######## fifo_count_flat ########
`config.mk`:
```
export PLATFORM = sky130hd
export DESIGN_NAME = fifo_count_flat
export DESIGN_NICKNAME = d
export VERILOG_FILES = /design/src/rtl/fifo_pkg.sv /design/src/rtl/fifo_count_if.sv /design/src/rtl/fifo_wrap_ptr.sv /design/src/rtl/fifo_count.sv /design/src/flat_wrapper.sv
export SDC_FILE = /design/constraint.sdc
export NUM_CORES = 1
export LEC_CHECK = 0
export ABC_AREA = 0
export CORE_MARGIN = 1
export CORE_UTILIZATION = 30
export DETAILED_ROUTE_END_ITERATION = 10
export SYNTH_ARGS = -nofsm -noshare
export SYNTH_HDL_FRONTEND = slang
export SYNTH_SLANG_ARGS = --single-unit
```
`constraint.sdc`:
```
create_clock -name clk -period 2.4 [get_ports clk]
set_input_delay 0.6 -clock clk [delete_from_list [all_inputs] [get_ports clk]]
set_output_delay 0.6 -clock clk [all_outputs]
set_load 0.01 [all_outputs]
```
`src/rtl/fifo_pkg.sv`:
```
// ============================================================================
// Module  : fifo_pkg
// Brief   : Shared width helpers and status struct for the fifo_count slice.
// Rev     : 1.0  initial release
// ============================================================================
`default_nettype none

package fifo_pkg;

    // Pointer width never collapses to zero bits, even for tiny depths.
    function automatic int ptr_w(input int depth);
        int w;
        w = $clog2(depth);
        return (w < 1) ? 1 : w;
    endfunction

    function automatic int cnt_w(input int depth);
        return $clog2(depth + 1);
    endfunction

    typedef struct packed {
        logic full;
        logic empty;
        logic almost_full;
        logic almost_empty;
    } fifo_status_t;

endpackage

`default_nettype wire

```
`src/rtl/fifo_count_if.sv`:
```
// ============================================================================
// Module  : fifo_count_if
// Brief   : Enqueue/dequeue valid-ready link bundle for fifo_count.
// Rev     : 1.0  initial release
// ============================================================================
`default_nettype none

interface fifo_count_if #(
    parameter int DATA_W = 32
) ();
    logic [DATA_W-1:0] enq_data;
    logic              enq_valid;
    logic              enq_ready;
    logic [DATA_W-1:0] deq_data;
    logic              deq_valid;
    logic              deq_ready;

    // master: producer and consumer side; slave: the FIFO itself
    modport master (
        output enq_data, enq_valid, deq_ready,
        input  enq_ready, deq_data, deq_valid
    );

    modport slave (
        input  enq_data, enq_valid, deq_ready,
        output enq_ready, deq_data, deq_valid
    );
endinterface

`default_nettype wire

```
`src/rtl/fifo_wrap_ptr.sv`:
```
// ============================================================================
// Module  : fifo_wrap_ptr
// Brief   : Modulo-DEPTH binary pointer with synchronous clear.
// Rev     : 1.0  initial release
// ============================================================================
`default_nettype none

module fifo_wrap_ptr
    import fifo_pkg::*;
#(
    parameter int DEPTH = 4,
    localparam int PTR_W = ptr_w(DEPTH)
) (
    input  wire logic             clk,
    input  wire logic             rst_n,
    input  wire logic             clr,
    input  wire logic             inc,
    output logic      [PTR_W-1:0] ptr
);

    localparam logic [PTR_W-1:0] C_LAST = PTR_W'(DEPTH - 1);

    logic [PTR_W-1:0] r_ptr;

    // Explicit wrap keeps non-power-of-two depths inside the storage range.
    always_ff @(posedge clk or negedge rst_n) begin
        if (!rst_n) begin
            r_ptr <= '0;
        end else if (clr) begin
            r_ptr <= '0;
        end else if (inc) begin
            r_ptr <= (r_ptr == C_LAST) ? '0 : r_ptr + PTR_W'(1);
        end
    end

    assign ptr = r_ptr;

endmodule

`default_nettype wire

```
`src/rtl/fifo_count.sv`:
```
// ============================================================================
// Module  : fifo_count
// Brief   : Any-depth synchronous FIFO with occupancy count and threshold
//           flags; define FIFO_BYPASS_EN for a zero-latency empty bypass.
// Rev     : 1.0  initial release
// ============================================================================
`default_nettype none

module fifo_count
    import fifo_pkg::*;
#(
    parameter int DATA_W    = 32,
    parameter int DEPTH     = 4,
    parameter int AF_THRESH = DEPTH - 1,
    parameter int AE_THRESH = 1,
    localparam int CNT_W    = cnt_w(DEPTH)
) (
    input  wire logic             clk,
    input  wire logic             rst_n,
    input  wire logic             flush,
    fifo_count_if.slave           link,
    output logic      [CNT_W-1:0] count,
    output logic                  full,
    output logic                  empty,
    output logic                  almost_full,
    output logic                  almost_empty
);

    localparam int               PTR_W = ptr_w(DEPTH);
    localparam logic [CNT_W-1:0] C_DEPTH = CNT_W'(DEPTH);
    localparam logic [CNT_W-1:0] C_AF    = CNT_W'(AF_THRESH);
    localparam logic [CNT_W-1:0] C_AE    = CNT_W'(AE_THRESH);

    generate
        if (DEPTH < 2) begin : g_bad_depth
            $fatal(1, "fifo_count: DEPTH must be at least 2");
        end
        if (AF_THRESH < 1 || AF_THRESH > DEPTH) begin : g_bad_af
            $fatal(1, "fifo_count: AF_THRESH must be within 1..DEPTH");
        end
        if (AE_THRESH < 0 || AE_THRESH > DEPTH - 1) begin : g_bad_ae
            $fatal(1, "fifo_count: AE_THRESH must be within 0..DEPTH-1");
        end
    endgenerate

    logic [DATA_W-1:0] r_mem [DEPTH];
    logic [CNT_W-1:0]  r_count;
    logic [PTR_W-1:0]  w_wr_ptr;
    logic [PTR_W-1:0]  w_rd_ptr;
    fifo_status_t      w_status;
    logic              w_bypass;
    logic              w_enq_fire;
    logic              w_deq_fire;
    logic              w_write;
    logic              w_pop;

    // Flags decode from the registered count only.
    assign w_status.full         = (r_count == C_DEPTH);
    assign w_status.empty        = (r_count == '0);
    assign w_status.almost_full  = (r_count >= C_AF);
    assign w_status.almost_empty = (r_count <= C_AE);

`ifdef FIFO_BYPASS_EN
    assign w_bypass = w_status.empty & link.enq_valid & ~flush;
`else
    assign w_bypass = 1'b0;
`endif

    assign link.enq_ready = ~w_status.full | link.deq_ready;
    assign link.deq_valid = ~w_status.empty | w_bypass;

    always_comb begin
        link.deq_data = '0;
        if (!w_status.empty) begin
            link.deq_data = r_mem[w_rd_ptr];
        end else if (w_bypass) begin
            link.deq_data = link.enq_data;
        end
    end

    assign w_enq_fire = link.enq_valid & link.enq_ready;
    assign w_deq_fire = link.deq_valid & link.deq_ready;
    // A bypassed word that is taken immediately never touches storage.
    assign w_pop      = w_deq_fire & ~w_status.empty;
    assign w_write    = w_enq_fire & ~(w_bypass & link.deq_ready) & ~flush;

    always_ff @(posedge clk) begin
        if (w_write) begin
            r_mem[w_wr_ptr] <= link.enq_data;
        end
    end

    always_ff @(posedge clk or negedge rst_n) begin
        if (!rst_n) begin
            r_count <= '0;
        end else if (flush) begin
            r_count <= '0;
        end else if (w_write && !w_pop) begin
            r_count <= r_count + CNT_W'(1);
        end else if (!w_write && w_pop) begin
            r_count <= r_count - CNT_W'(1);
        end
    end

    fifo_wrap_ptr #(.DEPTH(DEPTH)) u_wr_ptr (
        .clk   (clk),
        .rst_n (rst_n),
        .clr   (flush),
        .inc   (w_write),
        .ptr   (w_wr_ptr)
    );

    fifo_wrap_ptr #(.DEPTH(DEPTH)) u_rd_ptr (
        .clk   (clk),
        .rst_n (rst_n),
        .clr   (flush),
        .inc   (w_pop),
        .ptr   (w_rd_ptr)
    );

    assign count        = r_count;
    assign full         = w_status.full;
    assign empty        = w_status.empty;
    assign almost_full  = w_status.almost_full;
    assign almost_empty = w_status.almost_empty;

endmodule

`default_nettype wire

```
`src/flat_wrapper.sv`:
```
// flat-port wrapper written by rule: the top's interface ports become plain ports
module fifo_count_flat import fifo_pkg::*;
#(
    parameter int DATA_W    = 32,
    parameter int DEPTH     = 4,
    parameter int AF_THRESH = DEPTH - 1,
    parameter int AE_THRESH = 1,
    localparam int CNT_W    = cnt_w(DEPTH)
)
  (clk, rst_n, flush, count, full, empty, almost_full, almost_empty, link_enq_data, link_enq_valid, link_deq_ready, link_enq_ready, link_deq_data, link_deq_valid);
  fifo_count_if #(.DATA_W(DATA_W)) link_i ();
  input  wire logic clk;
  input  wire logic rst_n;
  input  wire logic flush;
  output logic      [CNT_W-1:0] count;
  output logic full;
  output logic empty;
  output logic almost_full;
  output logic almost_empty;
  input wire logic [$bits(link_i.enq_data)-1:0] link_enq_data;
  input wire logic [$bits(link_i.enq_valid)-1:0] link_enq_valid;
  input wire logic [$bits(link_i.deq_ready)-1:0] link_deq_ready;
  output wire logic [$bits(link_i.enq_ready)-1:0] link_enq_ready;
  output wire logic [$bits(link_i.deq_data)-1:0] link_deq_data;
  output wire logic [$bits(link_i.deq_valid)-1:0] link_deq_valid;
  assign link_i.enq_data = link_enq_data;
  assign link_i.enq_valid = link_enq_valid;
  assign link_i.deq_ready = link_deq_ready;
  assign link_enq_ready = link_i.enq_ready;
  assign link_deq_data = link_i.deq_data;
  assign link_deq_valid = link_i.deq_valid;
  fifo_count #(.DATA_W(DATA_W), .DEPTH(DEPTH), .AF_THRESH(AF_THRESH), .AE_THRESH(AE_THRESH)) u_core (.clk(clk), .rst_n(rst_n), .flush(flush), .link(link_i), .count(count), .full(full), .empty(empty), .almost_full(almost_full), .almost_empty(almost_empty));
endmodule
```
==> impl_metrics.ini <==
; yosys + openroad results
[outcome]
outcome = complete, but fails checks
violations = DRC, setup timing

[setup_path]
crit_type = flop to output pin
critPathSlowestCell = mux4_2
cp_top_family = multiplexers

[clock_network]
clk_pin_slew_ns = 0.06
insertion_delay_ns = 0.42
cts.sink_count = 135

[route]
antenna_left = 0
route.met3.wl_um = 593
drc = 2

[final_timing]
setup_slack_ns = -0.155
finalSetupViolations = 32
fin_skew_ns = 0.00763

[finish]
nNonClkInverters = 8
n_fill_cell = 1622
sh_comb_area = 0.179

[logic_synthesis]
synth_top_flop_cell = edfxtp_1
top_cell = edfxtp_1
synthTopCellsByArea = edfxtp_1 70%, mux4_2 12%, and2_1 4.2%
ys_sh_simple = 0.0610

[power]
max-vdd-ir-drop_v = 0.000611
total_power_mw = 8.25
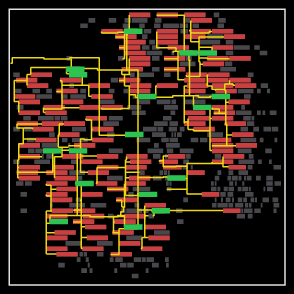
fifo_count_flat: clock network drawn from the DEF
Scale: 2 px per µm.
[red] flip-flops | count: 135
[yellow] clock wires | length: 1620 µm
[green] clock drivers | count: 17
routed clock nets: 18


######## apb_master_nslv_flat ########
apb_master_nslv_flat, the metal 4 layer:
Scale: 2 px per µm.
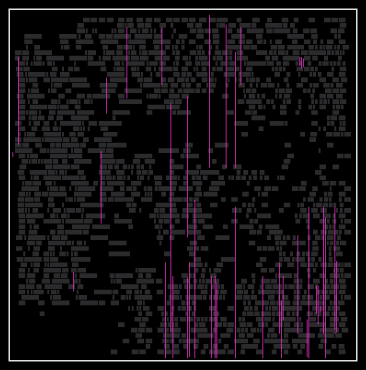
==> config.mk <==
export PLATFORM = sky130hd
export DESIGN_NAME = apb_master_nslv_flat
export DESIGN_NICKNAME = d
export VERILOG_FILES = /design/src/rtl/apb_master_nslv_pkg.sv /design/src/rtl/apb_master_nslv_if.sv /design/src/rtl/apb_master_nslv_addr_decoder.sv /design/src/rtl/apb_master_nslv.sv /design/src/flat_wrapper.sv
export SDC_FILE = /design/constraint.sdc
export NUM_CORES = 1
export LEC_CHECK = 0
export CORE_AREA = 2 2 171 173
export DETAILED_ROUTE_END_ITERATION = 8
export DIE_AREA = 0 0 173 175
export MAX_ROUTING_LAYER = met4
export PLACE_DENSITY = 0.67
export SLEW_MARGIN = 20
export SYNTH_ARGS = -nofsm -noshare
export SYNTH_HDL_FRONTEND = slang
export SYNTH_SLANG_ARGS = --single-unit
==> constraint.sdc <==
create_clock -name PCLK -period 2.3 [get_ports PCLK]
set_input_delay 0.46 -clock PCLK [delete_from_list [all_inputs] [get_ports PCLK]]
set_output_delay 0.46 -clock PCLK [all_outputs]
set_load 0.02 [all_outputs]
==> src/rtl/apb_master_nslv_pkg.sv <==
// ---------------------------------------------------------------------------
// apb_master_pkg
// Shared types and helpers for the N-slave APB master:
//   state_e     - master FSM states (IDLE / SETUP / ACCESS)
//   err_code_e  - reason a completed transfer reports err
//   idx_w()     - width of the slave index field (minimum 1)
//   cnt_w()     - width of the ACCESS-phase wait counter (minimum 8)
// ---------------------------------------------------------------------------
package apb_master_pkg;

    typedef enum logic [1:0] {
        IDLE,
        SETUP,
        ACCESS
    } state_e;

    typedef enum logic [1:0] {
        ERR_NONE     = 2'd0,
        ERR_UNMAPPED = 2'd1,
        ERR_TIMEOUT  = 2'd2
    } err_code_e;

    function automatic int unsigned idx_w(input int unsigned n);
        int unsigned w;
        w = $clog2(n);
        return (w < 1) ? 1 : w;
    endfunction

    function automatic int unsigned cnt_w(input int unsigned limit);
        int unsigned w;
        w = $clog2(limit + 1);
        return (w < 8) ? 8 : w;
    endfunction

endpackage

==> src/rtl/apb_master_nslv_if.sv <==
// ---------------------------------------------------------------------------
// apb_master_nslv_if
// APB bus bundle between the master and NUM_SLAVES slaves.
//   PADDR/PWDATA/PWRITE/PENABLE/PSEL : master -> slaves
//   PRDATA (packed, slave i at [i*DATA_W +: DATA_W]) / PREADY : slaves -> master
// Modports: master, slave.
// ---------------------------------------------------------------------------
interface apb_master_nslv_if #(
    parameter int unsigned NUM_SLAVES = 8,
    parameter int unsigned ADDR_W     = 32,
    parameter int unsigned DATA_W     = 32
);
    logic [ADDR_W-1:0]            PADDR;
    logic [DATA_W-1:0]            PWDATA;
    logic                         PWRITE;
    logic                         PENABLE;
    logic [NUM_SLAVES-1:0]        PSEL;
    logic [NUM_SLAVES*DATA_W-1:0] PRDATA;
    logic [NUM_SLAVES-1:0]        PREADY;

    modport master (
        output PADDR, PWDATA, PWRITE, PENABLE, PSEL,
        input  PRDATA, PREADY
    );

    modport slave (
        input  PADDR, PWDATA, PWRITE, PENABLE, PSEL,
        output PRDATA, PREADY
    );
endinterface

==> src/rtl/apb_master_nslv_addr_decoder.sv <==
// ---------------------------------------------------------------------------
// apb_addr_decoder
// Combinational address decode for the APB master.
//   addr_i : request address
//   idx_o  : slave index, addr_i[REGION_SHIFT +: IDX_W]
//   hit_o  : upper bits match BASE_ADDR and idx_o < NUM_SLAVES
// ---------------------------------------------------------------------------
module apb_addr_decoder
    import apb_master_pkg::*;
#(
    parameter int unsigned       NUM_SLAVES   = 8,
    parameter int unsigned       ADDR_W       = 32,
    parameter logic [ADDR_W-1:0] BASE_ADDR    = 32'h1000_0000,
    parameter int unsigned       REGION_SHIFT = 12,
    parameter int unsigned       IDX_W        = idx_w(NUM_SLAVES)
) (
    input  logic [ADDR_W-1:0] addr_i,
    output logic [IDX_W-1:0]  idx_o,
    output logic              hit_o
);
    // Bits above the index field must match the peripheral window base.
    localparam logic [ADDR_W-1:0] HI_MASK = {ADDR_W{1'b1}} << (REGION_SHIFT + IDX_W);
    localparam logic [IDX_W:0]    NS      = (IDX_W + 1)'(NUM_SLAVES);

    assign idx_o = addr_i[REGION_SHIFT +: IDX_W];
    assign hit_o = (((addr_i ^ BASE_ADDR) & HI_MASK) == '0) && ({1'b0, idx_o} < NS);

endmodule

==> src/rtl/apb_master_nslv.sv <==
// ---------------------------------------------------------------------------
// apb_master_nslv
// Core request/ready interface to APB SETUP/ACCESS phases for NUM_SLAVES
// slaves, with err on unmapped addresses.
// Optional feature macro: APB_TIMEOUT_EN - when defined, an ACCESS phase that
// waits TIMEOUT_CYCLES cycles without PREADY completes with err=1.
// Ports:
//   PCLK, PRESET (async, active-low)
//   transfer/write/addr/wdata : core request
//   rdata/ready/err           : completion (ready is a one-cycle pulse)
//   apb                       : APB master modport (PADDR..PREADY)
// ---------------------------------------------------------------------------
module apb_master_nslv
    import apb_master_pkg::*;
#(
    parameter int unsigned       NUM_SLAVES     = 8,
    parameter int unsigned       ADDR_W         = 32,
    parameter int unsigned       DATA_W         = 32,
    parameter logic [ADDR_W-1:0] BASE_ADDR      = 32'h1000_0000,
    parameter int unsigned       REGION_SHIFT   = 12,
    parameter int unsigned       TIMEOUT_CYCLES = 255
) (
    input  logic              PCLK,
    input  logic              PRESET,
    input  logic              transfer,
    input  logic              write,
    input  logic [ADDR_W-1:0] addr,
    input  logic [DATA_W-1:0] wdata,
    output logic [DATA_W-1:0] rdata,
    output logic              ready,
    output logic              err,
    apb_master_nslv_if.master apb
);
    localparam int unsigned IDX_W = idx_w(NUM_SLAVES);

    state_e              state_q, state_d;
    logic [ADDR_W-1:0]   paddr_q, paddr_d;
    logic [DATA_W-1:0]   pwdata_q, pwdata_d;
    logic                pwrite_q, pwrite_d;
    logic [IDX_W-1:0]    idx_q, idx_d;
    logic                hit_q, hit_d;

    logic [IDX_W-1:0]    req_idx;
    logic                req_hit;

    logic [NUM_SLAVES-1:0] psel_dec;
    logic                  pready_sel;
    logic [DATA_W-1:0]     prdata_sel;
    logic                  psel_en;
    logic                  penable;
    logic                  timeout;
    err_code_e             err_code;

    apb_addr_decoder #(
        .NUM_SLAVES   (NUM_SLAVES),
        .ADDR_W       (ADDR_W),
        .BASE_ADDR    (BASE_ADDR),
        .REGION_SHIFT (REGION_SHIFT),
        .IDX_W        (IDX_W)
    ) u_dec (
        .addr_i (addr),
        .idx_o  (req_idx),
        .hit_o  (req_hit)
    );

    // One-hot select of the latched slave; PREADY/PRDATA of other slaves are masked.
    always_comb begin
        psel_dec   = '0;
        pready_sel = 1'b0;
        prdata_sel = '0;
        for (int unsigned i = 0; i < NUM_SLAVES; i++) begin
            psel_dec[i] = hit_q && (32'(idx_q) == i);
            if (psel_dec[i]) begin
                pready_sel = apb.PREADY[i];
                prdata_sel = apb.PRDATA[i*DATA_W +: DATA_W];
            end
        end
    end

`ifdef APB_TIMEOUT_EN
    localparam int unsigned      CNT_W    = cnt_w(TIMEOUT_CYCLES);
    localparam logic [CNT_W-1:0] CNT_LAST = CNT_W'((TIMEOUT_CYCLES > 0) ? TIMEOUT_CYCLES - 1 : 0);

    logic [CNT_W-1:0] cnt_q, cnt_d;

    // Counter holds the number of stalled ACCESS cycles already seen, so the
    // TIMEOUT_CYCLES-th stalled cycle is the one that completes.
    always_comb begin
        cnt_d = cnt_q;
        if (state_q == SETUP) begin
            cnt_d = '0;
        end else if ((state_q == ACCESS) && !pready_sel) begin
            cnt_d = cnt_q + CNT_W'(1);
        end
    end

    always_ff @(posedge PCLK or negedge PRESET) begin
        if (!PRESET) begin
            cnt_q <= '0;
        end else begin
            cnt_q <= cnt_d;
        end
    end

    assign timeout = (state_q == ACCESS) && !pready_sel && (cnt_q >= CNT_LAST);
`else
    assign timeout = 1'b0;
`endif

    always_comb begin
        state_d  = state_q;
        paddr_d  = paddr_q;
        pwdata_d = pwdata_q;
        pwrite_d = pwrite_q;
        idx_d    = idx_q;
        hit_d    = hit_q;
        ready    = 1'b0;
        rdata    = '0;
        err_code = ERR_NONE;
        psel_en  = 1'b0;
        penable  = 1'b0;

        case (state_q)
            IDLE: begin
                if (transfer) begin
                    state_d = SETUP;
                end
            end
            SETUP: begin
                psel_en = 1'b1;
                state_d = ACCESS;
            end
            ACCESS: begin
                psel_en = 1'b1;
                penable = 1'b1;
                // PREADY is checked before the timeout so a same-cycle ready wins.
                if (!hit_q) begin
                    ready    = 1'b1;
                    err_code = ERR_UNMAPPED;
                end else if (pready_sel) begin
                    ready = 1'b1;
                    rdata = prdata_sel;
                end else if (timeout) begin
                    ready    = 1'b1;
                    err_code = ERR_TIMEOUT;
                end
                if (ready) begin
                    state_d = transfer ? SETUP : IDLE;
                end
            end
            default: state_d = IDLE;
        endcase

        // A request is accepted only when idle or in the completing cycle.
        if (transfer && ((state_q == IDLE) || ready)) begin
            paddr_d  = addr;
            pwdata_d = wdata;
            pwrite_d = write;
            idx_d    = req_idx;
            hit_d    = req_hit;
        end
    end

    assign err = (err_code != ERR_NONE);

    always_ff @(posedge PCLK or negedge PRESET) begin
        if (!PRESET) begin
            state_q  <= IDLE;
            paddr_q  <= '0;
            pwdata_q <= '0;
            pwrite_q <= 1'b0;
            idx_q    <= '0;
            hit_q    <= 1'b0;
        end else begin
            state_q  <= state_d;
            paddr_q  <= paddr_d;
            pwdata_q <= pwdata_d;
            pwrite_q <= pwrite_d;
            idx_q    <= idx_d;
            hit_q    <= hit_d;
        end
    end

    assign apb.PADDR   = paddr_q;
    assign apb.PWDATA  = pwdata_q;
    assign apb.PWRITE  = pwrite_q;
    assign apb.PENABLE = penable;
    assign apb.PSEL    = psel_en ? psel_dec : '0;

endmodule

==> src/flat_wrapper.sv <==
// flat-port wrapper written by rule: the top's interface ports become plain ports
module apb_master_nslv_flat import apb_master_pkg::*;
#(
    parameter int unsigned       NUM_SLAVES     = 8,
    parameter int unsigned       ADDR_W         = 32,
    parameter int unsigned       DATA_W         = 32,
    parameter logic [ADDR_W-1:0] BASE_ADDR      = 32'h1000_0000,
    parameter int unsigned       REGION_SHIFT   = 12,
    parameter int unsigned       TIMEOUT_CYCLES = 255
)
  (PCLK, PRESET, transfer, write, addr, wdata, rdata, ready, err, apb_PADDR, apb_PWDATA, apb_PWRITE, apb_PENABLE, apb_PSEL, apb_PRDATA, apb_PREADY);
  apb_master_nslv_if #(.NUM_SLAVES(NUM_SLAVES), .ADDR_W(ADDR_W), .DATA_W(DATA_W)) apb_i ();
  input  logic PCLK;
  input  logic PRESET;
  input  logic transfer;
  input  logic write;
  input  logic [ADDR_W-1:0] addr;
  input  logic [DATA_W-1:0] wdata;
  output logic [DATA_W-1:0] rdata;
  output logic ready;
  output logic err;
  output wire logic [$bits(apb_i.PADDR)-1:0] apb_PADDR;
  output wire logic [$bits(apb_i.PWDATA)-1:0] apb_PWDATA;
  output wire logic [$bits(apb_i.PWRITE)-1:0] apb_PWRITE;
  output wire logic [$bits(apb_i.PENABLE)-1:0] apb_PENABLE;
  output wire logic [$bits(apb_i.PSEL)-1:0] apb_PSEL;
  input wire logic [$bits(apb_i.PRDATA)-1:0] apb_PRDATA;
  input wire logic [$bits(apb_i.PREADY)-1:0] apb_PREADY;
  assign apb_PADDR = apb_i.PADDR;
  assign apb_PWDATA = apb_i.PWDATA;
  assign apb_PWRITE = apb_i.PWRITE;
  assign apb_PENABLE = apb_i.PENABLE;
  assign apb_PSEL = apb_i.PSEL;
  assign apb_i.PRDATA = apb_PRDATA;
  assign apb_i.PREADY = apb_PREADY;
  apb_master_nslv #(.NUM_SLAVES(NUM_SLAVES), .ADDR_W(ADDR_W), .DATA_W(DATA_W), .BASE_ADDR(BASE_ADDR), .REGION_SHIFT(REGION_SHIFT), .TIMEOUT_CYCLES(TIMEOUT_CYCLES)) u_core (.PCLK(PCLK), .PRESET(PRESET), .transfer(transfer), .write(write), .addr(addr), .wdata(wdata), .rdata(rdata), .ready(ready), .err(err), .apb(apb_i));
endmodule
==> impl_metrics.ini <==
; yosys + openroad results
[outcome]
outcome = complete, but fails checks
violations = setup timing

[placed_design]
dp_cells = 1727

[final_timing]
slew_violations = 0
setup_slack_ns = -0.617
finalHoldViolCount = 0
finalSetupViolations = 100
relSlewSlack = 0.564

[flow_run]
warnings = 32

[route]
vias_per_cell = 5.40
wl_per_cell_um = 23.2
maxUsedRoutingLayer = met4

[die]
dieHeight_um = 175

[finish]
clk_share = 0.0226

[logic_synthesis]
aoi_share = 0.402
synthTopCellsByArea = dfrtp_1 24%, nand2_1 9.1%, o211ai_2 8.9%
ys_cells = 925

[power]
p_sw_frac = 0.447
seq_power_share = 0.184
internal_power_mw = 6.96

[setup_path]
critPathMaxStageDelay_ns = 0.51
cp-start-kind = flop

[clock_network]
htreeDepth = 3
Notes on 'the metal 4 layer' of apb_master_nslv_flat above:
wire length on this layer: 1590 µm
nets with wire on the layer: 38
share of all routed wire: 3.8%
longest straight run: 114 µm
main direction: vertical


######## regbank_alu_datapath_flat ########
--- src/rtl/regbank_alu_if.sv ---
// regbank_alu_if: controller-facing bus of the register bank / ALU datapath.
// Carries the register selects, the ALU opcode, the port-register load
// strobe and data, and returns the registered status flags and R0.
//   master : controller side (drives selects/load/ports, reads flags/R0)
//   slave  : datapath side
interface regbank_alu_if #(
    parameter int DATAWIDTH     = 8,
    parameter int SELECTIONALU  = 3,
    parameter int SELECTIONDECO = 3
);
    logic [SELECTIONDECO-1:0] sSelDecoA;
    logic [SELECTIONDECO-1:0] sSelDecoB;
    logic [SELECTIONDECO-1:0] sSelDecoC;
    logic [SELECTIONALU-1:0]  sSelAlu;
    logic                     sLoad;
    logic [DATAWIDTH-1:0]     sPort0In;
    logic [DATAWIDTH-1:0]     sPort1In;
    logic                     sOverflow;
    logic                     sCarry;
    logic                     sNegative;
    logic                     sZero;
    logic [DATAWIDTH-1:0]     sDataOut;

    modport master (
        output sSelDecoA, sSelDecoB, sSelDecoC, sSelAlu, sLoad, sPort0In, sPort1In,
        input  sOverflow, sCarry, sNegative, sZero, sDataOut
    );

    modport slave (
        input  sSelDecoA, sSelDecoB, sSelDecoC, sSelAlu, sLoad, sPort0In, sPort1In,
        output sOverflow, sCarry, sNegative, sZero, sDataOut
    );
endinterface

--- src/rtl/regbank_alu_datapath.sv ---
// regbank_alu_datapath: six general registers R0..R5, two externally loaded
// port registers RP0/RP1, an 8-function ALU and a registered flag bank.
// Ports:
//   clk     system clock, all state changes on the rising edge
//   lowRst  asynchronous active-low reset
//   bus     regbank_alu_if.slave: selects A/B/C, ALU op, load strobe and
//           port data in; V/C/N/Z flags and R0 (sDataOut) out
// Register map for A/B: 0..5 = R0..R5, 6 = RP0, 7 = RP1.
// C codes 6/7 suppress the write (and the flag update).
module regbank_alu_datapath #(
    parameter int DATAWIDTH     = 8,
    parameter int SELECTIONALU  = 3,
    parameter int SELECTIONDECO = 3
) (
    input  logic          clk,
    input  logic          lowRst,
    regbank_alu_if.slave  bus
);
    localparam int NREG = 6;
    localparam int MSB  = DATAWIDTH - 1;

    logic [NREG-1:0][DATAWIDTH-1:0] regs;
    logic [DATAWIDTH-1:0]           rp0, rp1;
    logic [DATAWIDTH-1:0]           opa, opb, res;
    logic                           carry, ovf, wr_en;
    logic                           fv, fc, fn, fz;

    function automatic logic [DATAWIDTH-1:0] rd(
        input logic [SELECTIONDECO-1:0]     sel,
        input logic [NREG-1:0][DATAWIDTH-1:0] r,
        input logic [DATAWIDTH-1:0]         p0,
        input logic [DATAWIDTH-1:0]         p1
    );
        logic [DATAWIDTH-1:0] v;
        v = p1;
        if (32'(sel) < NREG) v = r[sel];
        else if (32'(sel) == NREG) v = p0;
        return v;
    endfunction

    // Reads come straight off the current state, so a write or load on an
    // edge is only seen by reads in the following cycle.
    assign opa   = rd(bus.sSelDecoA, regs, rp0, rp1);
    assign opb   = rd(bus.sSelDecoB, regs, rp0, rp1);
    assign wr_en = 32'(bus.sSelDecoC) < NREG;

    always_comb begin
        logic [DATAWIDTH:0] wide;
        res   = '0;
        carry = 1'b0;
        ovf   = 1'b0;
        wide  = '0;
        case (32'(bus.sSelAlu))
            0: res = opa;
            1: res = opb;
            2: begin
                wide  = {1'b0, opa} + {1'b0, opb};
                res   = wide[MSB:0];
                carry = wide[DATAWIDTH];
                ovf   = (opa[MSB] == opb[MSB]) && (res[MSB] != opa[MSB]);
            end
            3: begin
                res   = opa - opb;
                carry = opa >= opb;            // no borrow
                ovf   = (opa[MSB] != opb[MSB]) && (res[MSB] != opa[MSB]);
            end
            4: res = opa & opb;
            5: res = opa | opb;
            6: res = opa ^ opb;
            default: res = ~opa;
        endcase
    end

    always_ff @(posedge clk or negedge lowRst) begin
        if (!lowRst) begin
            regs <= '0;
            rp0  <= '0;
            rp1  <= '0;
            fv   <= 1'b0;
            fc   <= 1'b0;
            fn   <= 1'b0;
            fz   <= 1'b0;
        end else begin
            // Flags track only results that actually land in a register.
            if (wr_en) begin
                regs[bus.sSelDecoC] <= res;
                fv <= ovf;
                fc <= carry;
                fn <= res[MSB];
                fz <= (res == '0);
            end
            if (bus.sLoad) begin
                rp0 <= bus.sPort0In;
                rp1 <= bus.sPort1In;
            end
        end
    end

    assign bus.sOverflow = fv;
    assign bus.sCarry    = fc;
    assign bus.sNegative = fn;
    assign bus.sZero     = fz;
    assign bus.sDataOut  = regs[0];
endmodule

--- src/flat_wrapper.sv ---
// flat-port wrapper written by rule: the top's interface ports become plain ports
module regbank_alu_datapath_flat 
#(
    parameter int DATAWIDTH     = 8,
    parameter int SELECTIONALU  = 3,
    parameter int SELECTIONDECO = 3
)
  (clk, lowRst, bus_sSelDecoA, bus_sSelDecoB, bus_sSelDecoC, bus_sSelAlu, bus_sLoad, bus_sPort0In, bus_sPort1In, bus_sOverflow, bus_sCarry, bus_sNegative, bus_sZero, bus_sDataOut);
  regbank_alu_if #(.DATAWIDTH(DATAWIDTH), .SELECTIONALU(SELECTIONALU), .SELECTIONDECO(SELECTIONDECO)) bus_i ();
  input  logic clk;
  input  logic lowRst;
  input wire logic [$bits(bus_i.sSelDecoA)-1:0] bus_sSelDecoA;
  input wire logic [$bits(bus_i.sSelDecoB)-1:0] bus_sSelDecoB;
  input wire logic [$bits(bus_i.sSelDecoC)-1:0] bus_sSelDecoC;
  input wire logic [$bits(bus_i.sSelAlu)-1:0] bus_sSelAlu;
  input wire logic [$bits(bus_i.sLoad)-1:0] bus_sLoad;
  input wire logic [$bits(bus_i.sPort0In)-1:0] bus_sPort0In;
  input wire logic [$bits(bus_i.sPort1In)-1:0] bus_sPort1In;
  output wire logic [$bits(bus_i.sOverflow)-1:0] bus_sOverflow;
  output wire logic [$bits(bus_i.sCarry)-1:0] bus_sCarry;
  output wire logic [$bits(bus_i.sNegative)-1:0] bus_sNegative;
  output wire logic [$bits(bus_i.sZero)-1:0] bus_sZero;
  output wire logic [$bits(bus_i.sDataOut)-1:0] bus_sDataOut;
  assign bus_i.sSelDecoA = bus_sSelDecoA;
  assign bus_i.sSelDecoB = bus_sSelDecoB;
  assign bus_i.sSelDecoC = bus_sSelDecoC;
  assign bus_i.sSelAlu = bus_sSelAlu;
  assign bus_i.sLoad = bus_sLoad;
  assign bus_i.sPort0In = bus_sPort0In;
  assign bus_i.sPort1In = bus_sPort1In;
  assign bus_sOverflow = bus_i.sOverflow;
  assign bus_sCarry = bus_i.sCarry;
  assign bus_sNegative = bus_i.sNegative;
  assign bus_sZero = bus_i.sZero;
  assign bus_sDataOut = bus_i.sDataOut;
  regbank_alu_datapath #(.DATAWIDTH(DATAWIDTH), .SELECTIONALU(SELECTIONALU), .SELECTIONDECO(SELECTIONDECO)) u_core (.clk(clk), .lowRst(lowRst), .bus(bus_i));
endmodule
--- config.mk ---
export PLATFORM = sky130hd
export DESIGN_NAME = regbank_alu_datapath_flat
export DESIGN_NICKNAME = d
export VERILOG_FILES = /design/src/rtl/regbank_alu_if.sv /design/src/rtl/regbank_alu_datapath.sv /design/src/flat_wrapper.sv
export SDC_FILE = /design/constraint.sdc
export NUM_CORES = 1
export LEC_CHECK = 0
export CORE_MARGIN = 4
export CORE_UTILIZATION = 30
export DETAILED_ROUTE_END_ITERATION = 6
export PLACE_DENSITY = 0.58
export SYNTH_ARGS = -nofsm -noshare
export SYNTH_HDL_FRONTEND = slang
export SYNTH_SLANG_ARGS = --single-unit
export TNS_END_PERCENT = 5
--- constraint.sdc ---
create_clock -name clk -period 9.1 [get_ports clk]
set_clock_uncertainty 0.15 [all_clocks]
set_input_delay 1.82 -clock clk [delete_from_list [all_inputs] [get_ports clk]]
set_output_delay 1.82 -clock clk [all_outputs]
set_load 0.02 [all_outputs]
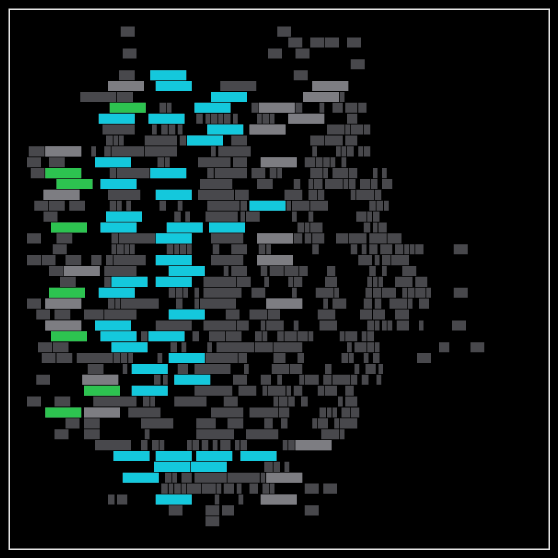
regbank_alu_datapath_flat: sequential cells coloured by netlist name
Scale: 4 px per µm. Other sequential cells in the stronger grey, the rest of the logic in the fainter grey.
| colour | name in the netlist | sequential cells |
|---|---|---|
| green | u_core.rp1 | 8 |
| cyan | u_core.regs | 40 |
not coloured: 20

==> impl_metrics.ini <==
; yosys + openroad results
[outcome]
outcome = completed

[clock_network]
insertion_delay_ns = 0.33
htreeDepth = 3
ctsResizeCount = 0

[final_timing]
max_slew.worst_pin.slew_ns = 0.996
period_used_share = 0.671
relSlewSlack = 0.326
whs_ns = 0.338
slew_violations = 0
finalSetupViolations = 0
finalHoldViolCount = 0

[setup_path]
reg2reg_to = u_core.bus.sZero$_DFFE_PN0N_
critPathSlowestCell = clkdlybuf4s50_1

[grt]
grt_pass1_vias = 3845

[logic_synthesis]
synth-edff-count = 0
top_cell = dfrtp_1
yosysWarnings = 0

[route]
vias_per_cell = 5.28
drt-initial-drc-count = 226
wl_met2_mm = 5.92

[finish]
logic_gates = 343
sh_comb_area = 0.497

[power]
seq_power_share = 0.314
clkPwrFrac = 0.238
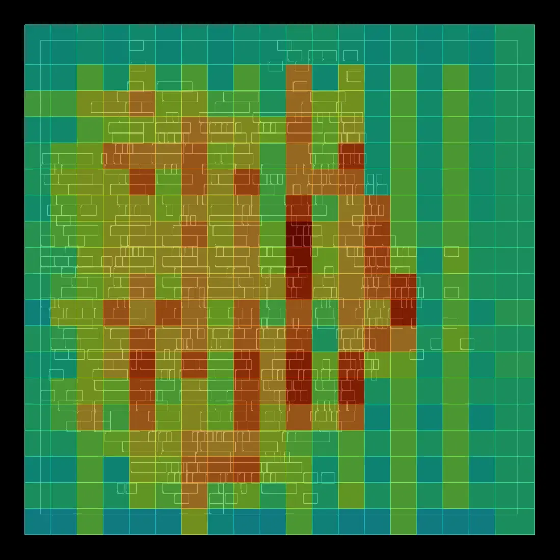
regbank_alu_datapath_flat: routing congestion
final core occ: 0.356
met1 Use GR: 0.178
DR WL/cell: 17.0 µm
met3 Use GR: 0.0272


######## pwm_duty_sequencer_flat ########
pwm_duty_sequencer_flat, routing congestion:
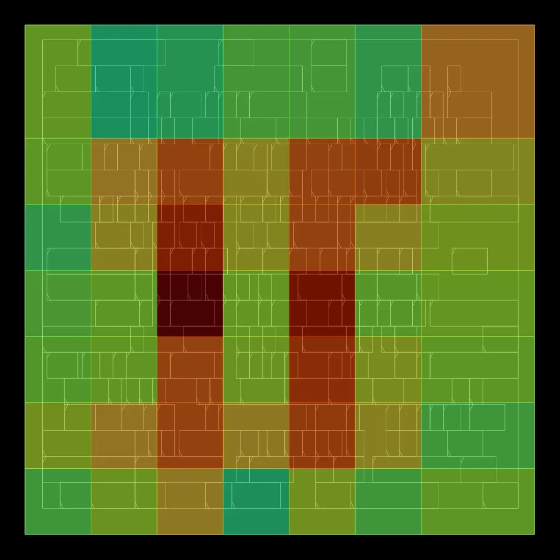
pwm_duty_sequencer_flat, sequential cells coloured by netlist name:
Scale: 10 px per µm. Other sequential cells in the stronger grey, the rest of the logic in the fainter grey.
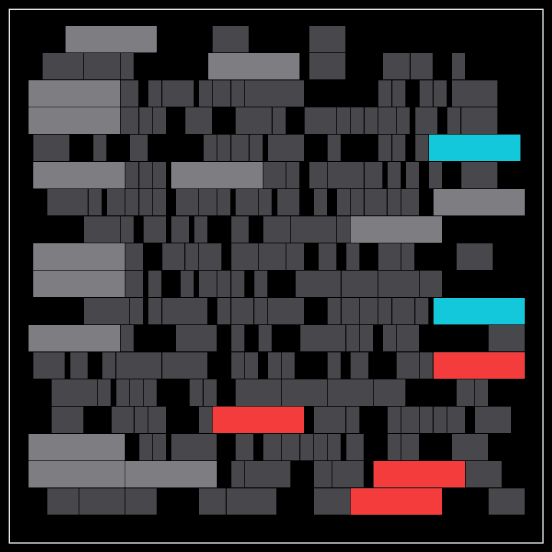
===== config.mk =====
export PLATFORM = sky130hd
export DESIGN_NAME = pwm_duty_sequencer_flat
export DESIGN_NICKNAME = d
export VERILOG_FILES = /design/src/rtl/pwm_duty_sequencer_if.sv /design/src/rtl/pwm_duty_sequencer.sv /design/src/flat_wrapper.sv
export SDC_FILE = /design/constraint.sdc
export NUM_CORES = 1
export LEC_CHECK = 0
export ABC_AREA = 1
export CORE_MARGIN = 1.5
export CORE_UTILIZATION = 61
export DETAILED_ROUTE_END_ITERATION = 16
export PLACE_DENSITY_LB_ADDON = 0.1
export SLEW_MARGIN = 15
export SYNTH_ARGS = -nofsm -noshare
export SYNTH_HDL_FRONTEND = slang
export SYNTH_SLANG_ARGS = --single-unit

===== constraint.sdc =====
create_clock -name clk -period 3.5 [get_ports clk]
set_input_delay 0.7 -clock clk [delete_from_list [all_inputs] [get_ports clk]]
set_output_delay 0.7 -clock clk [all_outputs]
set_load 0.005 [all_outputs]

===== src/rtl/pwm_duty_sequencer_if.sv =====
// Bundle between the duty sequencer and its surroundings: command/button inputs,
// the PWM core's period_end pulse, and the duty value/strobe back to the core.
interface pwm_duty_sequencer_if #(
   parameter int DUTY_W = 4
);
   logic              ena;
   logic              inc_btn;
   logic              dec_btn;
   logic              start;
   logic              stop;
   logic              period_end;
   logic [DUTY_W-1:0] duty_out;
   logic              duty_load;
   logic              busy;
   logic [1:0]        state;
`ifdef PWM_SEQ_LIMIT_FLAG_EN
   logic              limit_hit;

   modport master (
      output ena, inc_btn, dec_btn, start, stop, period_end,
      input  duty_out, duty_load, busy, state, limit_hit
   );
   modport slave (
      input  ena, inc_btn, dec_btn, start, stop, period_end,
      output duty_out, duty_load, busy, state, limit_hit
   );
`else
   modport master (
      output ena, inc_btn, dec_btn, start, stop, period_end,
      input  duty_out, duty_load, busy, state
   );
   modport slave (
      input  ena, inc_btn, dec_btn, start, stop, period_end,
      output duty_out, duty_load, busy, state
   );
`endif
endinterface


===== src/rtl/pwm_duty_sequencer.sv =====
// Duty sequencer for the 10-step PWM core: debounced inc/dec, soft-start/stop ramp,
// duty changes only at period boundaries. Optional sticky limit flag: PWM_SEQ_LIMIT_FLAG_EN.
module pwm_duty_sequencer #(
   parameter int DUTY_W       = 4,
   parameter int DUTY_MAX     = 9,
   parameter int DUTY_MIN     = 1,
   parameter int DUTY_INIT    = 5,
   parameter int DEB_DIV      = 2,
   parameter int RAMP_PERIODS = 4
) (
   input  logic                clk,
   input  logic                rst_n,
   pwm_duty_sequencer_if.slave bus
);
   localparam int TICK_W = $clog2(DEB_DIV);
   localparam int RAMP_W = (RAMP_PERIODS > 1) ? $clog2(RAMP_PERIODS) : 1;
   localparam logic [TICK_W-1:0] TICK_LAST = TICK_W'(DEB_DIV - 1);
   localparam logic [RAMP_W-1:0] RAMP_LAST = RAMP_W'(RAMP_PERIODS - 1);
   localparam logic [DUTY_W-1:0] MAX_V     = DUTY_W'(DUTY_MAX);
   localparam logic [DUTY_W-1:0] MIN_V     = DUTY_W'(DUTY_MIN);
   localparam logic [DUTY_W-1:0] INIT_V    = DUTY_W'(DUTY_INIT);

   typedef enum logic [1:0] {
      S_IDLE    = 2'd0,
      S_RAMP_UP = 2'd1,
      S_RUN     = 2'd2,
      S_RAMP_DN = 2'd3
   } state_t;

   logic [TICK_W-1:0] tick_q;
   logic              inc_s1_q, inc_s2_q, dec_s1_q, dec_s2_q;
   logic              tick_s, inc_ev_s, dec_ev_s, inc_ok_s, dec_ok_s, ramp_due_s;
   logic [DUTY_W-1:0] duty_up_s, duty_dn_s;

   state_t            state_q, state_d;
   logic [DUTY_W-1:0] duty_q, duty_d, target_q, target_d;
   logic [RAMP_W-1:0] ramp_q, ramp_d;
   logic              load_q, load_d, busy_q, busy_d;
   logic              pinc_q, pinc_d, pdec_q, pdec_d;
`ifdef PWM_SEQ_LIMIT_FLAG_EN
   logic              limit_q, limit_d;
`endif

   assign tick_s     = (tick_q == TICK_LAST);
   assign inc_ev_s   = inc_s1_q & ~inc_s2_q & tick_s;
   assign dec_ev_s   = dec_s1_q & ~dec_s2_q & tick_s;
   assign inc_ok_s   = pinc_q & (duty_q < MAX_V);
   assign dec_ok_s   = pdec_q & (duty_q > MIN_V);
   assign ramp_due_s = (ramp_q == RAMP_LAST);
   assign duty_up_s  = duty_q + 1'b1;
   assign duty_dn_s  = duty_q - 1'b1;

   // Button sampling: two-stage shift on each slow debounce tick
   always_ff @(posedge clk or negedge rst_n) begin
      if (!rst_n) begin
         tick_q   <= '0;
         inc_s1_q <= 1'b0;
         inc_s2_q <= 1'b0;
         dec_s1_q <= 1'b0;
         dec_s2_q <= 1'b0;
      end else if (bus.ena) begin
         tick_q <= tick_s ? '0 : tick_q + 1'b1;
         if (tick_s) begin
            inc_s1_q <= bus.inc_btn;
            inc_s2_q <= inc_s1_q;
            dec_s1_q <= bus.dec_btn;
            dec_s2_q <= dec_s1_q;
         end
      end
   end

   // Next-state logic for the sequencer FSM and its registered outputs
   always_comb begin
      state_d  = state_q;
      duty_d   = duty_q;
      target_d = target_q;
      ramp_d   = ramp_q;
      load_d   = 1'b0;
      pinc_d   = pinc_q;
      pdec_d   = pdec_q;
`ifdef PWM_SEQ_LIMIT_FLAG_EN
      limit_d  = limit_q;
`endif
      case (state_q)
         S_IDLE: begin
            duty_d = '0;
            pinc_d = 1'b0;
            pdec_d = 1'b0;
            if (bus.start && !bus.stop) state_d = S_RAMP_UP;
            else                        state_d = S_IDLE;
         end
         S_RAMP_UP: begin
            if (bus.stop) begin
               state_d = S_RAMP_DN;
            end else if (bus.period_end) begin
               // First boundary after start loads DUTY_MIN, later steps wait RAMP_PERIODS
               if (duty_q == '0) begin
                  duty_d = MIN_V;
                  load_d = 1'b1;
                  ramp_d = '0;
                  if (MIN_V >= target_q) state_d = S_RUN;
                  else                   state_d = S_RAMP_UP;
               end else if (ramp_due_s) begin
                  duty_d = duty_up_s;
                  load_d = 1'b1;
                  ramp_d = '0;
                  if (duty_up_s >= target_q) state_d = S_RUN;
                  else                       state_d = S_RAMP_UP;
               end else begin
                  ramp_d = ramp_q + 1'b1;
               end
            end else begin
               state_d = S_RAMP_UP;
            end
         end
         S_RUN: begin
            if (bus.stop) begin
               state_d = S_RAMP_DN;
            end else if (bus.period_end) begin
               pinc_d = 1'b0;
               pdec_d = 1'b0;
               if (inc_ok_s) begin
                  duty_d   = duty_up_s;
                  target_d = target_q + 1'b1;
                  load_d   = 1'b1;
               end else if (dec_ok_s) begin
                  duty_d   = duty_dn_s;
                  target_d = target_q - 1'b1;
                  load_d   = 1'b1;
               end else begin
                  load_d   = 1'b0;
               end
`ifdef PWM_SEQ_LIMIT_FLAG_EN
               if ((pinc_q && !inc_ok_s) || (pdec_q && !dec_ok_s && !inc_ok_s)) limit_d = 1'b1;
               else                                                             limit_d = limit_q;
`endif
            end else begin
               state_d = S_RUN;
            end
         end
         S_RAMP_DN: begin
            if (duty_q == '0) begin
               state_d = S_IDLE;
            end else if (bus.period_end) begin
               if (ramp_due_s) begin
                  duty_d = duty_dn_s;
                  load_d = 1'b1;
                  ramp_d = '0;
                  if (duty_dn_s == '0) state_d = S_IDLE;
                  else                 state_d = S_RAMP_DN;
               end else begin
                  ramp_d = ramp_q + 1'b1;
               end
            end else begin
               state_d = S_RAMP_DN;
            end
         end
         default: begin
            state_d = S_IDLE;
            duty_d  = '0;
         end
      endcase

      // Requests held through ramps; a same-tick inc+dec pair cancels out
      if (state_q != S_IDLE && inc_ev_s && !dec_ev_s)      pinc_d = 1'b1;
      else if (state_q != S_IDLE && dec_ev_s && !inc_ev_s) pdec_d = 1'b1;
      else                                                 pinc_d = pinc_d;

      if (state_d != state_q) ramp_d = '0;
      else                    ramp_d = ramp_d;
`ifdef PWM_SEQ_LIMIT_FLAG_EN
      if (state_d == S_IDLE) limit_d = 1'b0;
      else                   limit_d = limit_d;
`endif
      busy_d = (state_d == S_RAMP_UP) || (state_d == S_RAMP_DN);
   end

   // Sequencer state register; ena low freezes everything and suppresses the strobe
   always_ff @(posedge clk or negedge rst_n) begin
      if (!rst_n) begin
         state_q  <= S_IDLE;
         duty_q   <= '0;
         target_q <= INIT_V;
         ramp_q   <= '0;
         load_q   <= 1'b0;
         busy_q   <= 1'b0;
         pinc_q   <= 1'b0;
         pdec_q   <= 1'b0;
`ifdef PWM_SEQ_LIMIT_FLAG_EN
         limit_q  <= 1'b0;
`endif
      end else if (bus.ena) begin
         state_q  <= state_d;
         duty_q   <= duty_d;
         target_q <= target_d;
         ramp_q   <= ramp_d;
         load_q   <= load_d;
         busy_q   <= busy_d;
         pinc_q   <= pinc_d;
         pdec_q   <= pdec_d;
`ifdef PWM_SEQ_LIMIT_FLAG_EN
         limit_q  <= limit_d;
`endif
      end else begin
         load_q   <= 1'b0;
      end
   end

   assign bus.duty_out  = duty_q;
   assign bus.duty_load = load_q;
   assign bus.busy      = busy_q;
   assign bus.state     = state_q;
`ifdef PWM_SEQ_LIMIT_FLAG_EN
   assign bus.limit_hit = limit_q;
`endif
endmodule


===== src/flat_wrapper.sv =====
// flat-port wrapper written by rule: the top's interface ports become plain ports
module pwm_duty_sequencer_flat 
#(
   parameter int DUTY_W       = 4,
   parameter int DUTY_MAX     = 9,
   parameter int DUTY_MIN     = 1,
   parameter int DUTY_INIT    = 5,
   parameter int DEB_DIV      = 2,
   parameter int RAMP_PERIODS = 4
)
  (clk, rst_n, bus_ena, bus_inc_btn, bus_dec_btn, bus_start, bus_stop, bus_period_end, bus_duty_out, bus_duty_load, bus_busy, bus_state);
  pwm_duty_sequencer_if #(.DUTY_W(DUTY_W)) bus_i ();
  input  logic clk;
  input  logic rst_n;
  input wire logic [$bits(bus_i.ena)-1:0] bus_ena;
  input wire logic [$bits(bus_i.inc_btn)-1:0] bus_inc_btn;
  input wire logic [$bits(bus_i.dec_btn)-1:0] bus_dec_btn;
  input wire logic [$bits(bus_i.start)-1:0] bus_start;
  input wire logic [$bits(bus_i.stop)-1:0] bus_stop;
  input wire logic [$bits(bus_i.period_end)-1:0] bus_period_end;
  output wire logic [$bits(bus_i.duty_out)-1:0] bus_duty_out;
  output wire logic [$bits(bus_i.duty_load)-1:0] bus_duty_load;
  output wire logic [$bits(bus_i.busy)-1:0] bus_busy;
  output wire logic [$bits(bus_i.state)-1:0] bus_state;
  assign bus_i.ena = bus_ena;
  assign bus_i.inc_btn = bus_inc_btn;
  assign bus_i.dec_btn = bus_dec_btn;
  assign bus_i.start = bus_start;
  assign bus_i.stop = bus_stop;
  assign bus_i.period_end = bus_period_end;
  assign bus_duty_out = bus_i.duty_out;
  assign bus_duty_load = bus_i.duty_load;
  assign bus_busy = bus_i.busy;
  assign bus_state = bus_i.state;
  pwm_duty_sequencer #(.DUTY_W(DUTY_W), .DUTY_MAX(DUTY_MAX), .DUTY_MIN(DUTY_MIN), .DUTY_INIT(DUTY_INIT), .DEB_DIV(DEB_DIV), .RAMP_PERIODS(RAMP_PERIODS)) u_core (.clk(clk), .rst_n(rst_n), .bus(bus_i));
endmodule

==> impl_metrics.ini <==
; yosys + openroad results
[logic_synthesis]
ys_sh_mux = 0.0146
ys_cells = 202
synth_top_flop_cell = dfrtp_1

[setup_path]
critPathCapture = u_core.ramp_q[0]$_DFFE_PN0P_
ff2ff_setup_slack_ns = 1.13

[power]
seq_power_uw = 453
clkPwrFrac = 0.090
internal_power_uw = 788

[outcome]
outcome = completed

[finish]
largestClassByArea = logic gates
fin_area_um2 = 1740

[clock_network]
cts_setup_buffers = 0

[route]
drt-initial-drc-count = 46

[hold_path]
min_path_type = flop to flop

[final_timing]
fin_skew_ns = 0.0111
About 'routing congestion' of pwm_duty_sequencer_flat:
met1 Use GR: 0.346
GRT Util Overall: 0.280
layer with the highest usage: met2

About 'sequential cells coloured by netlist name' of pwm_duty_sequencer_flat:
| colour | name in the netlist | sequential cells |
|---|---|---|
| cyan | u_core.ramp_q | 2 |
| red | u_core.bus.duty_out | 4 |
not coloured: 14


######## rx_pkt_payload_q_burst_dequeue ########
$ cat src/rtl/rx_pkt_payload_q_burst_dequeue.sv
// Burst dequeue engine: reads up to MAX_BURST entries of one flow queue and retires them with one head write.
// Latency: 3 cycles from request handshake to first beat with zero-wait memories, then one beat per cycle.
// Backpressure: any low rdy holds the FSM; at most 2 buffer reads are outstanding while resp_rdy stalls.
module rx_pkt_payload_q_burst_dequeue #(
    parameter int FLOW_ID_W = 4,
    parameter int Q_DEPTH_W = 4,
    parameter int ENTRY_W   = 64,
    parameter int BURST_W   = 3
) (
    input  logic                           clk,
    input  logic                           rst_n,
    input  logic                           req_val,
    output logic                           req_rdy,
    input  logic [FLOW_ID_W-1:0]           req_flowid,
    input  logic [BURST_W-1:0]             req_max,
    output logic                           resp_val,
    input  logic                           resp_rdy,
    output logic [ENTRY_W-1:0]             resp_entry,
    output logic                           resp_is_empty,
    output logic                           resp_last,
    output logic [BURST_W-1:0]             resp_idx,
    output logic                           head_rd_req_val,
    input  logic                           head_rd_req_rdy,
    output logic [FLOW_ID_W-1:0]           head_rd_req_addr,
    input  logic                           head_rd_resp_val,
    output logic                           head_rd_resp_rdy,
    input  logic [Q_DEPTH_W:0]             head_rd_resp_data,
    output logic                           tail_rd_req_val,
    input  logic                           tail_rd_req_rdy,
    output logic [FLOW_ID_W-1:0]           tail_rd_req_addr,
    input  logic                           tail_rd_resp_val,
    output logic                           tail_rd_resp_rdy,
    input  logic [Q_DEPTH_W:0]             tail_rd_resp_data,
    output logic                           head_wr_req_val,
    input  logic                           head_wr_req_rdy,
    output logic [FLOW_ID_W-1:0]           head_wr_req_addr,
    output logic [Q_DEPTH_W:0]             head_wr_req_data,
    output logic                           buf_rd_req_val,
    input  logic                           buf_rd_req_rdy,
    output logic [FLOW_ID_W+Q_DEPTH_W-1:0] buf_rd_req_addr,
    input  logic                           buf_rd_resp_val,
    output logic                           buf_rd_resp_rdy,
    input  logic [ENTRY_W-1:0]             buf_rd_resp_data
);

    localparam int PW = Q_DEPTH_W + 1;
    localparam int CW = (PW > BURST_W) ? PW : BURST_W;

    typedef enum logic [2:0] {
        S_IDLE,
        S_PTR_REQ,
        S_PTR_RESP,
        S_EMPTY,
        S_READ,
        S_WB
    } state_t;

    state_t state, state_nxt;

    logic [FLOW_ID_W-1:0] flowid_q;
    logic [BURST_W-1:0]   max_q;
    logic [PW-1:0]        head_q;
    logic [BURST_W-1:0]   n_q;
    logic [BURST_W-1:0]   ic_q;
    logic [BURST_W-1:0]   rc_q;

    logic [BURST_W-1:0]   max_in;
    logic [PW-1:0]        occ;
    logic [CW-1:0]        occ_w;
    logic [CW-1:0]        max_w;
    logic [BURST_W-1:0]   n_calc;
    logic [BURST_W-1:0]   outstanding;
    logic                 has_outstanding;
    logic                 can_issue;
    logic                 rc_last;
    logic [PW-1:0]        rd_ptr;
    logic                 ptr_both_vld;
    logic                 iss_hs;
    logic                 beat_hs;

    // A zero-length request still pulls one entry.
    assign max_in          = (req_max == '0) ? BURST_W'(1) : req_max;
    // Full-wrap subtraction: differing wrap bits with equal low bits yields 2^Q_DEPTH_W.
    assign occ             = tail_rd_resp_data - head_rd_resp_data;
    assign ptr_both_vld    = head_rd_resp_val && tail_rd_resp_val;
    assign outstanding     = ic_q - rc_q;
    assign has_outstanding = (outstanding != '0);
    assign can_issue       = (ic_q < n_q) && ({1'b0, outstanding} < (BURST_W + 1)'(2));
    assign rc_last         = (rc_q == (n_q - BURST_W'(1)));
    assign rd_ptr          = head_q + PW'(ic_q);
    assign iss_hs          = buf_rd_req_val && buf_rd_req_rdy;
    assign beat_hs         = (state == S_READ) && resp_val && resp_rdy;

    // Burst length is the smaller of queue occupancy and the requested maximum.
    always_comb begin
        occ_w  = CW'(occ);
        max_w  = CW'(max_q);
        n_calc = (occ_w < max_w) ? BURST_W'(occ_w) : max_q;
    end

    // Next-state and all handshake/data outputs; everything idles at zero outside its own state.
    always_comb begin
        state_nxt        = state;
        req_rdy          = 1'b0;
        resp_val         = 1'b0;
        resp_entry       = '0;
        resp_is_empty    = 1'b0;
        resp_last        = 1'b0;
        resp_idx         = '0;
        head_rd_req_val  = 1'b0;
        head_rd_req_addr = '0;
        head_rd_resp_rdy = 1'b0;
        tail_rd_req_val  = 1'b0;
        tail_rd_req_addr = '0;
        tail_rd_resp_rdy = 1'b0;
        head_wr_req_val  = 1'b0;
        head_wr_req_addr = '0;
        head_wr_req_data = '0;
        buf_rd_req_val   = 1'b0;
        buf_rd_req_addr  = '0;
        buf_rd_resp_rdy  = 1'b0;
        case (state)
            S_IDLE: begin
                req_rdy = 1'b1;
                if (req_val) state_nxt = S_PTR_REQ;
            end
            S_PTR_REQ: begin
                head_rd_req_val  = 1'b1;
                tail_rd_req_val  = 1'b1;
                head_rd_req_addr = flowid_q;
                tail_rd_req_addr = flowid_q;
                if (head_rd_req_rdy && tail_rd_req_rdy) state_nxt = S_PTR_RESP;
            end
            S_PTR_RESP: begin
                head_rd_resp_rdy = ptr_both_vld;
                tail_rd_resp_rdy = ptr_both_vld;
                if (ptr_both_vld) state_nxt = (occ == '0) ? S_EMPTY : S_READ;
            end
            S_EMPTY: begin
                resp_val      = 1'b1;
                resp_is_empty = 1'b1;
                resp_last     = 1'b1;
                if (resp_rdy) state_nxt = S_IDLE;
            end
            S_READ: begin
                buf_rd_req_val  = can_issue;
                buf_rd_req_addr = {flowid_q, rd_ptr[Q_DEPTH_W-1:0]};
                resp_val        = buf_rd_resp_val && has_outstanding;
                buf_rd_resp_rdy = resp_rdy && has_outstanding;
                resp_entry      = buf_rd_resp_data;
                resp_idx        = rc_q;
                resp_last       = rc_last;
                if (resp_val && resp_rdy && rc_last) state_nxt = S_WB;
            end
            S_WB: begin
                head_wr_req_val  = 1'b1;
                head_wr_req_addr = flowid_q;
                head_wr_req_data = head_q + PW'(n_q);
                if (head_wr_req_rdy) state_nxt = S_IDLE;
            end
            default: state_nxt = S_IDLE;
        endcase
    end

    // State register.
    always_ff @(posedge clk) begin
        if (!rst_n) state <= S_IDLE;
        else        state <= state_nxt;
    end

    // Request capture, pointer capture and issue/return counters.
    always_ff @(posedge clk) begin
        if (!rst_n) begin
            flowid_q <= '0;
            max_q    <= '0;
            head_q   <= '0;
            n_q      <= '0;
            ic_q     <= '0;
            rc_q     <= '0;
        end else begin
            if (state == S_IDLE && req_val) begin
                flowid_q <= req_flowid;
                max_q    <= max_in;
                ic_q     <= '0;
                rc_q     <= '0;
            end
            if (state == S_PTR_RESP && ptr_both_vld) begin
                head_q <= head_rd_resp_data;
                n_q    <= n_calc;
            end
            if (iss_hs)  ic_q <= ic_q + BURST_W'(1);
            if (beat_hs) rc_q <= rc_q + BURST_W'(1);
        end
    end

endmodule
$ cat config.mk
export PLATFORM = sky130hd
export DESIGN_NAME = rx_pkt_payload_q_burst_dequeue
export DESIGN_NICKNAME = d
export VERILOG_FILES = /design/src/rtl/rx_pkt_payload_q_burst_dequeue.sv
export SDC_FILE = /design/constraint.sdc
export NUM_CORES = 1
export LEC_CHECK = 0
export ABC_CLOCK_PERIOD_IN_PS = 3070
export CAP_MARGIN = 40
export CELL_PAD_IN_SITES_DETAIL_PLACEMENT = 0
export CELL_PAD_IN_SITES_GLOBAL_PLACEMENT = 2
export CORE_MARGIN = 1.5
export CORE_UTILIZATION = 17
export DETAILED_ROUTE_END_ITERATION = 8
export GPL_ROUTABILITY_DRIVEN = 0
export GPL_TIMING_DRIVEN = 0
export HOLD_SLACK_MARGIN = 0.15
export PLACE_DENSITY = 0.86
export REMOVE_ABC_BUFFERS = 1
export SYNTH_ARGS = -nofsm -noshare
export SYNTH_HDL_FRONTEND = slang
export SYNTH_SLANG_ARGS = --single-unit
$ cat constraint.sdc
create_clock -name clk -period 3.07 [get_ports clk]
set_input_delay 0.307 -clock clk [delete_from_list [all_inputs] [get_ports clk]]
set_output_delay 0.307 -clock clk [all_outputs]
set_load 0.05 [all_outputs]
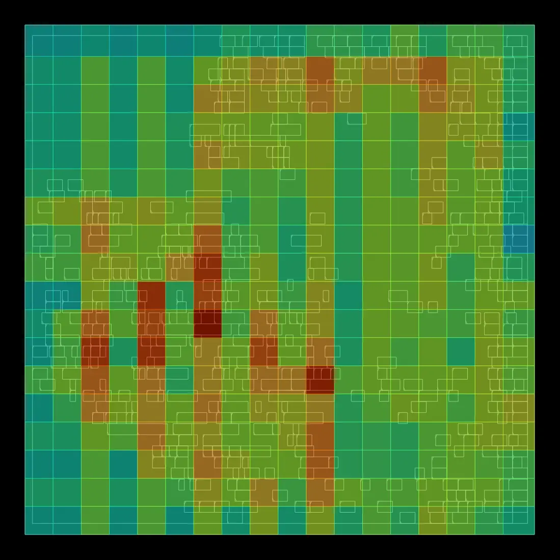
rx_pkt_payload_q_burst_dequeue: routing congestion
DR WL/cell: 15.5 µm
layer with the highest usage: met2
met3 Use GR: 0.0223
GRT Util Overall: 0.130

==> impl_metrics.ini <==
; yosys + openroad results
[logic_synthesis]
ys_sh_mux = 0.00791
synth_cell_types = 48
ys_seq_share = 0.190
top_area_cell = and3_1

[outcome]
outcome = completed

[flow_run]
warnings = 26

[final_timing]
fmax_ghz = 0.337

[route]
drt-initial-drc-count = 84
vias = 2999

[finish]
layout.cells.most_common = clkdlybuf4s50_1
drive_gt1_frac = 0.0400

[setup_path]
path_cells = buf_12 > or3b_4 > o21ai_0 > clkdlybuf4s50_1
path_buffers = 2

[power]
seq_power_share = 0.287

[grt]
grtUsageMet2 = 0.257
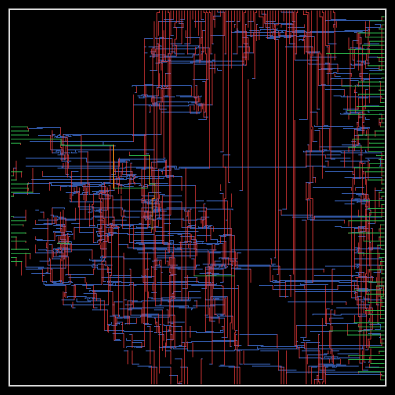
rx_pkt_payload_q_burst_dequeue: routed metal, one colour a layer
Scale: 3 px per µm.
| colour | layer | wire length |
|---|---|---|
| blue | metal 1 | 4360 µm |
| green | metal 3 | 614 µm |
| orange | metal 4 | 39.7 µm |
| red | metal 2 | 5620 µm |


######## colour_event_filter ########
colour_event_filter, a small window of the routed layout:
Region (55, 12) to (75, 32) µm. Cells in grey, sequential cells in the stronger grey; small squares are vias.
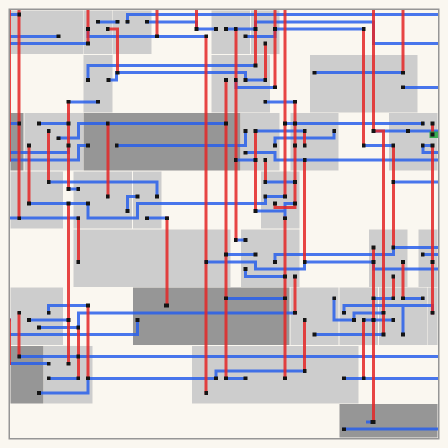
colour_event_filter, routing congestion:
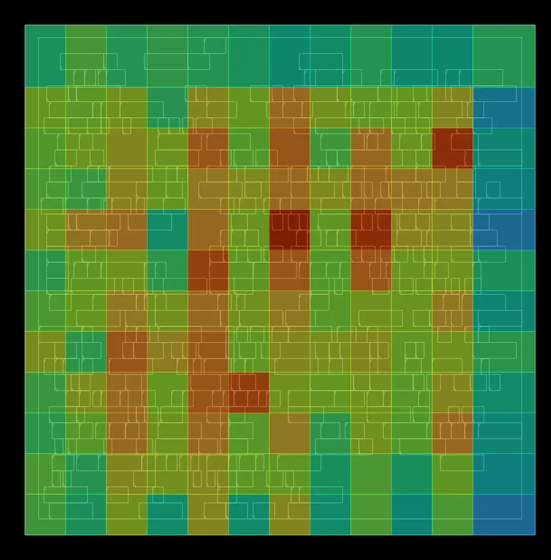
colour_event_filter, sequential cells coloured by netlist name:
Scale: 6 px per µm. Other sequential cells in the stronger grey, the rest of the logic in the fainter grey.
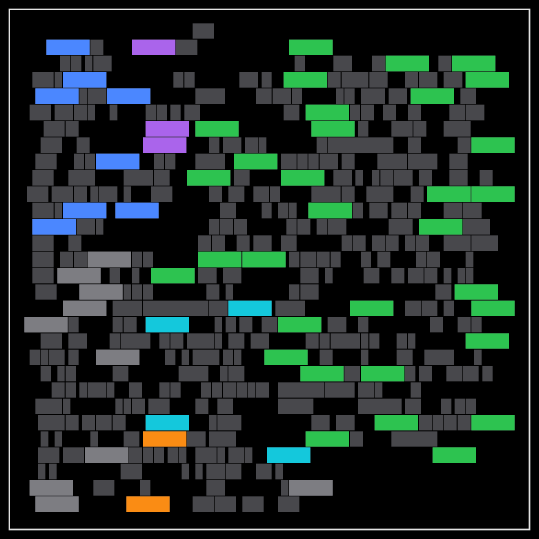
$ cat config.mk
export PLATFORM = sky130hd
export DESIGN_NAME = colour_event_filter
export DESIGN_NICKNAME = d
export VERILOG_FILES = /design/src/rtl/colour_event_filter.sv
export SDC_FILE = /design/constraint.sdc
export NUM_CORES = 1
export LEC_CHECK = 0
export ABC_CLOCK_PERIOD_IN_PS = 2650
export CAP_MARGIN = 10
export CORE_MARGIN = 2
export CORE_UTILIZATION = 45
export CTS_CLUSTER_DIAMETER = 80
export DETAILED_ROUTE_END_ITERATION = 10
export SYNTH_ARGS = -nofsm -noshare
export SYNTH_HDL_FRONTEND = slang
export SYNTH_SLANG_ARGS = --single-unit
$ cat constraint.sdc
create_clock -name clk_50 -period 2.65 [get_ports clk_50]
set_input_delay 0.265 -clock clk_50 [delete_from_list [all_inputs] [get_ports clk_50]]
set_output_delay 0.265 -clock clk_50 [all_outputs]
set_load 0.01 [all_outputs]
$ cat src/rtl/colour_event_filter.sv
// Debounces colour-classifier frames into confirmed colour events with a
// one-deep valid/ready output, an overrun flag and a timed one-hot LED indicator.
module colour_event_filter #(
  parameter int unsigned CONFIRM_N   = 3,
  parameter int unsigned RELEASE_N   = 2,
  parameter int unsigned HOLD_CYCLES = 50000000
) (
  input  logic       clk_50,
  input  logic       reset,
  input  logic       sample_valid,
  input  logic [1:0] color,
  input  logic       detected,
  output logic       evt_valid,
  output logic [1:0] evt_color,
  input  logic       evt_ready,
  output logic [7:0] evt_count,
  output logic       overrun,
  output logic       led_r,
  output logic       led_g,
  output logic       led_b,
  output logic [1:0] dbg_state
);

  typedef enum logic [1:0] {
    S_IDLE    = 2'd0,
    S_CONFIRM = 2'd1,
    S_LOCKED  = 2'd2
  } state_t;

  localparam logic [4:0]  LP_CONFIRM = 5'(CONFIRM_N);
  localparam logic [4:0]  LP_RELEASE = 5'(RELEASE_N);
  localparam logic [31:0] LP_HOLD    = 32'(HOLD_CYCLES);

  state_t      r_state;
  state_t      w_state_nxt;
  logic [1:0]  r_cand;
  logic [1:0]  w_cand_nxt;
  logic [3:0]  r_streak;
  logic [3:0]  w_streak_nxt;
  logic [3:0]  r_rel;
  logic [3:0]  w_rel_nxt;
  logic [4:0]  w_streak_inc;
  logic [4:0]  w_rel_inc;
  logic        w_hit;
  logic        w_confirm;

  logic        r_evt_valid;
  logic [1:0]  r_evt_color;
  logic [7:0]  r_evt_count;
  logic        r_overrun;
  logic [31:0] r_timer;
  logic [2:0]  r_led;
  logic        w_hs;
  logic        w_load_evt;
  logic        w_drop;
  logic [2:0]  w_led_nxt;

  assign w_hit        = detected & (color != 2'd0);
  assign w_streak_inc = {1'b0, r_streak} + 5'd1;
  assign w_rel_inc    = {1'b0, r_rel} + 5'd1;

  // State register: FSM plus its candidate colour and streak/release counters.
  always_ff @(posedge clk_50) begin
    if (reset) begin
      r_state  <= S_IDLE;
      r_cand   <= 2'd0;
      r_streak <= 4'd0;
      r_rel    <= 4'd0;
    end else begin
      r_state  <= w_state_nxt;
      r_cand   <= w_cand_nxt;
      r_streak <= w_streak_nxt;
      r_rel    <= w_rel_nxt;
    end
  end

  // Next-state logic; everything holds in cycles without a sample strobe.
  always_comb begin
    w_state_nxt  = r_state;
    w_cand_nxt   = r_cand;
    w_streak_nxt = r_streak;
    w_rel_nxt    = r_rel;
    w_confirm    = 1'b0;
    if (sample_valid) begin
      case (r_state)
        S_IDLE: begin
          if (w_hit) begin
            w_state_nxt  = S_CONFIRM;
            w_cand_nxt   = color;
            w_streak_nxt = 4'd1;
          end
        end
        S_CONFIRM: begin
          if (!w_hit) begin
            w_state_nxt  = S_IDLE;
            w_streak_nxt = 4'd0;
          end else if (color == r_cand) begin
            w_streak_nxt = w_streak_inc[3:0];
            if (w_streak_inc == LP_CONFIRM) begin
              w_confirm   = 1'b1;
              w_state_nxt = S_LOCKED;
              w_rel_nxt   = 4'd0;
            end
          end else begin
            w_cand_nxt   = color;
            w_streak_nxt = 4'd1;
          end
        end
        S_LOCKED: begin
          if (w_hit) begin
            w_rel_nxt = 4'd0;
          end else begin
            w_rel_nxt = w_rel_inc[3:0];
            if (w_rel_inc == LP_RELEASE) w_state_nxt = S_IDLE;
          end
        end
        default: w_state_nxt = S_IDLE;
      endcase
    end
  end

  // Handshake: an event transfers on any edge where evt_valid and evt_ready are
  // both high; evt_valid/evt_color hold until then, and evt_ready is don't-care
  // while evt_valid is low. A confirm coinciding with a transfer refills the slot.
  always_comb begin
    w_hs       = r_evt_valid & evt_ready;
    w_load_evt = w_confirm & (~r_evt_valid | w_hs);
    w_drop     = w_confirm & r_evt_valid & ~evt_ready;
    w_led_nxt  = 3'b000;
    case (r_cand)
      2'd1:    w_led_nxt = 3'b001;
      2'd2:    w_led_nxt = 3'b010;
      2'd3:    w_led_nxt = 3'b100;
      default: w_led_nxt = 3'b000;
    endcase
  end

  always_ff @(posedge clk_50) begin
    if (reset) begin
      r_evt_valid <= 1'b0;
      r_evt_color <= 2'd0;
      r_evt_count <= 8'd0;
      r_overrun   <= 1'b0;
      r_timer     <= 32'd0;
      r_led       <= 3'b000;
    end else begin
      if (w_load_evt) begin
        r_evt_valid <= 1'b1;
        r_evt_color <= r_cand;
      end else if (w_hs) begin
        r_evt_valid <= 1'b0;
      end
      if (w_hs)   r_evt_count <= r_evt_count + 8'd1;
      if (w_drop) r_overrun   <= 1'b1;
      // Dropped confirms still refresh the indicator.
      if (w_confirm) begin
        r_timer <= LP_HOLD;
        r_led   <= w_led_nxt;
      end else if (r_timer != 32'd0) begin
        r_timer <= r_timer - 32'd1;
        if (r_timer == 32'd1) r_led <= 3'b000;
      end
    end
  end

  assign evt_valid = r_evt_valid;
  assign evt_color = r_evt_color;
  assign evt_count = r_evt_count;
  assign overrun   = r_overrun;
  assign led_r     = r_led[0];
  assign led_g     = r_led[1];
  assign led_b     = r_led[2];
  assign dbg_state = r_state;

endmodule

==> impl_metrics.ini <==
; yosys + openroad results
[finish]
lay_top_cells = 59 x dfxtp_1, 31 x a21oi_1, 27 x nor2_1
sh_comb_area = 0.485
top_register = r_timer

[outcome]
outcome = completed

[final_timing]
finalSetupViolations = 0
fmax_ghz = 0.467
whs_ns = 0.469

[placed_design]
dp_slack_ns = 0.380
place_area_um2 = 3400

[logic_synthesis]
ys_area_um2 = 3060

[power]
internal_power_mw = 2.19
p_sw_frac = 0.360
max-vdd-ir-drop_v = 0.000480

[clock_network]
insertion_delay_ns = 0.34

[route]
route.met3.wl_um = 269
vias_per_cell = 5.64
first_pass_iters = 4
wl_met2_mm = 3.09

[setup_path]
crit_type = flop to flop
r2r_start = r_timer[0]$_SDFFE_PP0P_
path_cells = inv_1 > ha_1 > nor4b_1 > nand4_2 > o21ai_0 > o311ai_0 > o41ai_1
critPathRequiredTime_ns = 2.89

[die]
fp_util = 0.458
Notes on 'a small window of the routed layout' of colour_event_filter above:
| colour | layer |
|---|---|
| green | metal 3 |
| blue | metal 1 |
| red | metal 2 |
sequential cells in the window: 3
cells with their middle in the window: 28
netlist names of flops here include: r_timer (3)
most frequent: o21ai_0 (4)

Notes on 'routing congestion' of colour_event_filter above:
GRT Util Overall: 0.196
met3 Use GR: 0.0657

Notes on 'sequential cells coloured by netlist name' of colour_event_filter above:
| colour | name in the netlist | sequential cells |
|---|---|---|
| purple | r_led | 3 |
| cyan | r_streak | 4 |
| orange | r_cand | 2 |
| blue | evt_count | 8 |
| green | r_timer | 32 |
not coloured: 10


######## add_slice_sequencer ########
add_slice_sequencer, the metal 4 layer:
Scale: 3 px per µm.
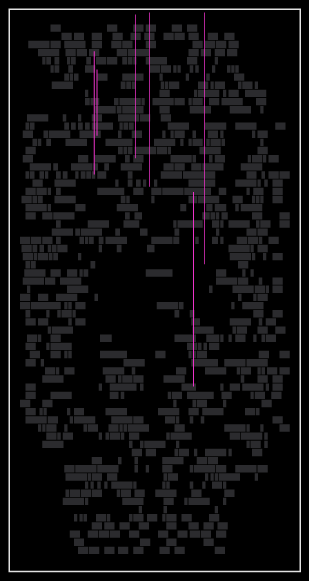
<file path="config.mk">
export PLATFORM = sky130hd
export DESIGN_NAME = add_slice_sequencer
export DESIGN_NICKNAME = d
export VERILOG_FILES = /design/src/rtl/adder_pkg.sv /design/src/rtl/add_slice_sequencer.sv
export SDC_FILE = /design/constraint.sdc
export NUM_CORES = 1
export LEC_CHECK = 0
export CAP_MARGIN = 40
export CELL_PAD_IN_SITES_DETAIL_PLACEMENT = 0
export CELL_PAD_IN_SITES_GLOBAL_PLACEMENT = 2
export CORE_ASPECT_RATIO = 2
export CORE_MARGIN = 3
export CORE_UTILIZATION = 27
export CTS_CLUSTER_DIAMETER = 80
export DETAILED_ROUTE_END_ITERATION = 8
export PLACE_DENSITY = 0.81
export RECOVER_POWER = 25
export SLEW_MARGIN = 20
export SYNTH_ARGS = -nofsm -noshare
export SYNTH_HDL_FRONTEND = slang
export SYNTH_SLANG_ARGS = --single-unit
</file>
<file path="constraint.sdc">
create_clock -name clk -period 4.8 [get_ports clk]
set_input_delay 0.48 -clock clk [delete_from_list [all_inputs] [get_ports clk]]
set_output_delay 0.48 -clock clk [all_outputs]
set_load 0.01 [all_outputs]
</file>
<file path="src/rtl/adder_pkg.sv">
// Shared definitions for the slice-based adder sequencers.
//   state_e    : sequencer FSM states (IDLE, RUN, DONE)
//   SLICE_W    : width of the external prefix adder slice
//   slice_cout : rebuilds a slice carry-out from the operand MSBs and the
//                sum MSB, because the adder has no carry output
package adder_pkg;

   typedef enum logic [1:0] {
      IDLE,
      RUN,
      DONE
   } state_e;

   localparam int SLICE_W = 16;

   // A carry out of the MSB occurs when both operand MSBs are set (generate),
   // or when exactly one is set (propagate) and the sum MSB came out 0,
   // because that means a carry arrived into the MSB and passed through it.
   function automatic logic slice_cout(input logic x, input logic y, input logic s);
      return (x & y) | ((x ^ y) & ~s);
   endfunction

endpackage

</file>
<file path="src/rtl/add_slice_sequencer.sv">
// Operand sequencer for the external combinational 16-bit prefix adder.
// A full-width add request is split into SLICE-wide pieces. One piece goes
// through the adder per cycle, least-significant piece first. The carry of
// each piece is rebuilt from the adder sum and fed into the next piece.
//
// Ports:
//   clk, rst_n             clock and synchronous active-low reset
//   in_valid/in_ready      request handshake; in_a, in_b, in_cin are the operands
//   adder_a/adder_b/adder_cin  slice operands driven to the adder (0 outside RUN)
//   adder_s                slice sum returned combinationally by the adder
//   out_valid/out_ready    result handshake; out_sum and out_cout are the result
//
// WIDTH must be a multiple of SLICE.
module add_slice_sequencer
   import adder_pkg::*;
#(
   parameter int WIDTH = 32,
   parameter int SLICE = SLICE_W
) (
   input  logic             clk,
   input  logic             rst_n,
   input  logic             in_valid,
   output logic             in_ready,
   input  logic [WIDTH-1:0] in_a,
   input  logic [WIDTH-1:0] in_b,
   input  logic             in_cin,
   output logic [SLICE-1:0] adder_a,
   output logic [SLICE-1:0] adder_b,
   output logic             adder_cin,
   input  logic [SLICE-1:0] adder_s,
   output logic             out_valid,
   input  logic             out_ready,
   output logic [WIDTH-1:0] out_sum,
   output logic             out_cout
);

   localparam int NSLICE = WIDTH / SLICE;
   localparam int IDXW   = (NSLICE > 1) ? $clog2(NSLICE) : 1;

   state_e            state_q, state_d;
   logic [IDXW-1:0]   idx_q;
   logic              carry_q;
   logic              cin_q;
   logic [WIDTH-1:0]  opa_q, opb_q;
   logic [WIDTH-1:0]  sum_q;
   logic              accept;
   logic              last;

   assign accept = in_valid & in_ready;
   assign last   = (idx_q == IDXW'(NSLICE - 1));

   // State register.
   always_ff @(posedge clk) begin
      if (!rst_n) begin
         state_q <= IDLE;
      end else begin
         // NOTE: sequential state uses non-blocking assignments so every
         // register samples the values from before the clock edge.
         state_q <= state_d;
      end
   end

   // Next-state logic and handshake outputs.
   always_comb begin
      // NOTE: every output gets a default first, so no path through this
      // block leaves a signal unassigned and no latch is inferred.
      state_d   = state_q;
      in_ready  = 1'b0;
      out_valid = 1'b0;
      unique case (state_q)
         IDLE: begin
            in_ready = 1'b1;
            if (in_valid) state_d = RUN;
         end
         RUN: begin
            if (last) state_d = DONE;
         end
         DONE: begin
            out_valid = 1'b1;
            // Taking a new request in the same cycle the result leaves
            // allows back-to-back operation without an idle cycle.
            in_ready  = out_ready;
            if (out_ready) state_d = in_valid ? RUN : IDLE;
         end
         default: state_d = IDLE;
      endcase
   end

   // Slice select toward the adder. The loop builds a mux on idx and avoids
   // a variable part-select.
   always_comb begin
      adder_a   = '0;
      adder_b   = '0;
      adder_cin = 1'b0;
      if (state_q == RUN) begin
         for (int i = 0; i < NSLICE; i++) begin
            if (idx_q == IDXW'(i)) begin
               adder_a = opa_q[i*SLICE +: SLICE];
               adder_b = opb_q[i*SLICE +: SLICE];
            end
         end
         adder_cin = (idx_q == '0) ? cin_q : carry_q;
      end
   end

   // Operand capture, slice counter, carry chain and sum assembly.
   always_ff @(posedge clk) begin
      if (!rst_n) begin
         idx_q   <= '0;
         carry_q <= 1'b0;
         cin_q   <= 1'b0;
         opa_q   <= '0;
         opb_q   <= '0;
         sum_q   <= '0;
      end else if (accept) begin
         opa_q <= in_a;
         opb_q <= in_b;
         cin_q <= in_cin;
         idx_q <= '0;
      end else if (state_q == RUN) begin
         for (int i = 0; i < NSLICE; i++) begin
            if (idx_q == IDXW'(i)) sum_q[i*SLICE +: SLICE] <= adder_s;
         end
         carry_q <= slice_cout(adder_a[SLICE-1], adder_b[SLICE-1], adder_s[SLICE-1]);
         if (!last) idx_q <= idx_q + IDXW'(1);
      end
   end

   // The carry register holds the final slice carry from the last RUN cycle
   // until the next request starts, so it is also the result carry.
   assign out_sum  = sum_q;
   assign out_cout = carry_q;

endmodule
</file>
==> impl_metrics.ini <==
; yosys + openroad results
[outcome]
outcome = complete, but fails checks
violations = capacitance limit, slew limit

[finish]
syn2layout_area_growth_pct = 43.9
logic_gates = 378
clk_share = 0.0496
sh_comb_area = 0.341
lay_top_cells = 163 x nand2_1, 139 x clkdlybuf4s50_1, 100 x dfxtp_1
nNonClkInverters = 2

[route]
wl_per_cell_um = 15.1
wl_mm = 12.9
vias_per_cell = 4.50
drc = 0
antenna_left = 0

[setup_path]
cp_max_fo = 77
critPathSlowestCell = clkbuf_1
critPathCapture = opb_q[14]$_SDFFE_PN0P_

[grt]
grtUsageMet1 = 0.154
grt_overflow = 0

[clock_network]
cts.sink_count = 101

[final_timing]
slew_violations = 118
post-route-min-period_ns = 3.07

[placed_design]
dp_slack_ns = 2.36
dp_cells = 840

[flow_run]
cap_violations = 2
About 'the metal 4 layer' of add_slice_sequencer:
main direction: vertical
nets with wire on the layer: 6
longest straight run: 83.6 µm
wire length on this layer: 316 µm


######## rl_ras_ecc_agg ########
rl_ras_ecc_agg, a small window of the routed layout:
Region (109, 26) to (129, 46) µm. Cells in grey, sequential cells in the stronger grey; small squares are vias.
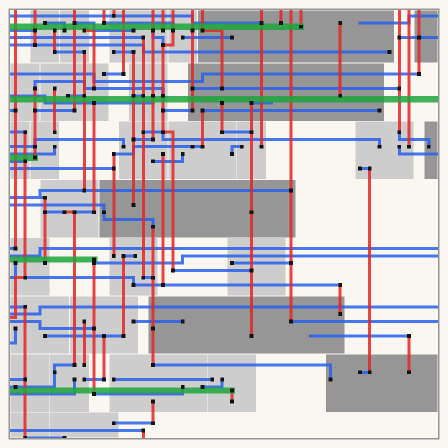
rl_ras_ecc_agg, the metal 4 layer:
Scale: 2 px per µm.
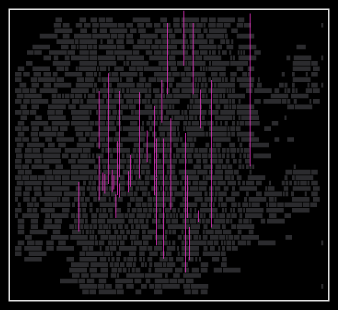
[src/rtl/rl_ras_ecc_agg.sv]
// rl_ras_ecc_agg: parametrised N-channel RAS ECC error aggregator.
// Collects per-channel SBE/DBE/ADR strobes and keeps the following state:
//   - saturating SBE counters with a programmable overflow threshold
//   - a sticky status word
//   - a first-error capture log for each channel
// All of this state is exposed through a simple register port and also drives
// the sfty_mem_* / high_prio_ras safety outputs.
//
// Optional macro: RAS_ERR_INJECT_EN adds a write-only INJECT register (0x08)
// that fires a one-cycle error strobe into a selected channel.
//
// Ports:
//   clk, rst_a (async, active-low)
//   ch_sb_err / ch_db_err / ch_addr_err [NUM_CH] : per-channel error strobes
//   ch_syndrome [NUM_CH*SYND_W], ch_addr [NUM_CH*ADDR_W] : per-channel error data
//   reg_ren, reg_wen, reg_addr[7:0], reg_wdata[31:0] : register access
//   reg_rdata[31:0], reg_rvalid : registered read response
//   sfty_mem_sbe_err, sfty_mem_dbe_err, sfty_mem_adr_err, sfty_mem_sbe_overflow,
//   high_prio_ras : registered ORs of the sticky bits
module rl_ras_ecc_agg #(
   parameter int unsigned NUM_CH = 4,
   parameter int unsigned CNT_W  = 8,
   parameter int unsigned SYND_W = 8,
   parameter int unsigned ADDR_W = 16
) (
   input  logic                       clk,
   input  logic                       rst_a,
   input  logic [NUM_CH-1:0]          ch_sb_err,
   input  logic [NUM_CH-1:0]          ch_db_err,
   input  logic [NUM_CH-1:0]          ch_addr_err,
   input  logic [NUM_CH*SYND_W-1:0]   ch_syndrome,
   input  logic [NUM_CH*ADDR_W-1:0]   ch_addr,
   input  logic                       reg_ren,
   input  logic                       reg_wen,
   input  logic [7:0]                 reg_addr,
   input  logic [31:0]                reg_wdata,
   output logic [31:0]                reg_rdata,
   output logic                       reg_rvalid,
   output logic                       sfty_mem_sbe_err,
   output logic                       sfty_mem_dbe_err,
   output logic                       sfty_mem_adr_err,
   output logic                       sfty_mem_sbe_overflow,
   output logic                       high_prio_ras
);

   localparam logic [1:0]       TYPE_SB  = 2'b01;
   localparam logic [1:0]       TYPE_DB  = 2'b10;
   localparam logic [1:0]       TYPE_ADR = 2'b11;
   localparam logic [CNT_W-1:0] CNT_MAX  = '1;
   localparam logic [5:0]       W_STATUS = 6'd0;
   localparam logic [5:0]       W_THRESH = 6'd1;

   logic [5:0] word_c;
   assign word_c = reg_addr[7:2];

   // Byte-lane bits of the address and unused write-data bits are don't-care.
   logic unused_c;
   assign unused_c = ^{reg_addr[1:0], reg_wdata};

   // Effective per-channel event strobes and capture data
   logic [NUM_CH-1:0] sb_c, db_c, adr_c;
   logic [SYND_W-1:0] synd_c  [NUM_CH];
   logic [ADDR_W-1:0] eaddr_c [NUM_CH];

`ifdef RAS_ERR_INJECT_EN
   localparam logic [5:0] W_INJECT = 6'd2;

   logic [NUM_CH-1:0] inj_sb_q, inj_db_q, inj_adr_q;
   logic [NUM_CH-1:0] inj_sb_d, inj_db_d, inj_adr_d;

   // INJECT write decode; a channel select beyond NUM_CH matches nothing
   always_comb begin
      inj_sb_d  = '0;
      inj_db_d  = '0;
      inj_adr_d = '0;
      if (reg_wen && (word_c == W_INJECT)) begin
         for (int c = 0; c < NUM_CH; c++) begin
            if (reg_wdata[2:0] == 3'(c)) begin
               inj_sb_d[c]  = (reg_wdata[5:4] == TYPE_SB);
               inj_db_d[c]  = (reg_wdata[5:4] == TYPE_DB);
               inj_adr_d[c] = (reg_wdata[5:4] == TYPE_ADR);
            end
         end
      end
   end

   always_ff @(posedge clk or negedge rst_a) begin
      if (!rst_a) begin
         inj_sb_q  <= '0;
         inj_db_q  <= '0;
         inj_adr_q <= '0;
      end else begin
         inj_sb_q  <= inj_sb_d;
         inj_db_q  <= inj_db_d;
         inj_adr_q <= inj_adr_d;
      end
   end

   // Injected events carry an all-ones syndrome and address 0
   always_comb begin
      sb_c  = ch_sb_err   | inj_sb_q;
      db_c  = ch_db_err   | inj_db_q;
      adr_c = ch_addr_err | inj_adr_q;
      for (int c = 0; c < NUM_CH; c++) begin
         if (inj_sb_q[c] || inj_db_q[c] || inj_adr_q[c]) begin
            synd_c[c]  = '1;
            eaddr_c[c] = '0;
         end else begin
            synd_c[c]  = ch_syndrome[c*SYND_W +: SYND_W];
            eaddr_c[c] = ch_addr[c*ADDR_W +: ADDR_W];
         end
      end
   end
`else
   always_comb begin
      sb_c  = ch_sb_err;
      db_c  = ch_db_err;
      adr_c = ch_addr_err;
      for (int c = 0; c < NUM_CH; c++) begin
         synd_c[c]  = ch_syndrome[c*SYND_W +: SYND_W];
         eaddr_c[c] = ch_addr[c*ADDR_W +: ADDR_W];
      end
   end
`endif

   // Architectural state
   logic [NUM_CH-1:0] sbe_q, sbe_d, dbe_q, dbe_d, adr_q, adr_d, ovf_q, ovf_d;
   logic [CNT_W-1:0]  thresh_q, thresh_d;
   logic [CNT_W-1:0]  cnt_q [NUM_CH];
   logic [CNT_W-1:0]  cnt_d [NUM_CH];
   logic [NUM_CH-1:0] log_vld_q, log_vld_d;
   logic [1:0]        log_type_q [NUM_CH];
   logic [1:0]        log_type_d [NUM_CH];
   logic [SYND_W-1:0] log_synd_q [NUM_CH];
   logic [SYND_W-1:0] log_synd_d [NUM_CH];
   logic [ADDR_W-1:0] log_addr_q [NUM_CH];
   logic [ADDR_W-1:0] log_addr_d [NUM_CH];

   // Register-port and safety-output flops
   logic [31:0] rdata_q, rdata_d, rd_c;
   logic        rvalid_q, rvalid_d;
   logic        sbe_any_q, sbe_any_d, dbe_any_q, dbe_any_d;
   logic        adr_any_q, adr_any_d, ovf_any_q, ovf_any_d;
   logic        hprio_q, hprio_d;

   // Next state: stickies, threshold, counters, logs
   always_comb begin : next_state
      logic [CNT_W-1:0] cnt_base;
      logic [1:0]       ev_type;

      thresh_d = thresh_q;
      sbe_d    = sbe_q;
      dbe_d    = dbe_q;
      adr_d    = adr_q;
      ovf_d    = ovf_q;
      cnt_base = '0;
      ev_type  = 2'b00;

      if (reg_wen && (word_c == W_THRESH)) thresh_d = reg_wdata[CNT_W-1:0];

      // W1C is applied first so that a same-cycle event leaves the bit set
      if (reg_wen && (word_c == W_STATUS)) begin
         sbe_d = sbe_q & ~reg_wdata[0  +: NUM_CH];
         dbe_d = dbe_q & ~reg_wdata[8  +: NUM_CH];
         adr_d = adr_q & ~reg_wdata[16 +: NUM_CH];
         ovf_d = ovf_q & ~reg_wdata[24 +: NUM_CH];
      end
      sbe_d = sbe_d | sb_c;
      dbe_d = dbe_d | db_c;
      adr_d = adr_d | adr_c;

      for (int c = 0; c < NUM_CH; c++) begin
         // A clear and an increment in the same cycle leave the counter at 1
         cnt_base = (reg_wen && (word_c == 6'(4 + c))) ? '0 : cnt_q[c];
         cnt_d[c] = cnt_base;
         if (sb_c[c]) begin
            if (cnt_base != CNT_MAX) cnt_d[c] = cnt_base + CNT_W'(1);
            // Overflow is evaluated on each SBE event against the new count
            if ((thresh_q != '0) && (cnt_d[c] >= thresh_q)) ovf_d[c] = 1'b1;
         end

         log_vld_d[c]  = log_vld_q[c];
         log_type_d[c] = log_type_q[c];
         log_synd_d[c] = log_synd_q[c];
         log_addr_d[c] = log_addr_q[c];
         if (reg_wen && (word_c == 6'(16 + 2*c)) && reg_wdata[31]) log_vld_d[c] = 1'b0;

         ev_type = adr_c[c] ? TYPE_ADR :
                   db_c[c]  ? TYPE_DB  :
                   sb_c[c]  ? TYPE_SB  : 2'b00;
         // Capture into an empty log, or upgrade a held SB entry to DB/ADR
         if ((ev_type != 2'b00) &&
             (!log_vld_q[c] || ((log_type_q[c] == TYPE_SB) && (ev_type != TYPE_SB)))) begin
            log_vld_d[c]  = 1'b1;
            log_type_d[c] = ev_type;
            log_synd_d[c] = synd_c[c];
            log_addr_d[c] = eaddr_c[c];
         end
      end
   end

   // Read mux over the current (pre-write) state
   always_comb begin
      rd_c = '0;
      case (word_c)
         W_STATUS: begin
            rd_c[0  +: NUM_CH] = sbe_q;
            rd_c[8  +: NUM_CH] = dbe_q;
            rd_c[16 +: NUM_CH] = adr_q;
            rd_c[24 +: NUM_CH] = ovf_q;
         end
         W_THRESH: rd_c = 32'(thresh_q);
         default:  rd_c = '0;
      endcase
      for (int c = 0; c < NUM_CH; c++) begin
         if (word_c == 6'(4 + c))      rd_c = 32'(cnt_q[c]);
         if (word_c == 6'(16 + 2*c))   rd_c = {log_vld_q[c], log_type_q[c], 29'd0} |
                                              32'(log_synd_q[c]);
         if (word_c == 6'(17 + 2*c))   rd_c = 32'(log_addr_q[c]);
      end
   end

   // Read response and safety outputs
   always_comb begin
      rvalid_d  = reg_ren;
      rdata_d   = reg_ren ? rd_c : rdata_q;
      sbe_any_d = |sbe_q;
      dbe_any_d = |dbe_q;
      adr_any_d = |adr_q;
      ovf_any_d = |ovf_q;
      hprio_d   = (|dbe_q) | (|adr_q);
   end

   always_ff @(posedge clk or negedge rst_a) begin
      if (!rst_a) begin
         sbe_q     <= '0;
         dbe_q     <= '0;
         adr_q     <= '0;
         ovf_q     <= '0;
         thresh_q  <= '0;
         log_vld_q <= '0;
         for (int c = 0; c < NUM_CH; c++) begin
            cnt_q[c]      <= '0;
            log_type_q[c] <= '0;
            log_synd_q[c] <= '0;
            log_addr_q[c] <= '0;
         end
         rdata_q   <= '0;
         rvalid_q  <= 1'b0;
         sbe_any_q <= 1'b0;
         dbe_any_q <= 1'b0;
         adr_any_q <= 1'b0;
         ovf_any_q <= 1'b0;
         hprio_q   <= 1'b0;
      end else begin
         sbe_q     <= sbe_d;
         dbe_q     <= dbe_d;
         adr_q     <= adr_d;
         ovf_q     <= ovf_d;
         thresh_q  <= thresh_d;
         log_vld_q <= log_vld_d;
         for (int c = 0; c < NUM_CH; c++) begin
            cnt_q[c]      <= cnt_d[c];
            log_type_q[c] <= log_type_d[c];
            log_synd_q[c] <= log_synd_d[c];
            log_addr_q[c] <= log_addr_d[c];
         end
         rdata_q   <= rdata_d;
         rvalid_q  <= rvalid_d;
         sbe_any_q <= sbe_any_d;
         dbe_any_q <= dbe_any_d;
         adr_any_q <= adr_any_d;
         ovf_any_q <= ovf_any_d;
         hprio_q   <= hprio_d;
      end
   end

   assign reg_rdata             = rdata_q;
   assign reg_rvalid            = rvalid_q;
   assign sfty_mem_sbe_err      = sbe_any_q;
   assign sfty_mem_dbe_err      = dbe_any_q;
   assign sfty_mem_adr_err      = adr_any_q;
   assign sfty_mem_sbe_overflow = ovf_any_q;
   assign high_prio_ras         = hprio_q;

endmodule

[config.mk]
export PLATFORM = sky130hd
export DESIGN_NAME = rl_ras_ecc_agg
export DESIGN_NICKNAME = d
export VERILOG_FILES = /design/src/rtl/rl_ras_ecc_agg.sv
export SDC_FILE = /design/constraint.sdc
export NUM_CORES = 1
export LEC_CHECK = 0
export CAP_MARGIN = 30
export CORE_AREA = 2 2 157 143
export CTS_BUF_LIST = sky130_fd_sc_hd__clkbuf_8
export CTS_CLUSTER_DIAMETER = 150
export DETAILED_ROUTE_END_ITERATION = 10
export DIE_AREA = 0 0 159 145
export GPL_ROUTABILITY_DRIVEN = 0
export PLACE_DENSITY = 0.83
export SLEW_MARGIN = 20
export SYNTH_ARGS = -nofsm -noshare
export SYNTH_HDL_FRONTEND = slang
export SYNTH_SLANG_ARGS = --single-unit
[constraint.sdc]
create_clock -name clk -period 3.05 [get_ports clk]
set_input_delay 0.4575 -clock clk [delete_from_list [all_inputs] [get_ports clk]]
set_output_delay 0.4575 -clock clk [all_outputs]
set_load 0.02 [all_outputs]
==> impl_metrics.ini <==
; yosys + openroad results
[final_timing]
slew_violations = 0
finalHoldViolCount = 15
whs_ns = -0.0337

[die]
dieArea_um2 = 23100
rows = 51
fp_util = 0.493

[logic_synthesis]
synthTopLogicFamily = simple AND/OR/NAND/NOR gates
synth_top_flop_cell = dfrtp_1

[setup_path]
ff2ff_setup_slack_ns = 0.26

[clock_network]
clk_path_buf_depth = 2
clk_pin_slew_ns = 0.11

[grt]
grt_pass1_wl_mm = 48.3
grt_use_total = 0.265

[route]
drt-initial-drc-count = 1017
drt-met1-wl_mm = 13.3

[outcome]
violations = hold timing
outcome = complete, but fails checks

[finish]
logic_area_um2 = 5400
About 'a small window of the routed layout' of rl_ras_ecc_agg:
| colour | layer |
|---|---|
| blue | metal 1 |
| red | metal 2 |
| green | metal 3 |
most frequent: dfrtp_1 (5), buf_4 (4)
cells with their middle in the window: 26
sequential cells in the window: 5
netlist names of flops here include: cnt_q (4), sbe_q (1)

About 'the metal 4 layer' of rl_ras_ecc_agg:
share of all routed wire: 3.1%
nets with wire on the layer: 30
longest straight run: 76.2 µm
main direction: vertical


######## latch_bank_write_sched ########
latch_bank_write_sched, routed metal, one colour a layer:
Scale: 4 px per µm.
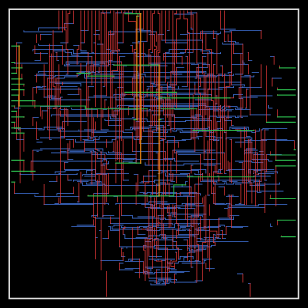
latch_bank_write_sched, routing congestion:
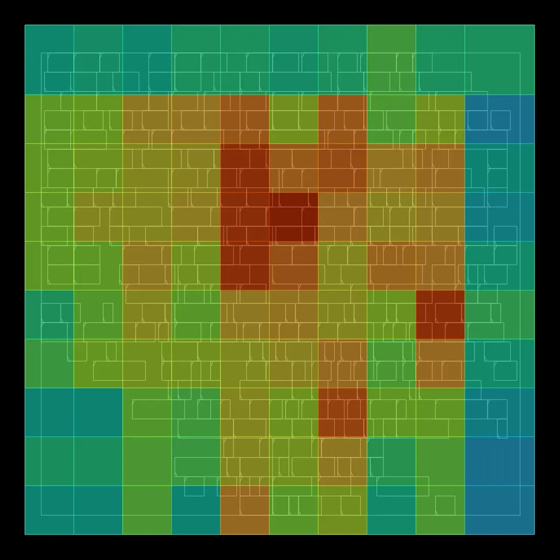
===== src/rtl/latch_bank_write_sched.sv =====
// Write sequencer for a bank of gate-clocked D-latch words.
// Round-robin arbitration between requesters, timed setup/gate/hold windows
// around each latch gate pulse, and a bank-wide clear through the latch reset.
module latch_bank_write_sched #(
  parameter int NREQ      = 4,
  parameter int WIDTH     = 8,
  parameter int DEPTH     = 4,
  parameter int SETUP_CYC = 1,
  parameter int EN_CYC    = 2,
  parameter int HOLD_CYC  = 1,
  localparam int AW       = (DEPTH > 1) ? $clog2(DEPTH) : 1
) (
  input  logic                  clk,
  input  logic                  rst,
  input  logic [NREQ-1:0]       req,
  input  logic [NREQ*WIDTH-1:0] wdata,
  input  logic [NREQ*AW-1:0]    waddr,
  input  logic                  clr_req,
  output logic [NREQ-1:0]       gnt,
  output logic [NREQ-1:0]       done,
  output logic                  err,
  output logic [WIDTH-1:0]      latch_d,
  output logic [DEPTH-1:0]      latch_en,
  output logic                  latch_rst,
  output logic                  clr_done
);

  localparam int PW   = (NREQ > 1) ? $clog2(NREQ) : 1;
  localparam int MAXC = (SETUP_CYC > EN_CYC) ?
                        ((SETUP_CYC > HOLD_CYC) ? SETUP_CYC : HOLD_CYC) :
                        ((EN_CYC > HOLD_CYC) ? EN_CYC : HOLD_CYC);
  localparam int CW   = $clog2(MAXC + 1);

  typedef enum logic [2:0] {
    S_IDLE, S_SETUP, S_ENABLE, S_HOLD, S_DONE, S_CLR_EN, S_CLR_HOLD
  } state_t;

  state_t            state_reg, state_next;
  logic [CW-1:0]     cnt_reg, cnt_next;
  logic [PW-1:0]     ptr_reg, ptr_next;
  logic [PW-1:0]     win_reg, win_next;
  logic [AW-1:0]     addr_reg, addr_next;
  logic              pend_reg, pend_next;
  logic [NREQ-1:0]   gnt_reg, gnt_next;
  logic [NREQ-1:0]   done_reg, done_next;
  logic              err_reg, err_next;
  logic [WIDTH-1:0]  latch_d_reg, latch_d_next;
  logic [DEPTH-1:0]  latch_en_reg, latch_en_next;
  logic              latch_rst_reg, latch_rst_next;
  logic              clr_done_reg, clr_done_next;

  logic [WIDTH-1:0]  wdata_arr [NREQ];
  logic [AW-1:0]     waddr_arr [NREQ];
  logic [DEPTH-1:0]  addr_dec;
  logic              addr_ok;
  logic              found;
  logic [PW-1:0]     win_sel;

  // Per-requester views of the packed data/address buses.
  for (genvar gi = 0; gi < NREQ; gi++) begin : g_unpack
    assign wdata_arr[gi] = wdata[gi*WIDTH +: WIDTH];
    assign waddr_arr[gi] = waddr[gi*AW +: AW];
  end

  // One-hot decode of the captured address; all-zero when out of range.
  for (genvar gi = 0; gi < DEPTH; gi++) begin : g_dec
    assign addr_dec[gi] = (int'(addr_reg) == gi);
  end
  assign addr_ok = (int'(addr_reg) < DEPTH);

  // Round-robin pick: first active request at or above the pointer, wrapping.
  always_comb begin
    found   = 1'b0;
    win_sel = ptr_reg;
    for (int i = 0; i < NREQ; i++) begin
      if (!found && req[(int'(ptr_reg) + i) % NREQ]) begin
        found   = 1'b1;
        win_sel = PW'((int'(ptr_reg) + i) % NREQ);
      end
    end
  end

  // Next-state and next-output logic; every output is registered.
  always_comb begin
    state_next     = state_reg;
    cnt_next       = cnt_reg;
    ptr_next       = ptr_reg;
    win_next       = win_reg;
    addr_next      = addr_reg;
    pend_next      = pend_reg | clr_req;
    gnt_next       = gnt_reg;
    done_next      = '0;
    err_next       = 1'b0;
    latch_d_next   = latch_d_reg;
    latch_en_next  = '0;
    latch_rst_next = 1'b0;
    clr_done_next  = 1'b0;
    case (state_reg)
      S_IDLE: begin
        if (pend_reg || clr_req) begin
          state_next     = S_CLR_EN;
          cnt_next       = '0;
          pend_next      = 1'b0;
          latch_rst_next = 1'b1;
        end else if (found) begin
          state_next        = S_SETUP;
          cnt_next          = '0;
          win_next          = win_sel;
          addr_next         = waddr_arr[win_sel];
          latch_d_next      = wdata_arr[win_sel];
          gnt_next          = '0;
          gnt_next[win_sel] = 1'b1;
        end
      end
      S_SETUP: begin
        if (cnt_reg == CW'(SETUP_CYC - 1)) begin
          state_next    = S_ENABLE;
          cnt_next      = '0;
          latch_en_next = addr_dec;
        end else begin
          cnt_next = cnt_reg + 1'b1;
        end
      end
      S_ENABLE: begin
        if (cnt_reg == CW'(EN_CYC - 1)) begin
          state_next = S_HOLD;
          cnt_next   = '0;
        end else begin
          cnt_next      = cnt_reg + 1'b1;
          latch_en_next = latch_en_reg;
        end
      end
      S_HOLD: begin
        if (cnt_reg == CW'(HOLD_CYC - 1)) begin
          state_next = S_DONE;
          cnt_next   = '0;
          done_next  = gnt_reg;
          gnt_next   = '0;
          err_next   = !addr_ok;
          ptr_next   = PW'((int'(win_reg) + 1) % NREQ);
        end else begin
          cnt_next = cnt_reg + 1'b1;
        end
      end
      S_DONE: begin
        state_next = S_IDLE;
      end
      S_CLR_EN: begin
        if (cnt_reg == CW'(EN_CYC - 1)) begin
          state_next = S_CLR_HOLD;
          cnt_next   = '0;
        end else begin
          cnt_next       = cnt_reg + 1'b1;
          latch_rst_next = 1'b1;
        end
      end
      S_CLR_HOLD: begin
        if (cnt_reg == CW'(HOLD_CYC - 1)) begin
          state_next    = S_IDLE;
          cnt_next      = '0;
          clr_done_next = 1'b1;
        end else begin
          cnt_next = cnt_reg + 1'b1;
        end
      end
      default: state_next = S_IDLE;
    endcase
  end

  // State and output registers; reset drops gate/reset strobes immediately.
  always_ff @(posedge clk) begin
    if (rst) begin
      state_reg     <= S_IDLE;
      cnt_reg       <= '0;
      ptr_reg       <= '0;
      win_reg       <= '0;
      addr_reg      <= '0;
      pend_reg      <= 1'b0;
      gnt_reg       <= '0;
      done_reg      <= '0;
      err_reg       <= 1'b0;
      latch_d_reg   <= '0;
      latch_en_reg  <= '0;
      latch_rst_reg <= 1'b0;
      clr_done_reg  <= 1'b0;
    end else begin
      state_reg     <= state_next;
      cnt_reg       <= cnt_next;
      ptr_reg       <= ptr_next;
      win_reg       <= win_next;
      addr_reg      <= addr_next;
      pend_reg      <= pend_next;
      gnt_reg       <= gnt_next;
      done_reg      <= done_next;
      err_reg       <= err_next;
      latch_d_reg   <= latch_d_next;
      latch_en_reg  <= latch_en_next;
      latch_rst_reg <= latch_rst_next;
      clr_done_reg  <= clr_done_next;
    end
  end

  assign gnt       = gnt_reg;
  assign done      = done_reg;
  assign err       = err_reg;
  assign latch_d   = latch_d_reg;
  assign latch_en  = latch_en_reg;
  assign latch_rst = latch_rst_reg;
  assign clr_done  = clr_done_reg;

endmodule


===== config.mk =====
export PLATFORM = sky130hd
export DESIGN_NAME = latch_bank_write_sched
export DESIGN_NICKNAME = d
export VERILOG_FILES = /design/src/rtl/latch_bank_write_sched.sv
export SDC_FILE = /design/constraint.sdc
export NUM_CORES = 1
export LEC_CHECK = 0
export CORE_MARGIN = 2
export CORE_UTILIZATION = 40
export DETAILED_ROUTE_END_ITERATION = 10
export GPL_ROUTABILITY_DRIVEN = 1
export HOLD_SLACK_MARGIN = 0.06
export PLACE_DENSITY = 0.76
export SLEW_MARGIN = 20
export SYNTH_ARGS = -nofsm -noshare
export SYNTH_HDL_FRONTEND = slang
export SYNTH_SLANG_ARGS = --single-unit
export TNS_END_PERCENT = 30

===== constraint.sdc =====
create_clock -name clk -period 1.5 [get_ports clk]
set_input_delay 0.15 -clock clk [delete_from_list [all_inputs] [get_ports clk]]
set_output_delay 0.15 -clock clk [all_outputs]
set_load 0.05 [all_outputs]

==> impl_metrics.ini <==
; yosys + openroad results
[outcome]
outcome = complete, but fails checks
violations = setup timing

[final_timing]
slew_violations = 0
setup_slack_ns = -0.0383
post-route-min-period_ns = 1.54
finalSetupViolations = 12

[power]
comb_power_mw = 2.18
p_sw_frac = 0.407
cellPowerDensity_nw_per_um2 = 1370

[route]
drc = 0
wl_mm = 5.35
maxUsedRoutingLayer = met4
drt-initial-drc-count = 141

[die]
pin_count = 70
fp_util = 0.418

[logic_synthesis]
ys_sh_simple = 0.208
yosysWarnings = 0

[clock_network]
cts_buffers = 5

[setup_path]
path_cells = clkdlybuf4s50_1 > nor2_1 > nand4_2 > or3_4 > buf_6 > o221ai_2
critPathMaxStageDelay_ns = 0.46

[finish]
ff_count = 34
bufAreaShareNonClock = 0.305

[placed_design]
dp_cells = 332
Notes on 'routed metal, one colour a layer' of latch_bank_write_sched above:
| colour | layer | wire length |
|---|---|---|
| blue | metal 1 | 2360 µm |
| green | metal 3 | 259 µm |
| red | metal 2 | 2630 µm |
| orange | metal 4 | 111 µm |

Notes on 'routing congestion' of latch_bank_write_sched above:
GRT Util Overall: 0.197
layer with the highest usage: met2
met2 Use GR: 0.312
met1 Use GR: 0.261


######## instr_fetch_unit_flat ########
instr_fetch_unit_flat, clock network drawn from the DEF:
Scale: 1.5 px per µm.
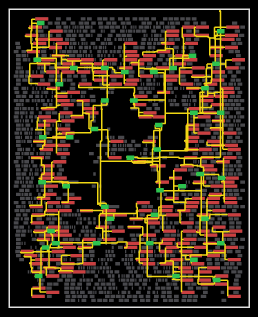
instr_fetch_unit_flat, a small window of the routed layout:
Region (109, 39) to (129, 59) µm. Cells in grey, sequential cells in the stronger grey; small squares are vias.
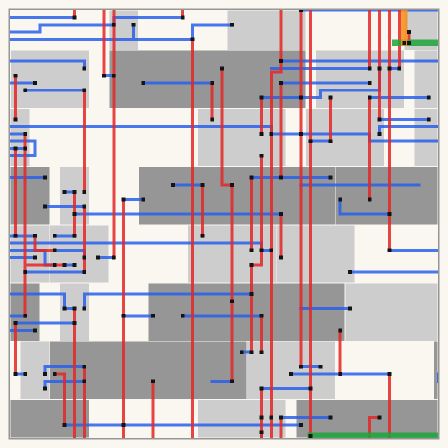
--- src/rtl/instr_fetch_unit_if.sv ---
// Fetch-stage bus: PC register hook-up, instruction-memory request/response and decode handoff.
// The master modport is the fetch unit; the slave modport is the surrounding core/memory.
interface instr_fetch_unit_if #(
  parameter int unsigned ADDR_WIDTH_POW = 6,
  parameter int unsigned INSTR_WIDTH    = 32
);
  localparam int unsigned ADDR_WIDTH = 1 << ADDR_WIDTH_POW;

  logic [ADDR_WIDTH-1:0]  pc_in;
  logic [ADDR_WIDTH-1:0]  next_pc_out;
  logic                   redirect_in;
  logic [ADDR_WIDTH-1:0]  redirect_target_in;
  logic                   imem_req_valid;
  logic                   imem_req_ready;
  logic [ADDR_WIDTH-1:0]  imem_req_addr;
  logic                   imem_rsp_valid;
  logic [INSTR_WIDTH-1:0] imem_rsp_data;
  logic                   fetch_valid_out;
  logic                   fetch_ready_in;
  logic [ADDR_WIDTH-1:0]  fetch_pc_out;
  logic [INSTR_WIDTH-1:0] fetch_instr_out;

  modport master (
    input  pc_in, redirect_in, redirect_target_in, imem_req_ready, imem_rsp_valid,
           imem_rsp_data, fetch_ready_in,
    output next_pc_out, imem_req_valid, imem_req_addr, fetch_valid_out, fetch_pc_out,
           fetch_instr_out
  );

  modport slave (
    output pc_in, redirect_in, redirect_target_in, imem_req_ready, imem_rsp_valid,
           imem_rsp_data, fetch_ready_in,
    input  next_pc_out, imem_req_valid, imem_req_addr, fetch_valid_out, fetch_pc_out,
           fetch_instr_out
  );
endinterface

--- src/rtl/instr_fetch_unit.sv ---
// Fetch stage: next-PC selection, single-outstanding instruction-memory requests and a
// 2-entry {pc, instr} buffer feeding decode.
module instr_fetch_unit #(
  parameter int unsigned ADDR_WIDTH_POW = 6,
  parameter int unsigned INSTR_WIDTH    = 32
) (
  input  logic                clk_in,
  input  logic                reset,
  instr_fetch_unit_if.master  bus
);
  localparam int unsigned ADDR_WIDTH = 1 << ADDR_WIDTH_POW;

  typedef enum logic [1:0] {StIdle, StReq, StWait, StDrop} state_e;

  state_e                 state_q, state_d;
  logic [1:0]             count_q, count_d;
  logic                   head_q, head_d;
  logic [ADDR_WIDTH-1:0]  req_addr_q, req_addr_d;
  logic [ADDR_WIDTH-1:0]  buf_pc_q    [2];
  logic [INSTR_WIDTH-1:0] buf_instr_q [2];

  logic accept, push, pop, tail;
  logic unused_tgt_lsbs;

  assign unused_tgt_lsbs = ^bus.redirect_target_in[1:0];

  always_comb begin
    bus.imem_req_valid  = (state_q == StReq) && (count_q < 2'd2) && !bus.redirect_in;
    bus.imem_req_addr   = bus.pc_in;
    accept              = bus.imem_req_valid && bus.imem_req_ready;
    bus.fetch_valid_out = (count_q != 2'd0) && !bus.redirect_in;
    bus.fetch_pc_out    = buf_pc_q[head_q];
    bus.fetch_instr_out = buf_instr_q[head_q];
    pop                 = bus.fetch_valid_out && bus.fetch_ready_in;
    // A response is only kept when it answers a live request and no redirect flushes it.
    push                = (state_q == StWait) && bus.imem_rsp_valid && !bus.redirect_in;
    tail                = head_q ^ count_q[0];

    if (bus.redirect_in) begin
      bus.next_pc_out = {bus.redirect_target_in[ADDR_WIDTH-1:2], 2'b00};
    end else if (accept) begin
      bus.next_pc_out = bus.pc_in + ADDR_WIDTH'(4);
    end else begin
      bus.next_pc_out = bus.pc_in;
    end
  end

  always_comb begin
    state_d    = state_q;
    count_d    = count_q;
    head_d     = head_q;
    req_addr_d = req_addr_q;

    if (accept) begin
      req_addr_d = bus.pc_in;
    end

    if (bus.redirect_in) begin
      count_d = 2'd0;
      head_d  = 1'b0;
    end else begin
      count_d = count_q + {1'b0, push} - {1'b0, pop};
      if (pop) begin
        head_d = ~head_q;
      end
    end

    unique case (state_q)
      StIdle: state_d = StReq;
      StReq: begin
        if (accept) begin
          state_d = StWait;
        end
      end
      StWait: begin
        if (bus.imem_rsp_valid) begin
          state_d = StReq;
        end else if (bus.redirect_in) begin
          state_d = StDrop;
        end
      end
      StDrop: begin
        if (bus.imem_rsp_valid) begin
          state_d = StReq;
        end
      end
      default: state_d = StIdle;
    endcase
  end

  always_ff @(posedge clk_in or posedge reset) begin
    if (reset) begin
      state_q    <= StIdle;
      count_q    <= 2'd0;
      head_q     <= 1'b0;
      req_addr_q <= '0;
      for (int i = 0; i < 2; i++) begin
        buf_pc_q[i]    <= '0;
        buf_instr_q[i] <= '0;
      end
    end else begin
      state_q    <= state_d;
      count_q    <= count_d;
      head_q     <= head_d;
      req_addr_q <= req_addr_d;
      if (push) begin
        buf_pc_q[tail]    <= req_addr_q;
        buf_instr_q[tail] <= bus.imem_rsp_data;
      end
    end
  end
endmodule

--- src/flat_wrapper.sv ---
// flat-port wrapper written by rule: the top's interface ports become plain ports
module instr_fetch_unit_flat 
#(
  parameter int unsigned ADDR_WIDTH_POW = 6,
  parameter int unsigned INSTR_WIDTH    = 32
)
  (clk_in, reset, bus_pc_in, bus_redirect_in, bus_redirect_target_in, bus_imem_req_ready, bus_imem_rsp_valid, bus_imem_rsp_data, bus_fetch_ready_in, bus_next_pc_out, bus_imem_req_valid, bus_imem_req_addr, bus_fetch_valid_out, bus_fetch_pc_out, bus_fetch_instr_out);
  instr_fetch_unit_if #(.ADDR_WIDTH_POW(ADDR_WIDTH_POW), .INSTR_WIDTH(INSTR_WIDTH)) bus_i ();
  input  logic clk_in;
  input  logic reset;
  input wire logic [$bits(bus_i.pc_in)-1:0] bus_pc_in;
  input wire logic [$bits(bus_i.redirect_in)-1:0] bus_redirect_in;
  input wire logic [$bits(bus_i.redirect_target_in)-1:0] bus_redirect_target_in;
  input wire logic [$bits(bus_i.imem_req_ready)-1:0] bus_imem_req_ready;
  input wire logic [$bits(bus_i.imem_rsp_valid)-1:0] bus_imem_rsp_valid;
  input wire logic [$bits(bus_i.imem_rsp_data)-1:0] bus_imem_rsp_data;
  input wire logic [$bits(bus_i.fetch_ready_in)-1:0] bus_fetch_ready_in;
  output wire logic [$bits(bus_i.next_pc_out)-1:0] bus_next_pc_out;
  output wire logic [$bits(bus_i.imem_req_valid)-1:0] bus_imem_req_valid;
  output wire logic [$bits(bus_i.imem_req_addr)-1:0] bus_imem_req_addr;
  output wire logic [$bits(bus_i.fetch_valid_out)-1:0] bus_fetch_valid_out;
  output wire logic [$bits(bus_i.fetch_pc_out)-1:0] bus_fetch_pc_out;
  output wire logic [$bits(bus_i.fetch_instr_out)-1:0] bus_fetch_instr_out;
  assign bus_i.pc_in = bus_pc_in;
  assign bus_i.redirect_in = bus_redirect_in;
  assign bus_i.redirect_target_in = bus_redirect_target_in;
  assign bus_i.imem_req_ready = bus_imem_req_ready;
  assign bus_i.imem_rsp_valid = bus_imem_rsp_valid;
  assign bus_i.imem_rsp_data = bus_imem_rsp_data;
  assign bus_i.fetch_ready_in = bus_fetch_ready_in;
  assign bus_next_pc_out = bus_i.next_pc_out;
  assign bus_imem_req_valid = bus_i.imem_req_valid;
  assign bus_imem_req_addr = bus_i.imem_req_addr;
  assign bus_fetch_valid_out = bus_i.fetch_valid_out;
  assign bus_fetch_pc_out = bus_i.fetch_pc_out;
  assign bus_fetch_instr_out = bus_i.fetch_instr_out;
  instr_fetch_unit #(.ADDR_WIDTH_POW(ADDR_WIDTH_POW), .INSTR_WIDTH(INSTR_WIDTH)) u_core (.clk_in(clk_in), .reset(reset), .bus(bus_i));
endmodule
--- config.mk ---
export PLATFORM = sky130hd
export DESIGN_NAME = instr_fetch_unit_flat
export DESIGN_NICKNAME = d
export VERILOG_FILES = /design/src/rtl/instr_fetch_unit_if.sv /design/src/rtl/instr_fetch_unit.sv /design/src/flat_wrapper.sv
export SDC_FILE = /design/constraint.sdc
export NUM_CORES = 1
export LEC_CHECK = 0
export CAP_MARGIN = 20
export CORE_ASPECT_RATIO = 1.25
export CORE_MARGIN = 2
export CORE_UTILIZATION = 45
export CTS_BUF_LIST = sky130_fd_sc_hd__clkbuf_8
export DETAILED_ROUTE_END_ITERATION = 6
export PLACE_DENSITY = 0.79
export SLEW_MARGIN = 10
export SYNTH_ARGS = -nofsm -noshare
export SYNTH_HDL_FRONTEND = slang
export SYNTH_SLANG_ARGS = --single-unit
--- constraint.sdc ---
create_clock -name clk_in -period 7.5 [get_ports clk_in]
set_input_delay 0.75 -clock clk_in [delete_from_list [all_inputs] [get_ports clk_in]]
set_output_delay 0.75 -clock clk_in [all_outputs]
set_load 0.05 [all_outputs]
==> impl_metrics.ini <==
; yosys + openroad results
[grt]
grtUsageMet1 = 0.304

[setup_path]
ff2ff_setup_slack_ns = 4.11
reg2reg_to = u_core.buf_instr_q[22]$_DFFE_PP0P_
r2r_cells = 4
critPathMaxStageDelay_ns = 0.97

[route]
vias = 10700
wl_met2_mm = 19.7

[placed_design]
dp_cells = 1915

[finish]
seq_share = 0.362
sh_comb_area = 0.342

[outcome]
outcome = completed

[logic_synthesis]
ys_sh_mux = 0.245
synthTopLogicFamily = multiplexers
ys_sh_simple = 0.137
ys_cells = 1257

[clock_network]
insertion_delay_ns = 0.53

[flow_run]
warnings = 32

[final_timing]
slew_violations = 0
fin_skew_ns = 0.0153
About 'clock network drawn from the DEF' of instr_fetch_unit_flat:
[green] clock drivers | count: 42
[yellow] clock wires | length: 3440 µm
[red] flip-flops | count: 261
routed clock nets: 43
flops lie: spread over the die

About 'a small window of the routed layout' of instr_fetch_unit_flat:
| colour | layer |
|---|---|
| blue | metal 1 |
| red | metal 2 |
| green | metal 3 |
| orange | metal 4 |
most frequent: dfrtp_1 (6), mux2_2 (5), nand2_1 (4)
sequential cells in the window: 6
cells with their middle in the window: 22
netlist names of flops here include: u_core.buf_pc_q (3), u_core.req_addr_q (2)


######## prep_mem_nch ########
prep_mem_nch, clock network drawn from the DEF:
Scale: 1.5 px per µm.
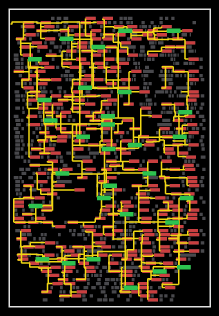
prep_mem_nch, a small window of the routed layout:
Region (90, 39) to (110, 59) µm. Cells in grey, sequential cells in the stronger grey; small squares are vias.
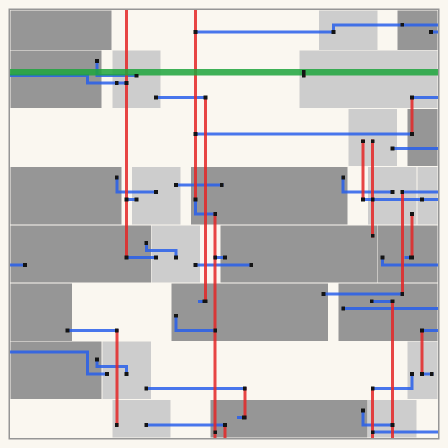
File: config.mk
export PLATFORM = sky130hd
export DESIGN_NAME = prep_mem_nch
export DESIGN_NICKNAME = d
export VERILOG_FILES = /design/src/rtl/prep_mem_nch.sv
export SDC_FILE = /design/constraint.sdc
export NUM_CORES = 1
export LEC_CHECK = 0
export CAP_MARGIN = 15
export CORE_ASPECT_RATIO = 1.5
export CORE_MARGIN = 2
export CORE_UTILIZATION = 40
export CTS_BUF_LIST = sky130_fd_sc_hd__clkbuf_4 sky130_fd_sc_hd__clkbuf_8 sky130_fd_sc_hd__clkbuf_16
export DETAILED_ROUTE_END_ITERATION = 10
export MAX_ROUTING_LAYER = met4
export SETUP_SLACK_MARGIN = 0.05
export SYNTH_ARGS = -nofsm -noshare
export SYNTH_HDL_FRONTEND = slang
export SYNTH_SLANG_ARGS = --single-unit
File: constraint.sdc
create_clock -name clk -period 2.5 [get_ports clk]
set_input_delay 0.75 -clock clk [delete_from_list [all_inputs] [get_ports clk]]
set_output_delay 0.75 -clock clk [all_outputs]
set_load 0.1 [all_outputs]
File: src/rtl/prep_mem_nch.sv
// Multi-channel memory preparation stage: delays NCH word streams by LATENCY,
// drops sentinel words and produces event-paged write addresses per channel.
module prep_mem_nch #(
  parameter int INPUT_SIZE   = 36,
  parameter int NCH          = 2,
  parameter int LATENCY      = 4,
  parameter int ADDR_WIDTH   = 6,
  parameter int FILTER_ONES  = 1,
  parameter int FILTER_ZEROS = 1
) (
  input  logic                           clk,
  input  logic                           reset,
  input  logic                           en_proc,
  input  logic [1:0]                     start,
  output logic [1:0]                     done,
  input  logic [NCH*INPUT_SIZE-1:0]      data_in,
  output logic [NCH*INPUT_SIZE-1:0]      data_out,
  output logic [NCH-1:0]                 wr_en,
  output logic [NCH*(ADDR_WIDTH+2)-1:0]  wr_addr,
  output logic [NCH-1:0]                 overflow
);

  localparam int          DW  = NCH * INPUT_SIZE;
  localparam int          AW2 = ADDR_WIDTH + 2;
  localparam int unsigned STG = LATENCY - 1;
  localparam logic [ADDR_WIDTH:0] DEPTH = {1'b1, {ADDR_WIDTH{1'b0}}};

  logic [DW-1:0]     data_q [STG];
  logic [NCH-1:0]    vld_q  [STG];
  logic [1:0]        page_q [STG];
  logic [NCH-1:0]    valid_d;

  logic [1:0]        done_q;
  logic [DW-1:0]     data_out_q;
  logic [NCH-1:0]    wr_en_q, wr_en_d;
  logic [NCH*AW2-1:0] wr_addr_q, wr_addr_d;
  logic [NCH-1:0]    ovf_q, ovf_d;
  logic [ADDR_WIDTH:0] cnt_q [NCH];
  logic [ADDR_WIDTH:0] cnt_d [NCH];
  logic              boundary;

  always_comb begin
    valid_d = '0;
    for (int unsigned c = 0; c < NCH; c++) begin
      valid_d[c] = en_proc
        && !((FILTER_ONES != 0)  && (&data_in[c*INPUT_SIZE +: INPUT_SIZE]))
        && !((FILTER_ZEROS != 0) && (data_in[c*INPUT_SIZE +: INPUT_SIZE] == '0));
    end
  end

  always_ff @(posedge clk) begin
    if (!reset) begin
      for (int unsigned i = 0; i < STG; i++) begin
        data_q[i] <= '0;
        vld_q[i]  <= '0;
        page_q[i] <= '0;
      end
    end else begin
      data_q[0] <= data_in;
      vld_q[0]  <= valid_d;
      page_q[0] <= start;
      for (int unsigned i = 1; i < STG; i++) begin
        data_q[i] <= data_q[i-1];
        vld_q[i]  <= vld_q[i-1];
        page_q[i] <= page_q[i-1];
      end
    end
  end

  // done_q doubles as the last-output-page register: both always hold the
  // page of the most recent output cycle.
  always_comb begin
    boundary  = (page_q[STG-1] != done_q);
    wr_en_d   = '0;
    wr_addr_d = wr_addr_q;
    ovf_d     = '0;
    for (int unsigned c = 0; c < NCH; c++) begin
      cnt_d[c] = boundary ? '0 : cnt_q[c];
      ovf_d[c] = boundary ? 1'b0 : ovf_q[c];
      if (vld_q[STG-1][c]) begin
        if (cnt_d[c] < DEPTH) begin
          wr_en_d[c]              = 1'b1;
          wr_addr_d[c*AW2 +: AW2] = {page_q[STG-1], cnt_d[c][ADDR_WIDTH-1:0]};
          cnt_d[c]                = cnt_d[c] + (ADDR_WIDTH+1)'(1);
        end else begin
          ovf_d[c] = 1'b1;
        end
      end
    end
  end

  always_ff @(posedge clk) begin
    if (!reset) begin
      done_q     <= '0;
      data_out_q <= '0;
      wr_en_q    <= '0;
      wr_addr_q  <= '0;
      ovf_q      <= '0;
      for (int unsigned c = 0; c < NCH; c++) cnt_q[c] <= '0;
    end else begin
      done_q     <= page_q[STG-1];
      data_out_q <= data_q[STG-1];
      wr_en_q    <= wr_en_d;
      wr_addr_q  <= wr_addr_d;
      ovf_q      <= ovf_d;
      for (int unsigned c = 0; c < NCH; c++) cnt_q[c] <= cnt_d[c];
    end
  end

  assign done     = done_q;
  assign data_out = data_out_q;
  assign wr_en    = wr_en_q;
  assign wr_addr  = wr_addr_q;
  assign overflow = ovf_q;

endmodule

==> impl_metrics.ini <==
; yosys + openroad results
[outcome]
outcome = completed

[setup_path]
crit_arrival_ns = 1.39
r2r_cells = 6

[power]
comb_power_uw = 572
power_clock_mw = 5.22
seq_power_mw = 5.56
cellPowerDensity_nw_per_um2 = 879

[finish]
seq_area_um2 = 6730
syn2layout_area_growth_pct = 29.5
ff_count = 336
fin_area_um2 = 12900
logic_gates = 472
logic_area_um2 = 3070
seq_share = 0.521

[route]
wl_met2_mm = 8.97
wl_mm = 17.8
drt-initial-drc-count = 163

[logic_synthesis]
ys_cells = 850

[grt]
grt_max_degree = 123

[placed_design]
io_buffers = 170
dp_hpwl_mm = 12.1
place_area_um2 = 11700

[final_timing]
max_slew.worst_pin.slew_ns = 0.584
finalSetupViolations = 0
About 'clock network drawn from the DEF' of prep_mem_nch:
[red] flip-flops | count: 336
[green] clock drivers | count: 30
[yellow] clock wires | length: 3620 µm
flops lie: spread over the die

About 'a small window of the routed layout' of prep_mem_nch:
| colour | layer |
|---|---|
| red | metal 2 |
| blue | metal 1 |
| green | metal 3 |
cells with their middle in the window: 21
sequential cells in the window: 10
netlist names of flops here include: data_q (10)
most frequent: dfxtp_1 (10), and2_1 (8)



==> layout pictures side by side <==
A small window of the routed layout.
image #1
Region (120, 34) to (140, 54) µm. Cells in grey, sequential cells in the stronger grey; small squares are vias.
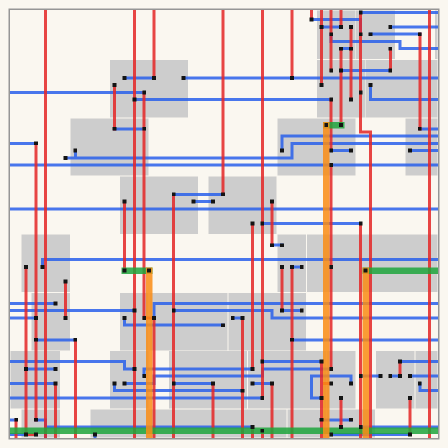
image #2
Region (84, 21) to (104, 41) µm. Cells in grey, sequential cells in the stronger grey; small squares are vias.
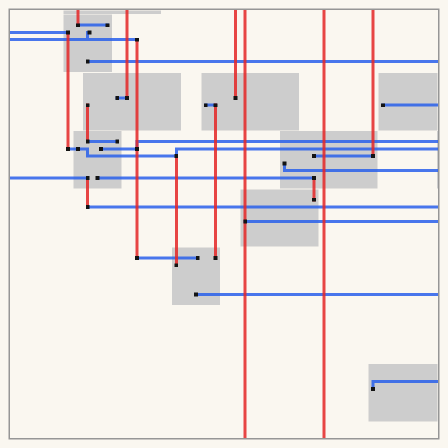
image #3
Region (93, 24) to (113, 44) µm. Cells in grey, sequential cells in the stronger grey; small squares are vias.
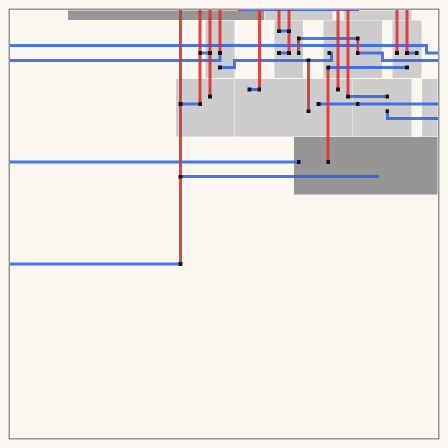
image #4
Region (44, 8) to (64, 28) µm. Cells in grey, sequential cells in the stronger grey; small squares are vias.
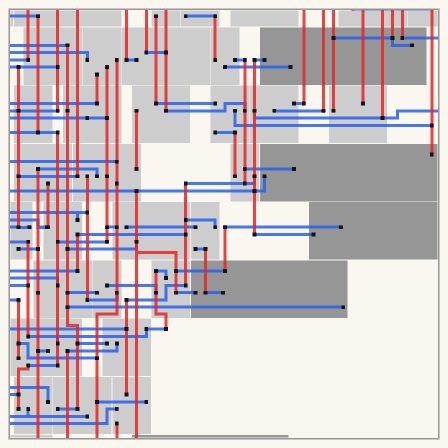
image #5
Region (62, 37) to (82, 57) µm. Cells in grey, sequential cells in the stronger grey; small squares are vias.
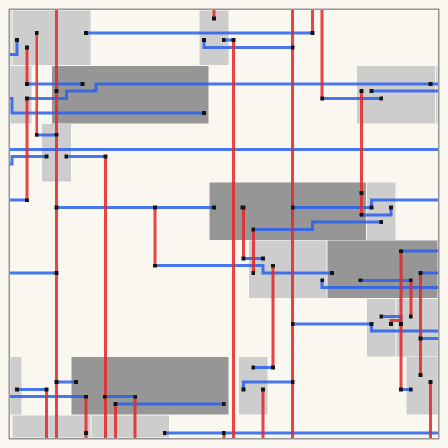
image #6
Region (30, 3) to (50, 23) µm. Cells in grey, sequential cells in the stronger grey; small squares are vias.
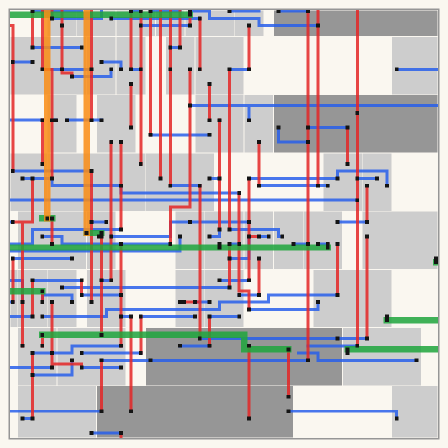
add_slice_sequencer is image #5.
latch_bank_write_sched is image #4.
apb_master_nslv_flat is image #1.
rx_pkt_payload_q_burst_dequeue is image #2.
pwm_duty_sequencer_flat is image #6.
fifo_count_flat is image #3.

Key to image #1:
| colour | layer |
|---|---|
| blue | metal 1 |
| orange | metal 4 |
| red | metal 2 |
| green | metal 3 |
cells with their middle in the window: 26
most frequent: clkdlybuf4s50_1 (9), o21ai_0 (5)
sequential cells in the window: 0


==> notes/layouts.md <==
Pictures saved along the way, in no particular order.

Routing congestion.
picture 1
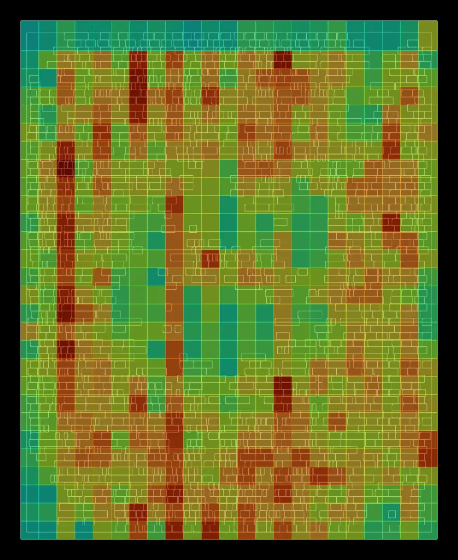
picture 2
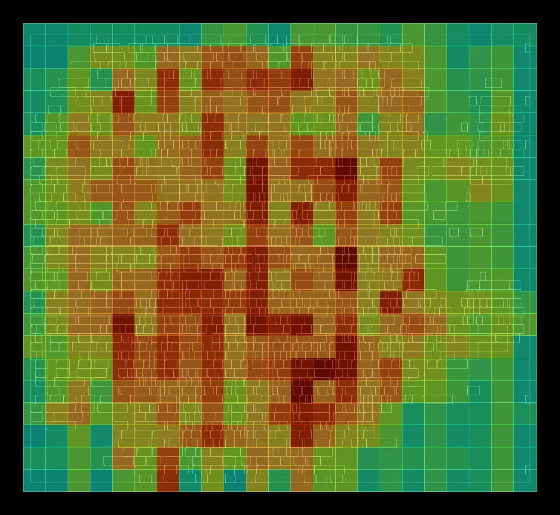
picture 3
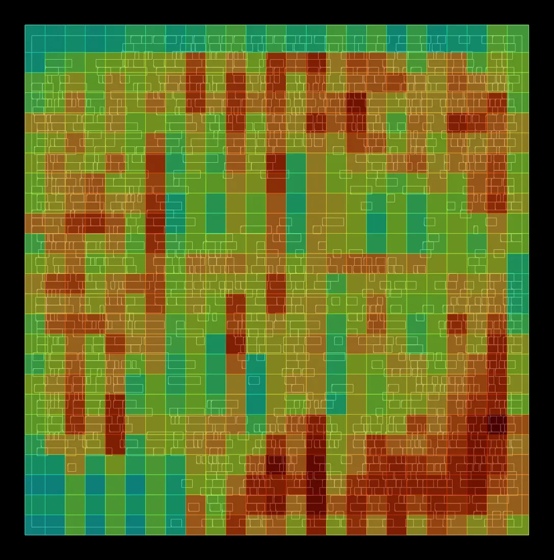
picture 4
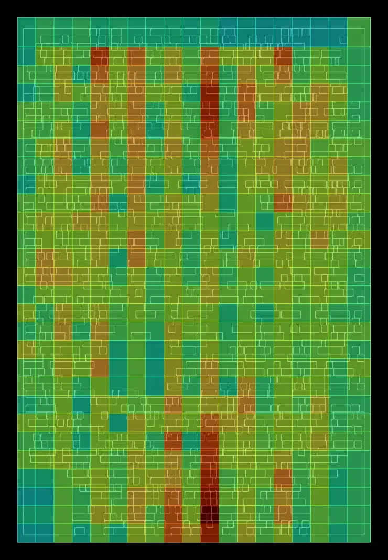
picture 5
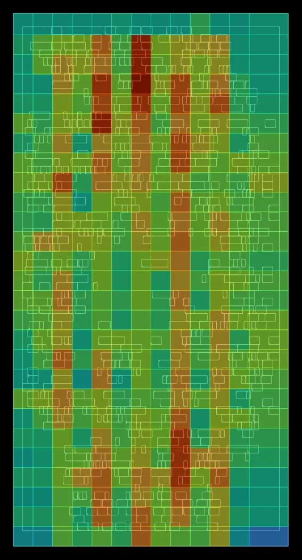
picture 6
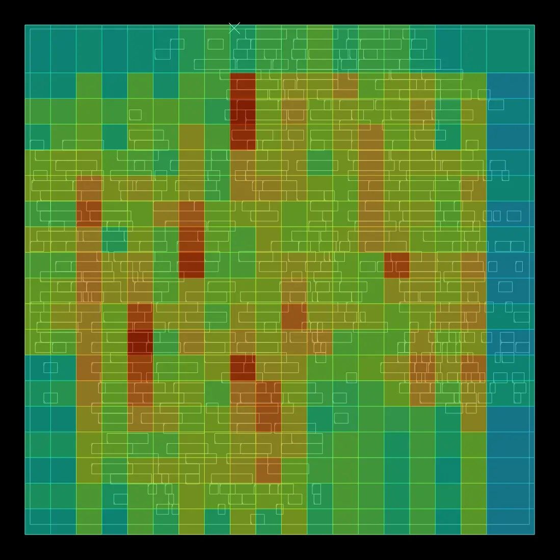
Picture 5 is add_slice_sequencer.
Picture 4 is prep_mem_nch.
Picture 2 is rl_ras_ecc_agg.
Picture 3 is apb_master_nslv_flat.
Picture 6 is fifo_count_flat.
Picture 1 is instr_fetch_unit_flat.
Of these, least wire per cell: picture 4
Of these, most wire per cell: picture 3

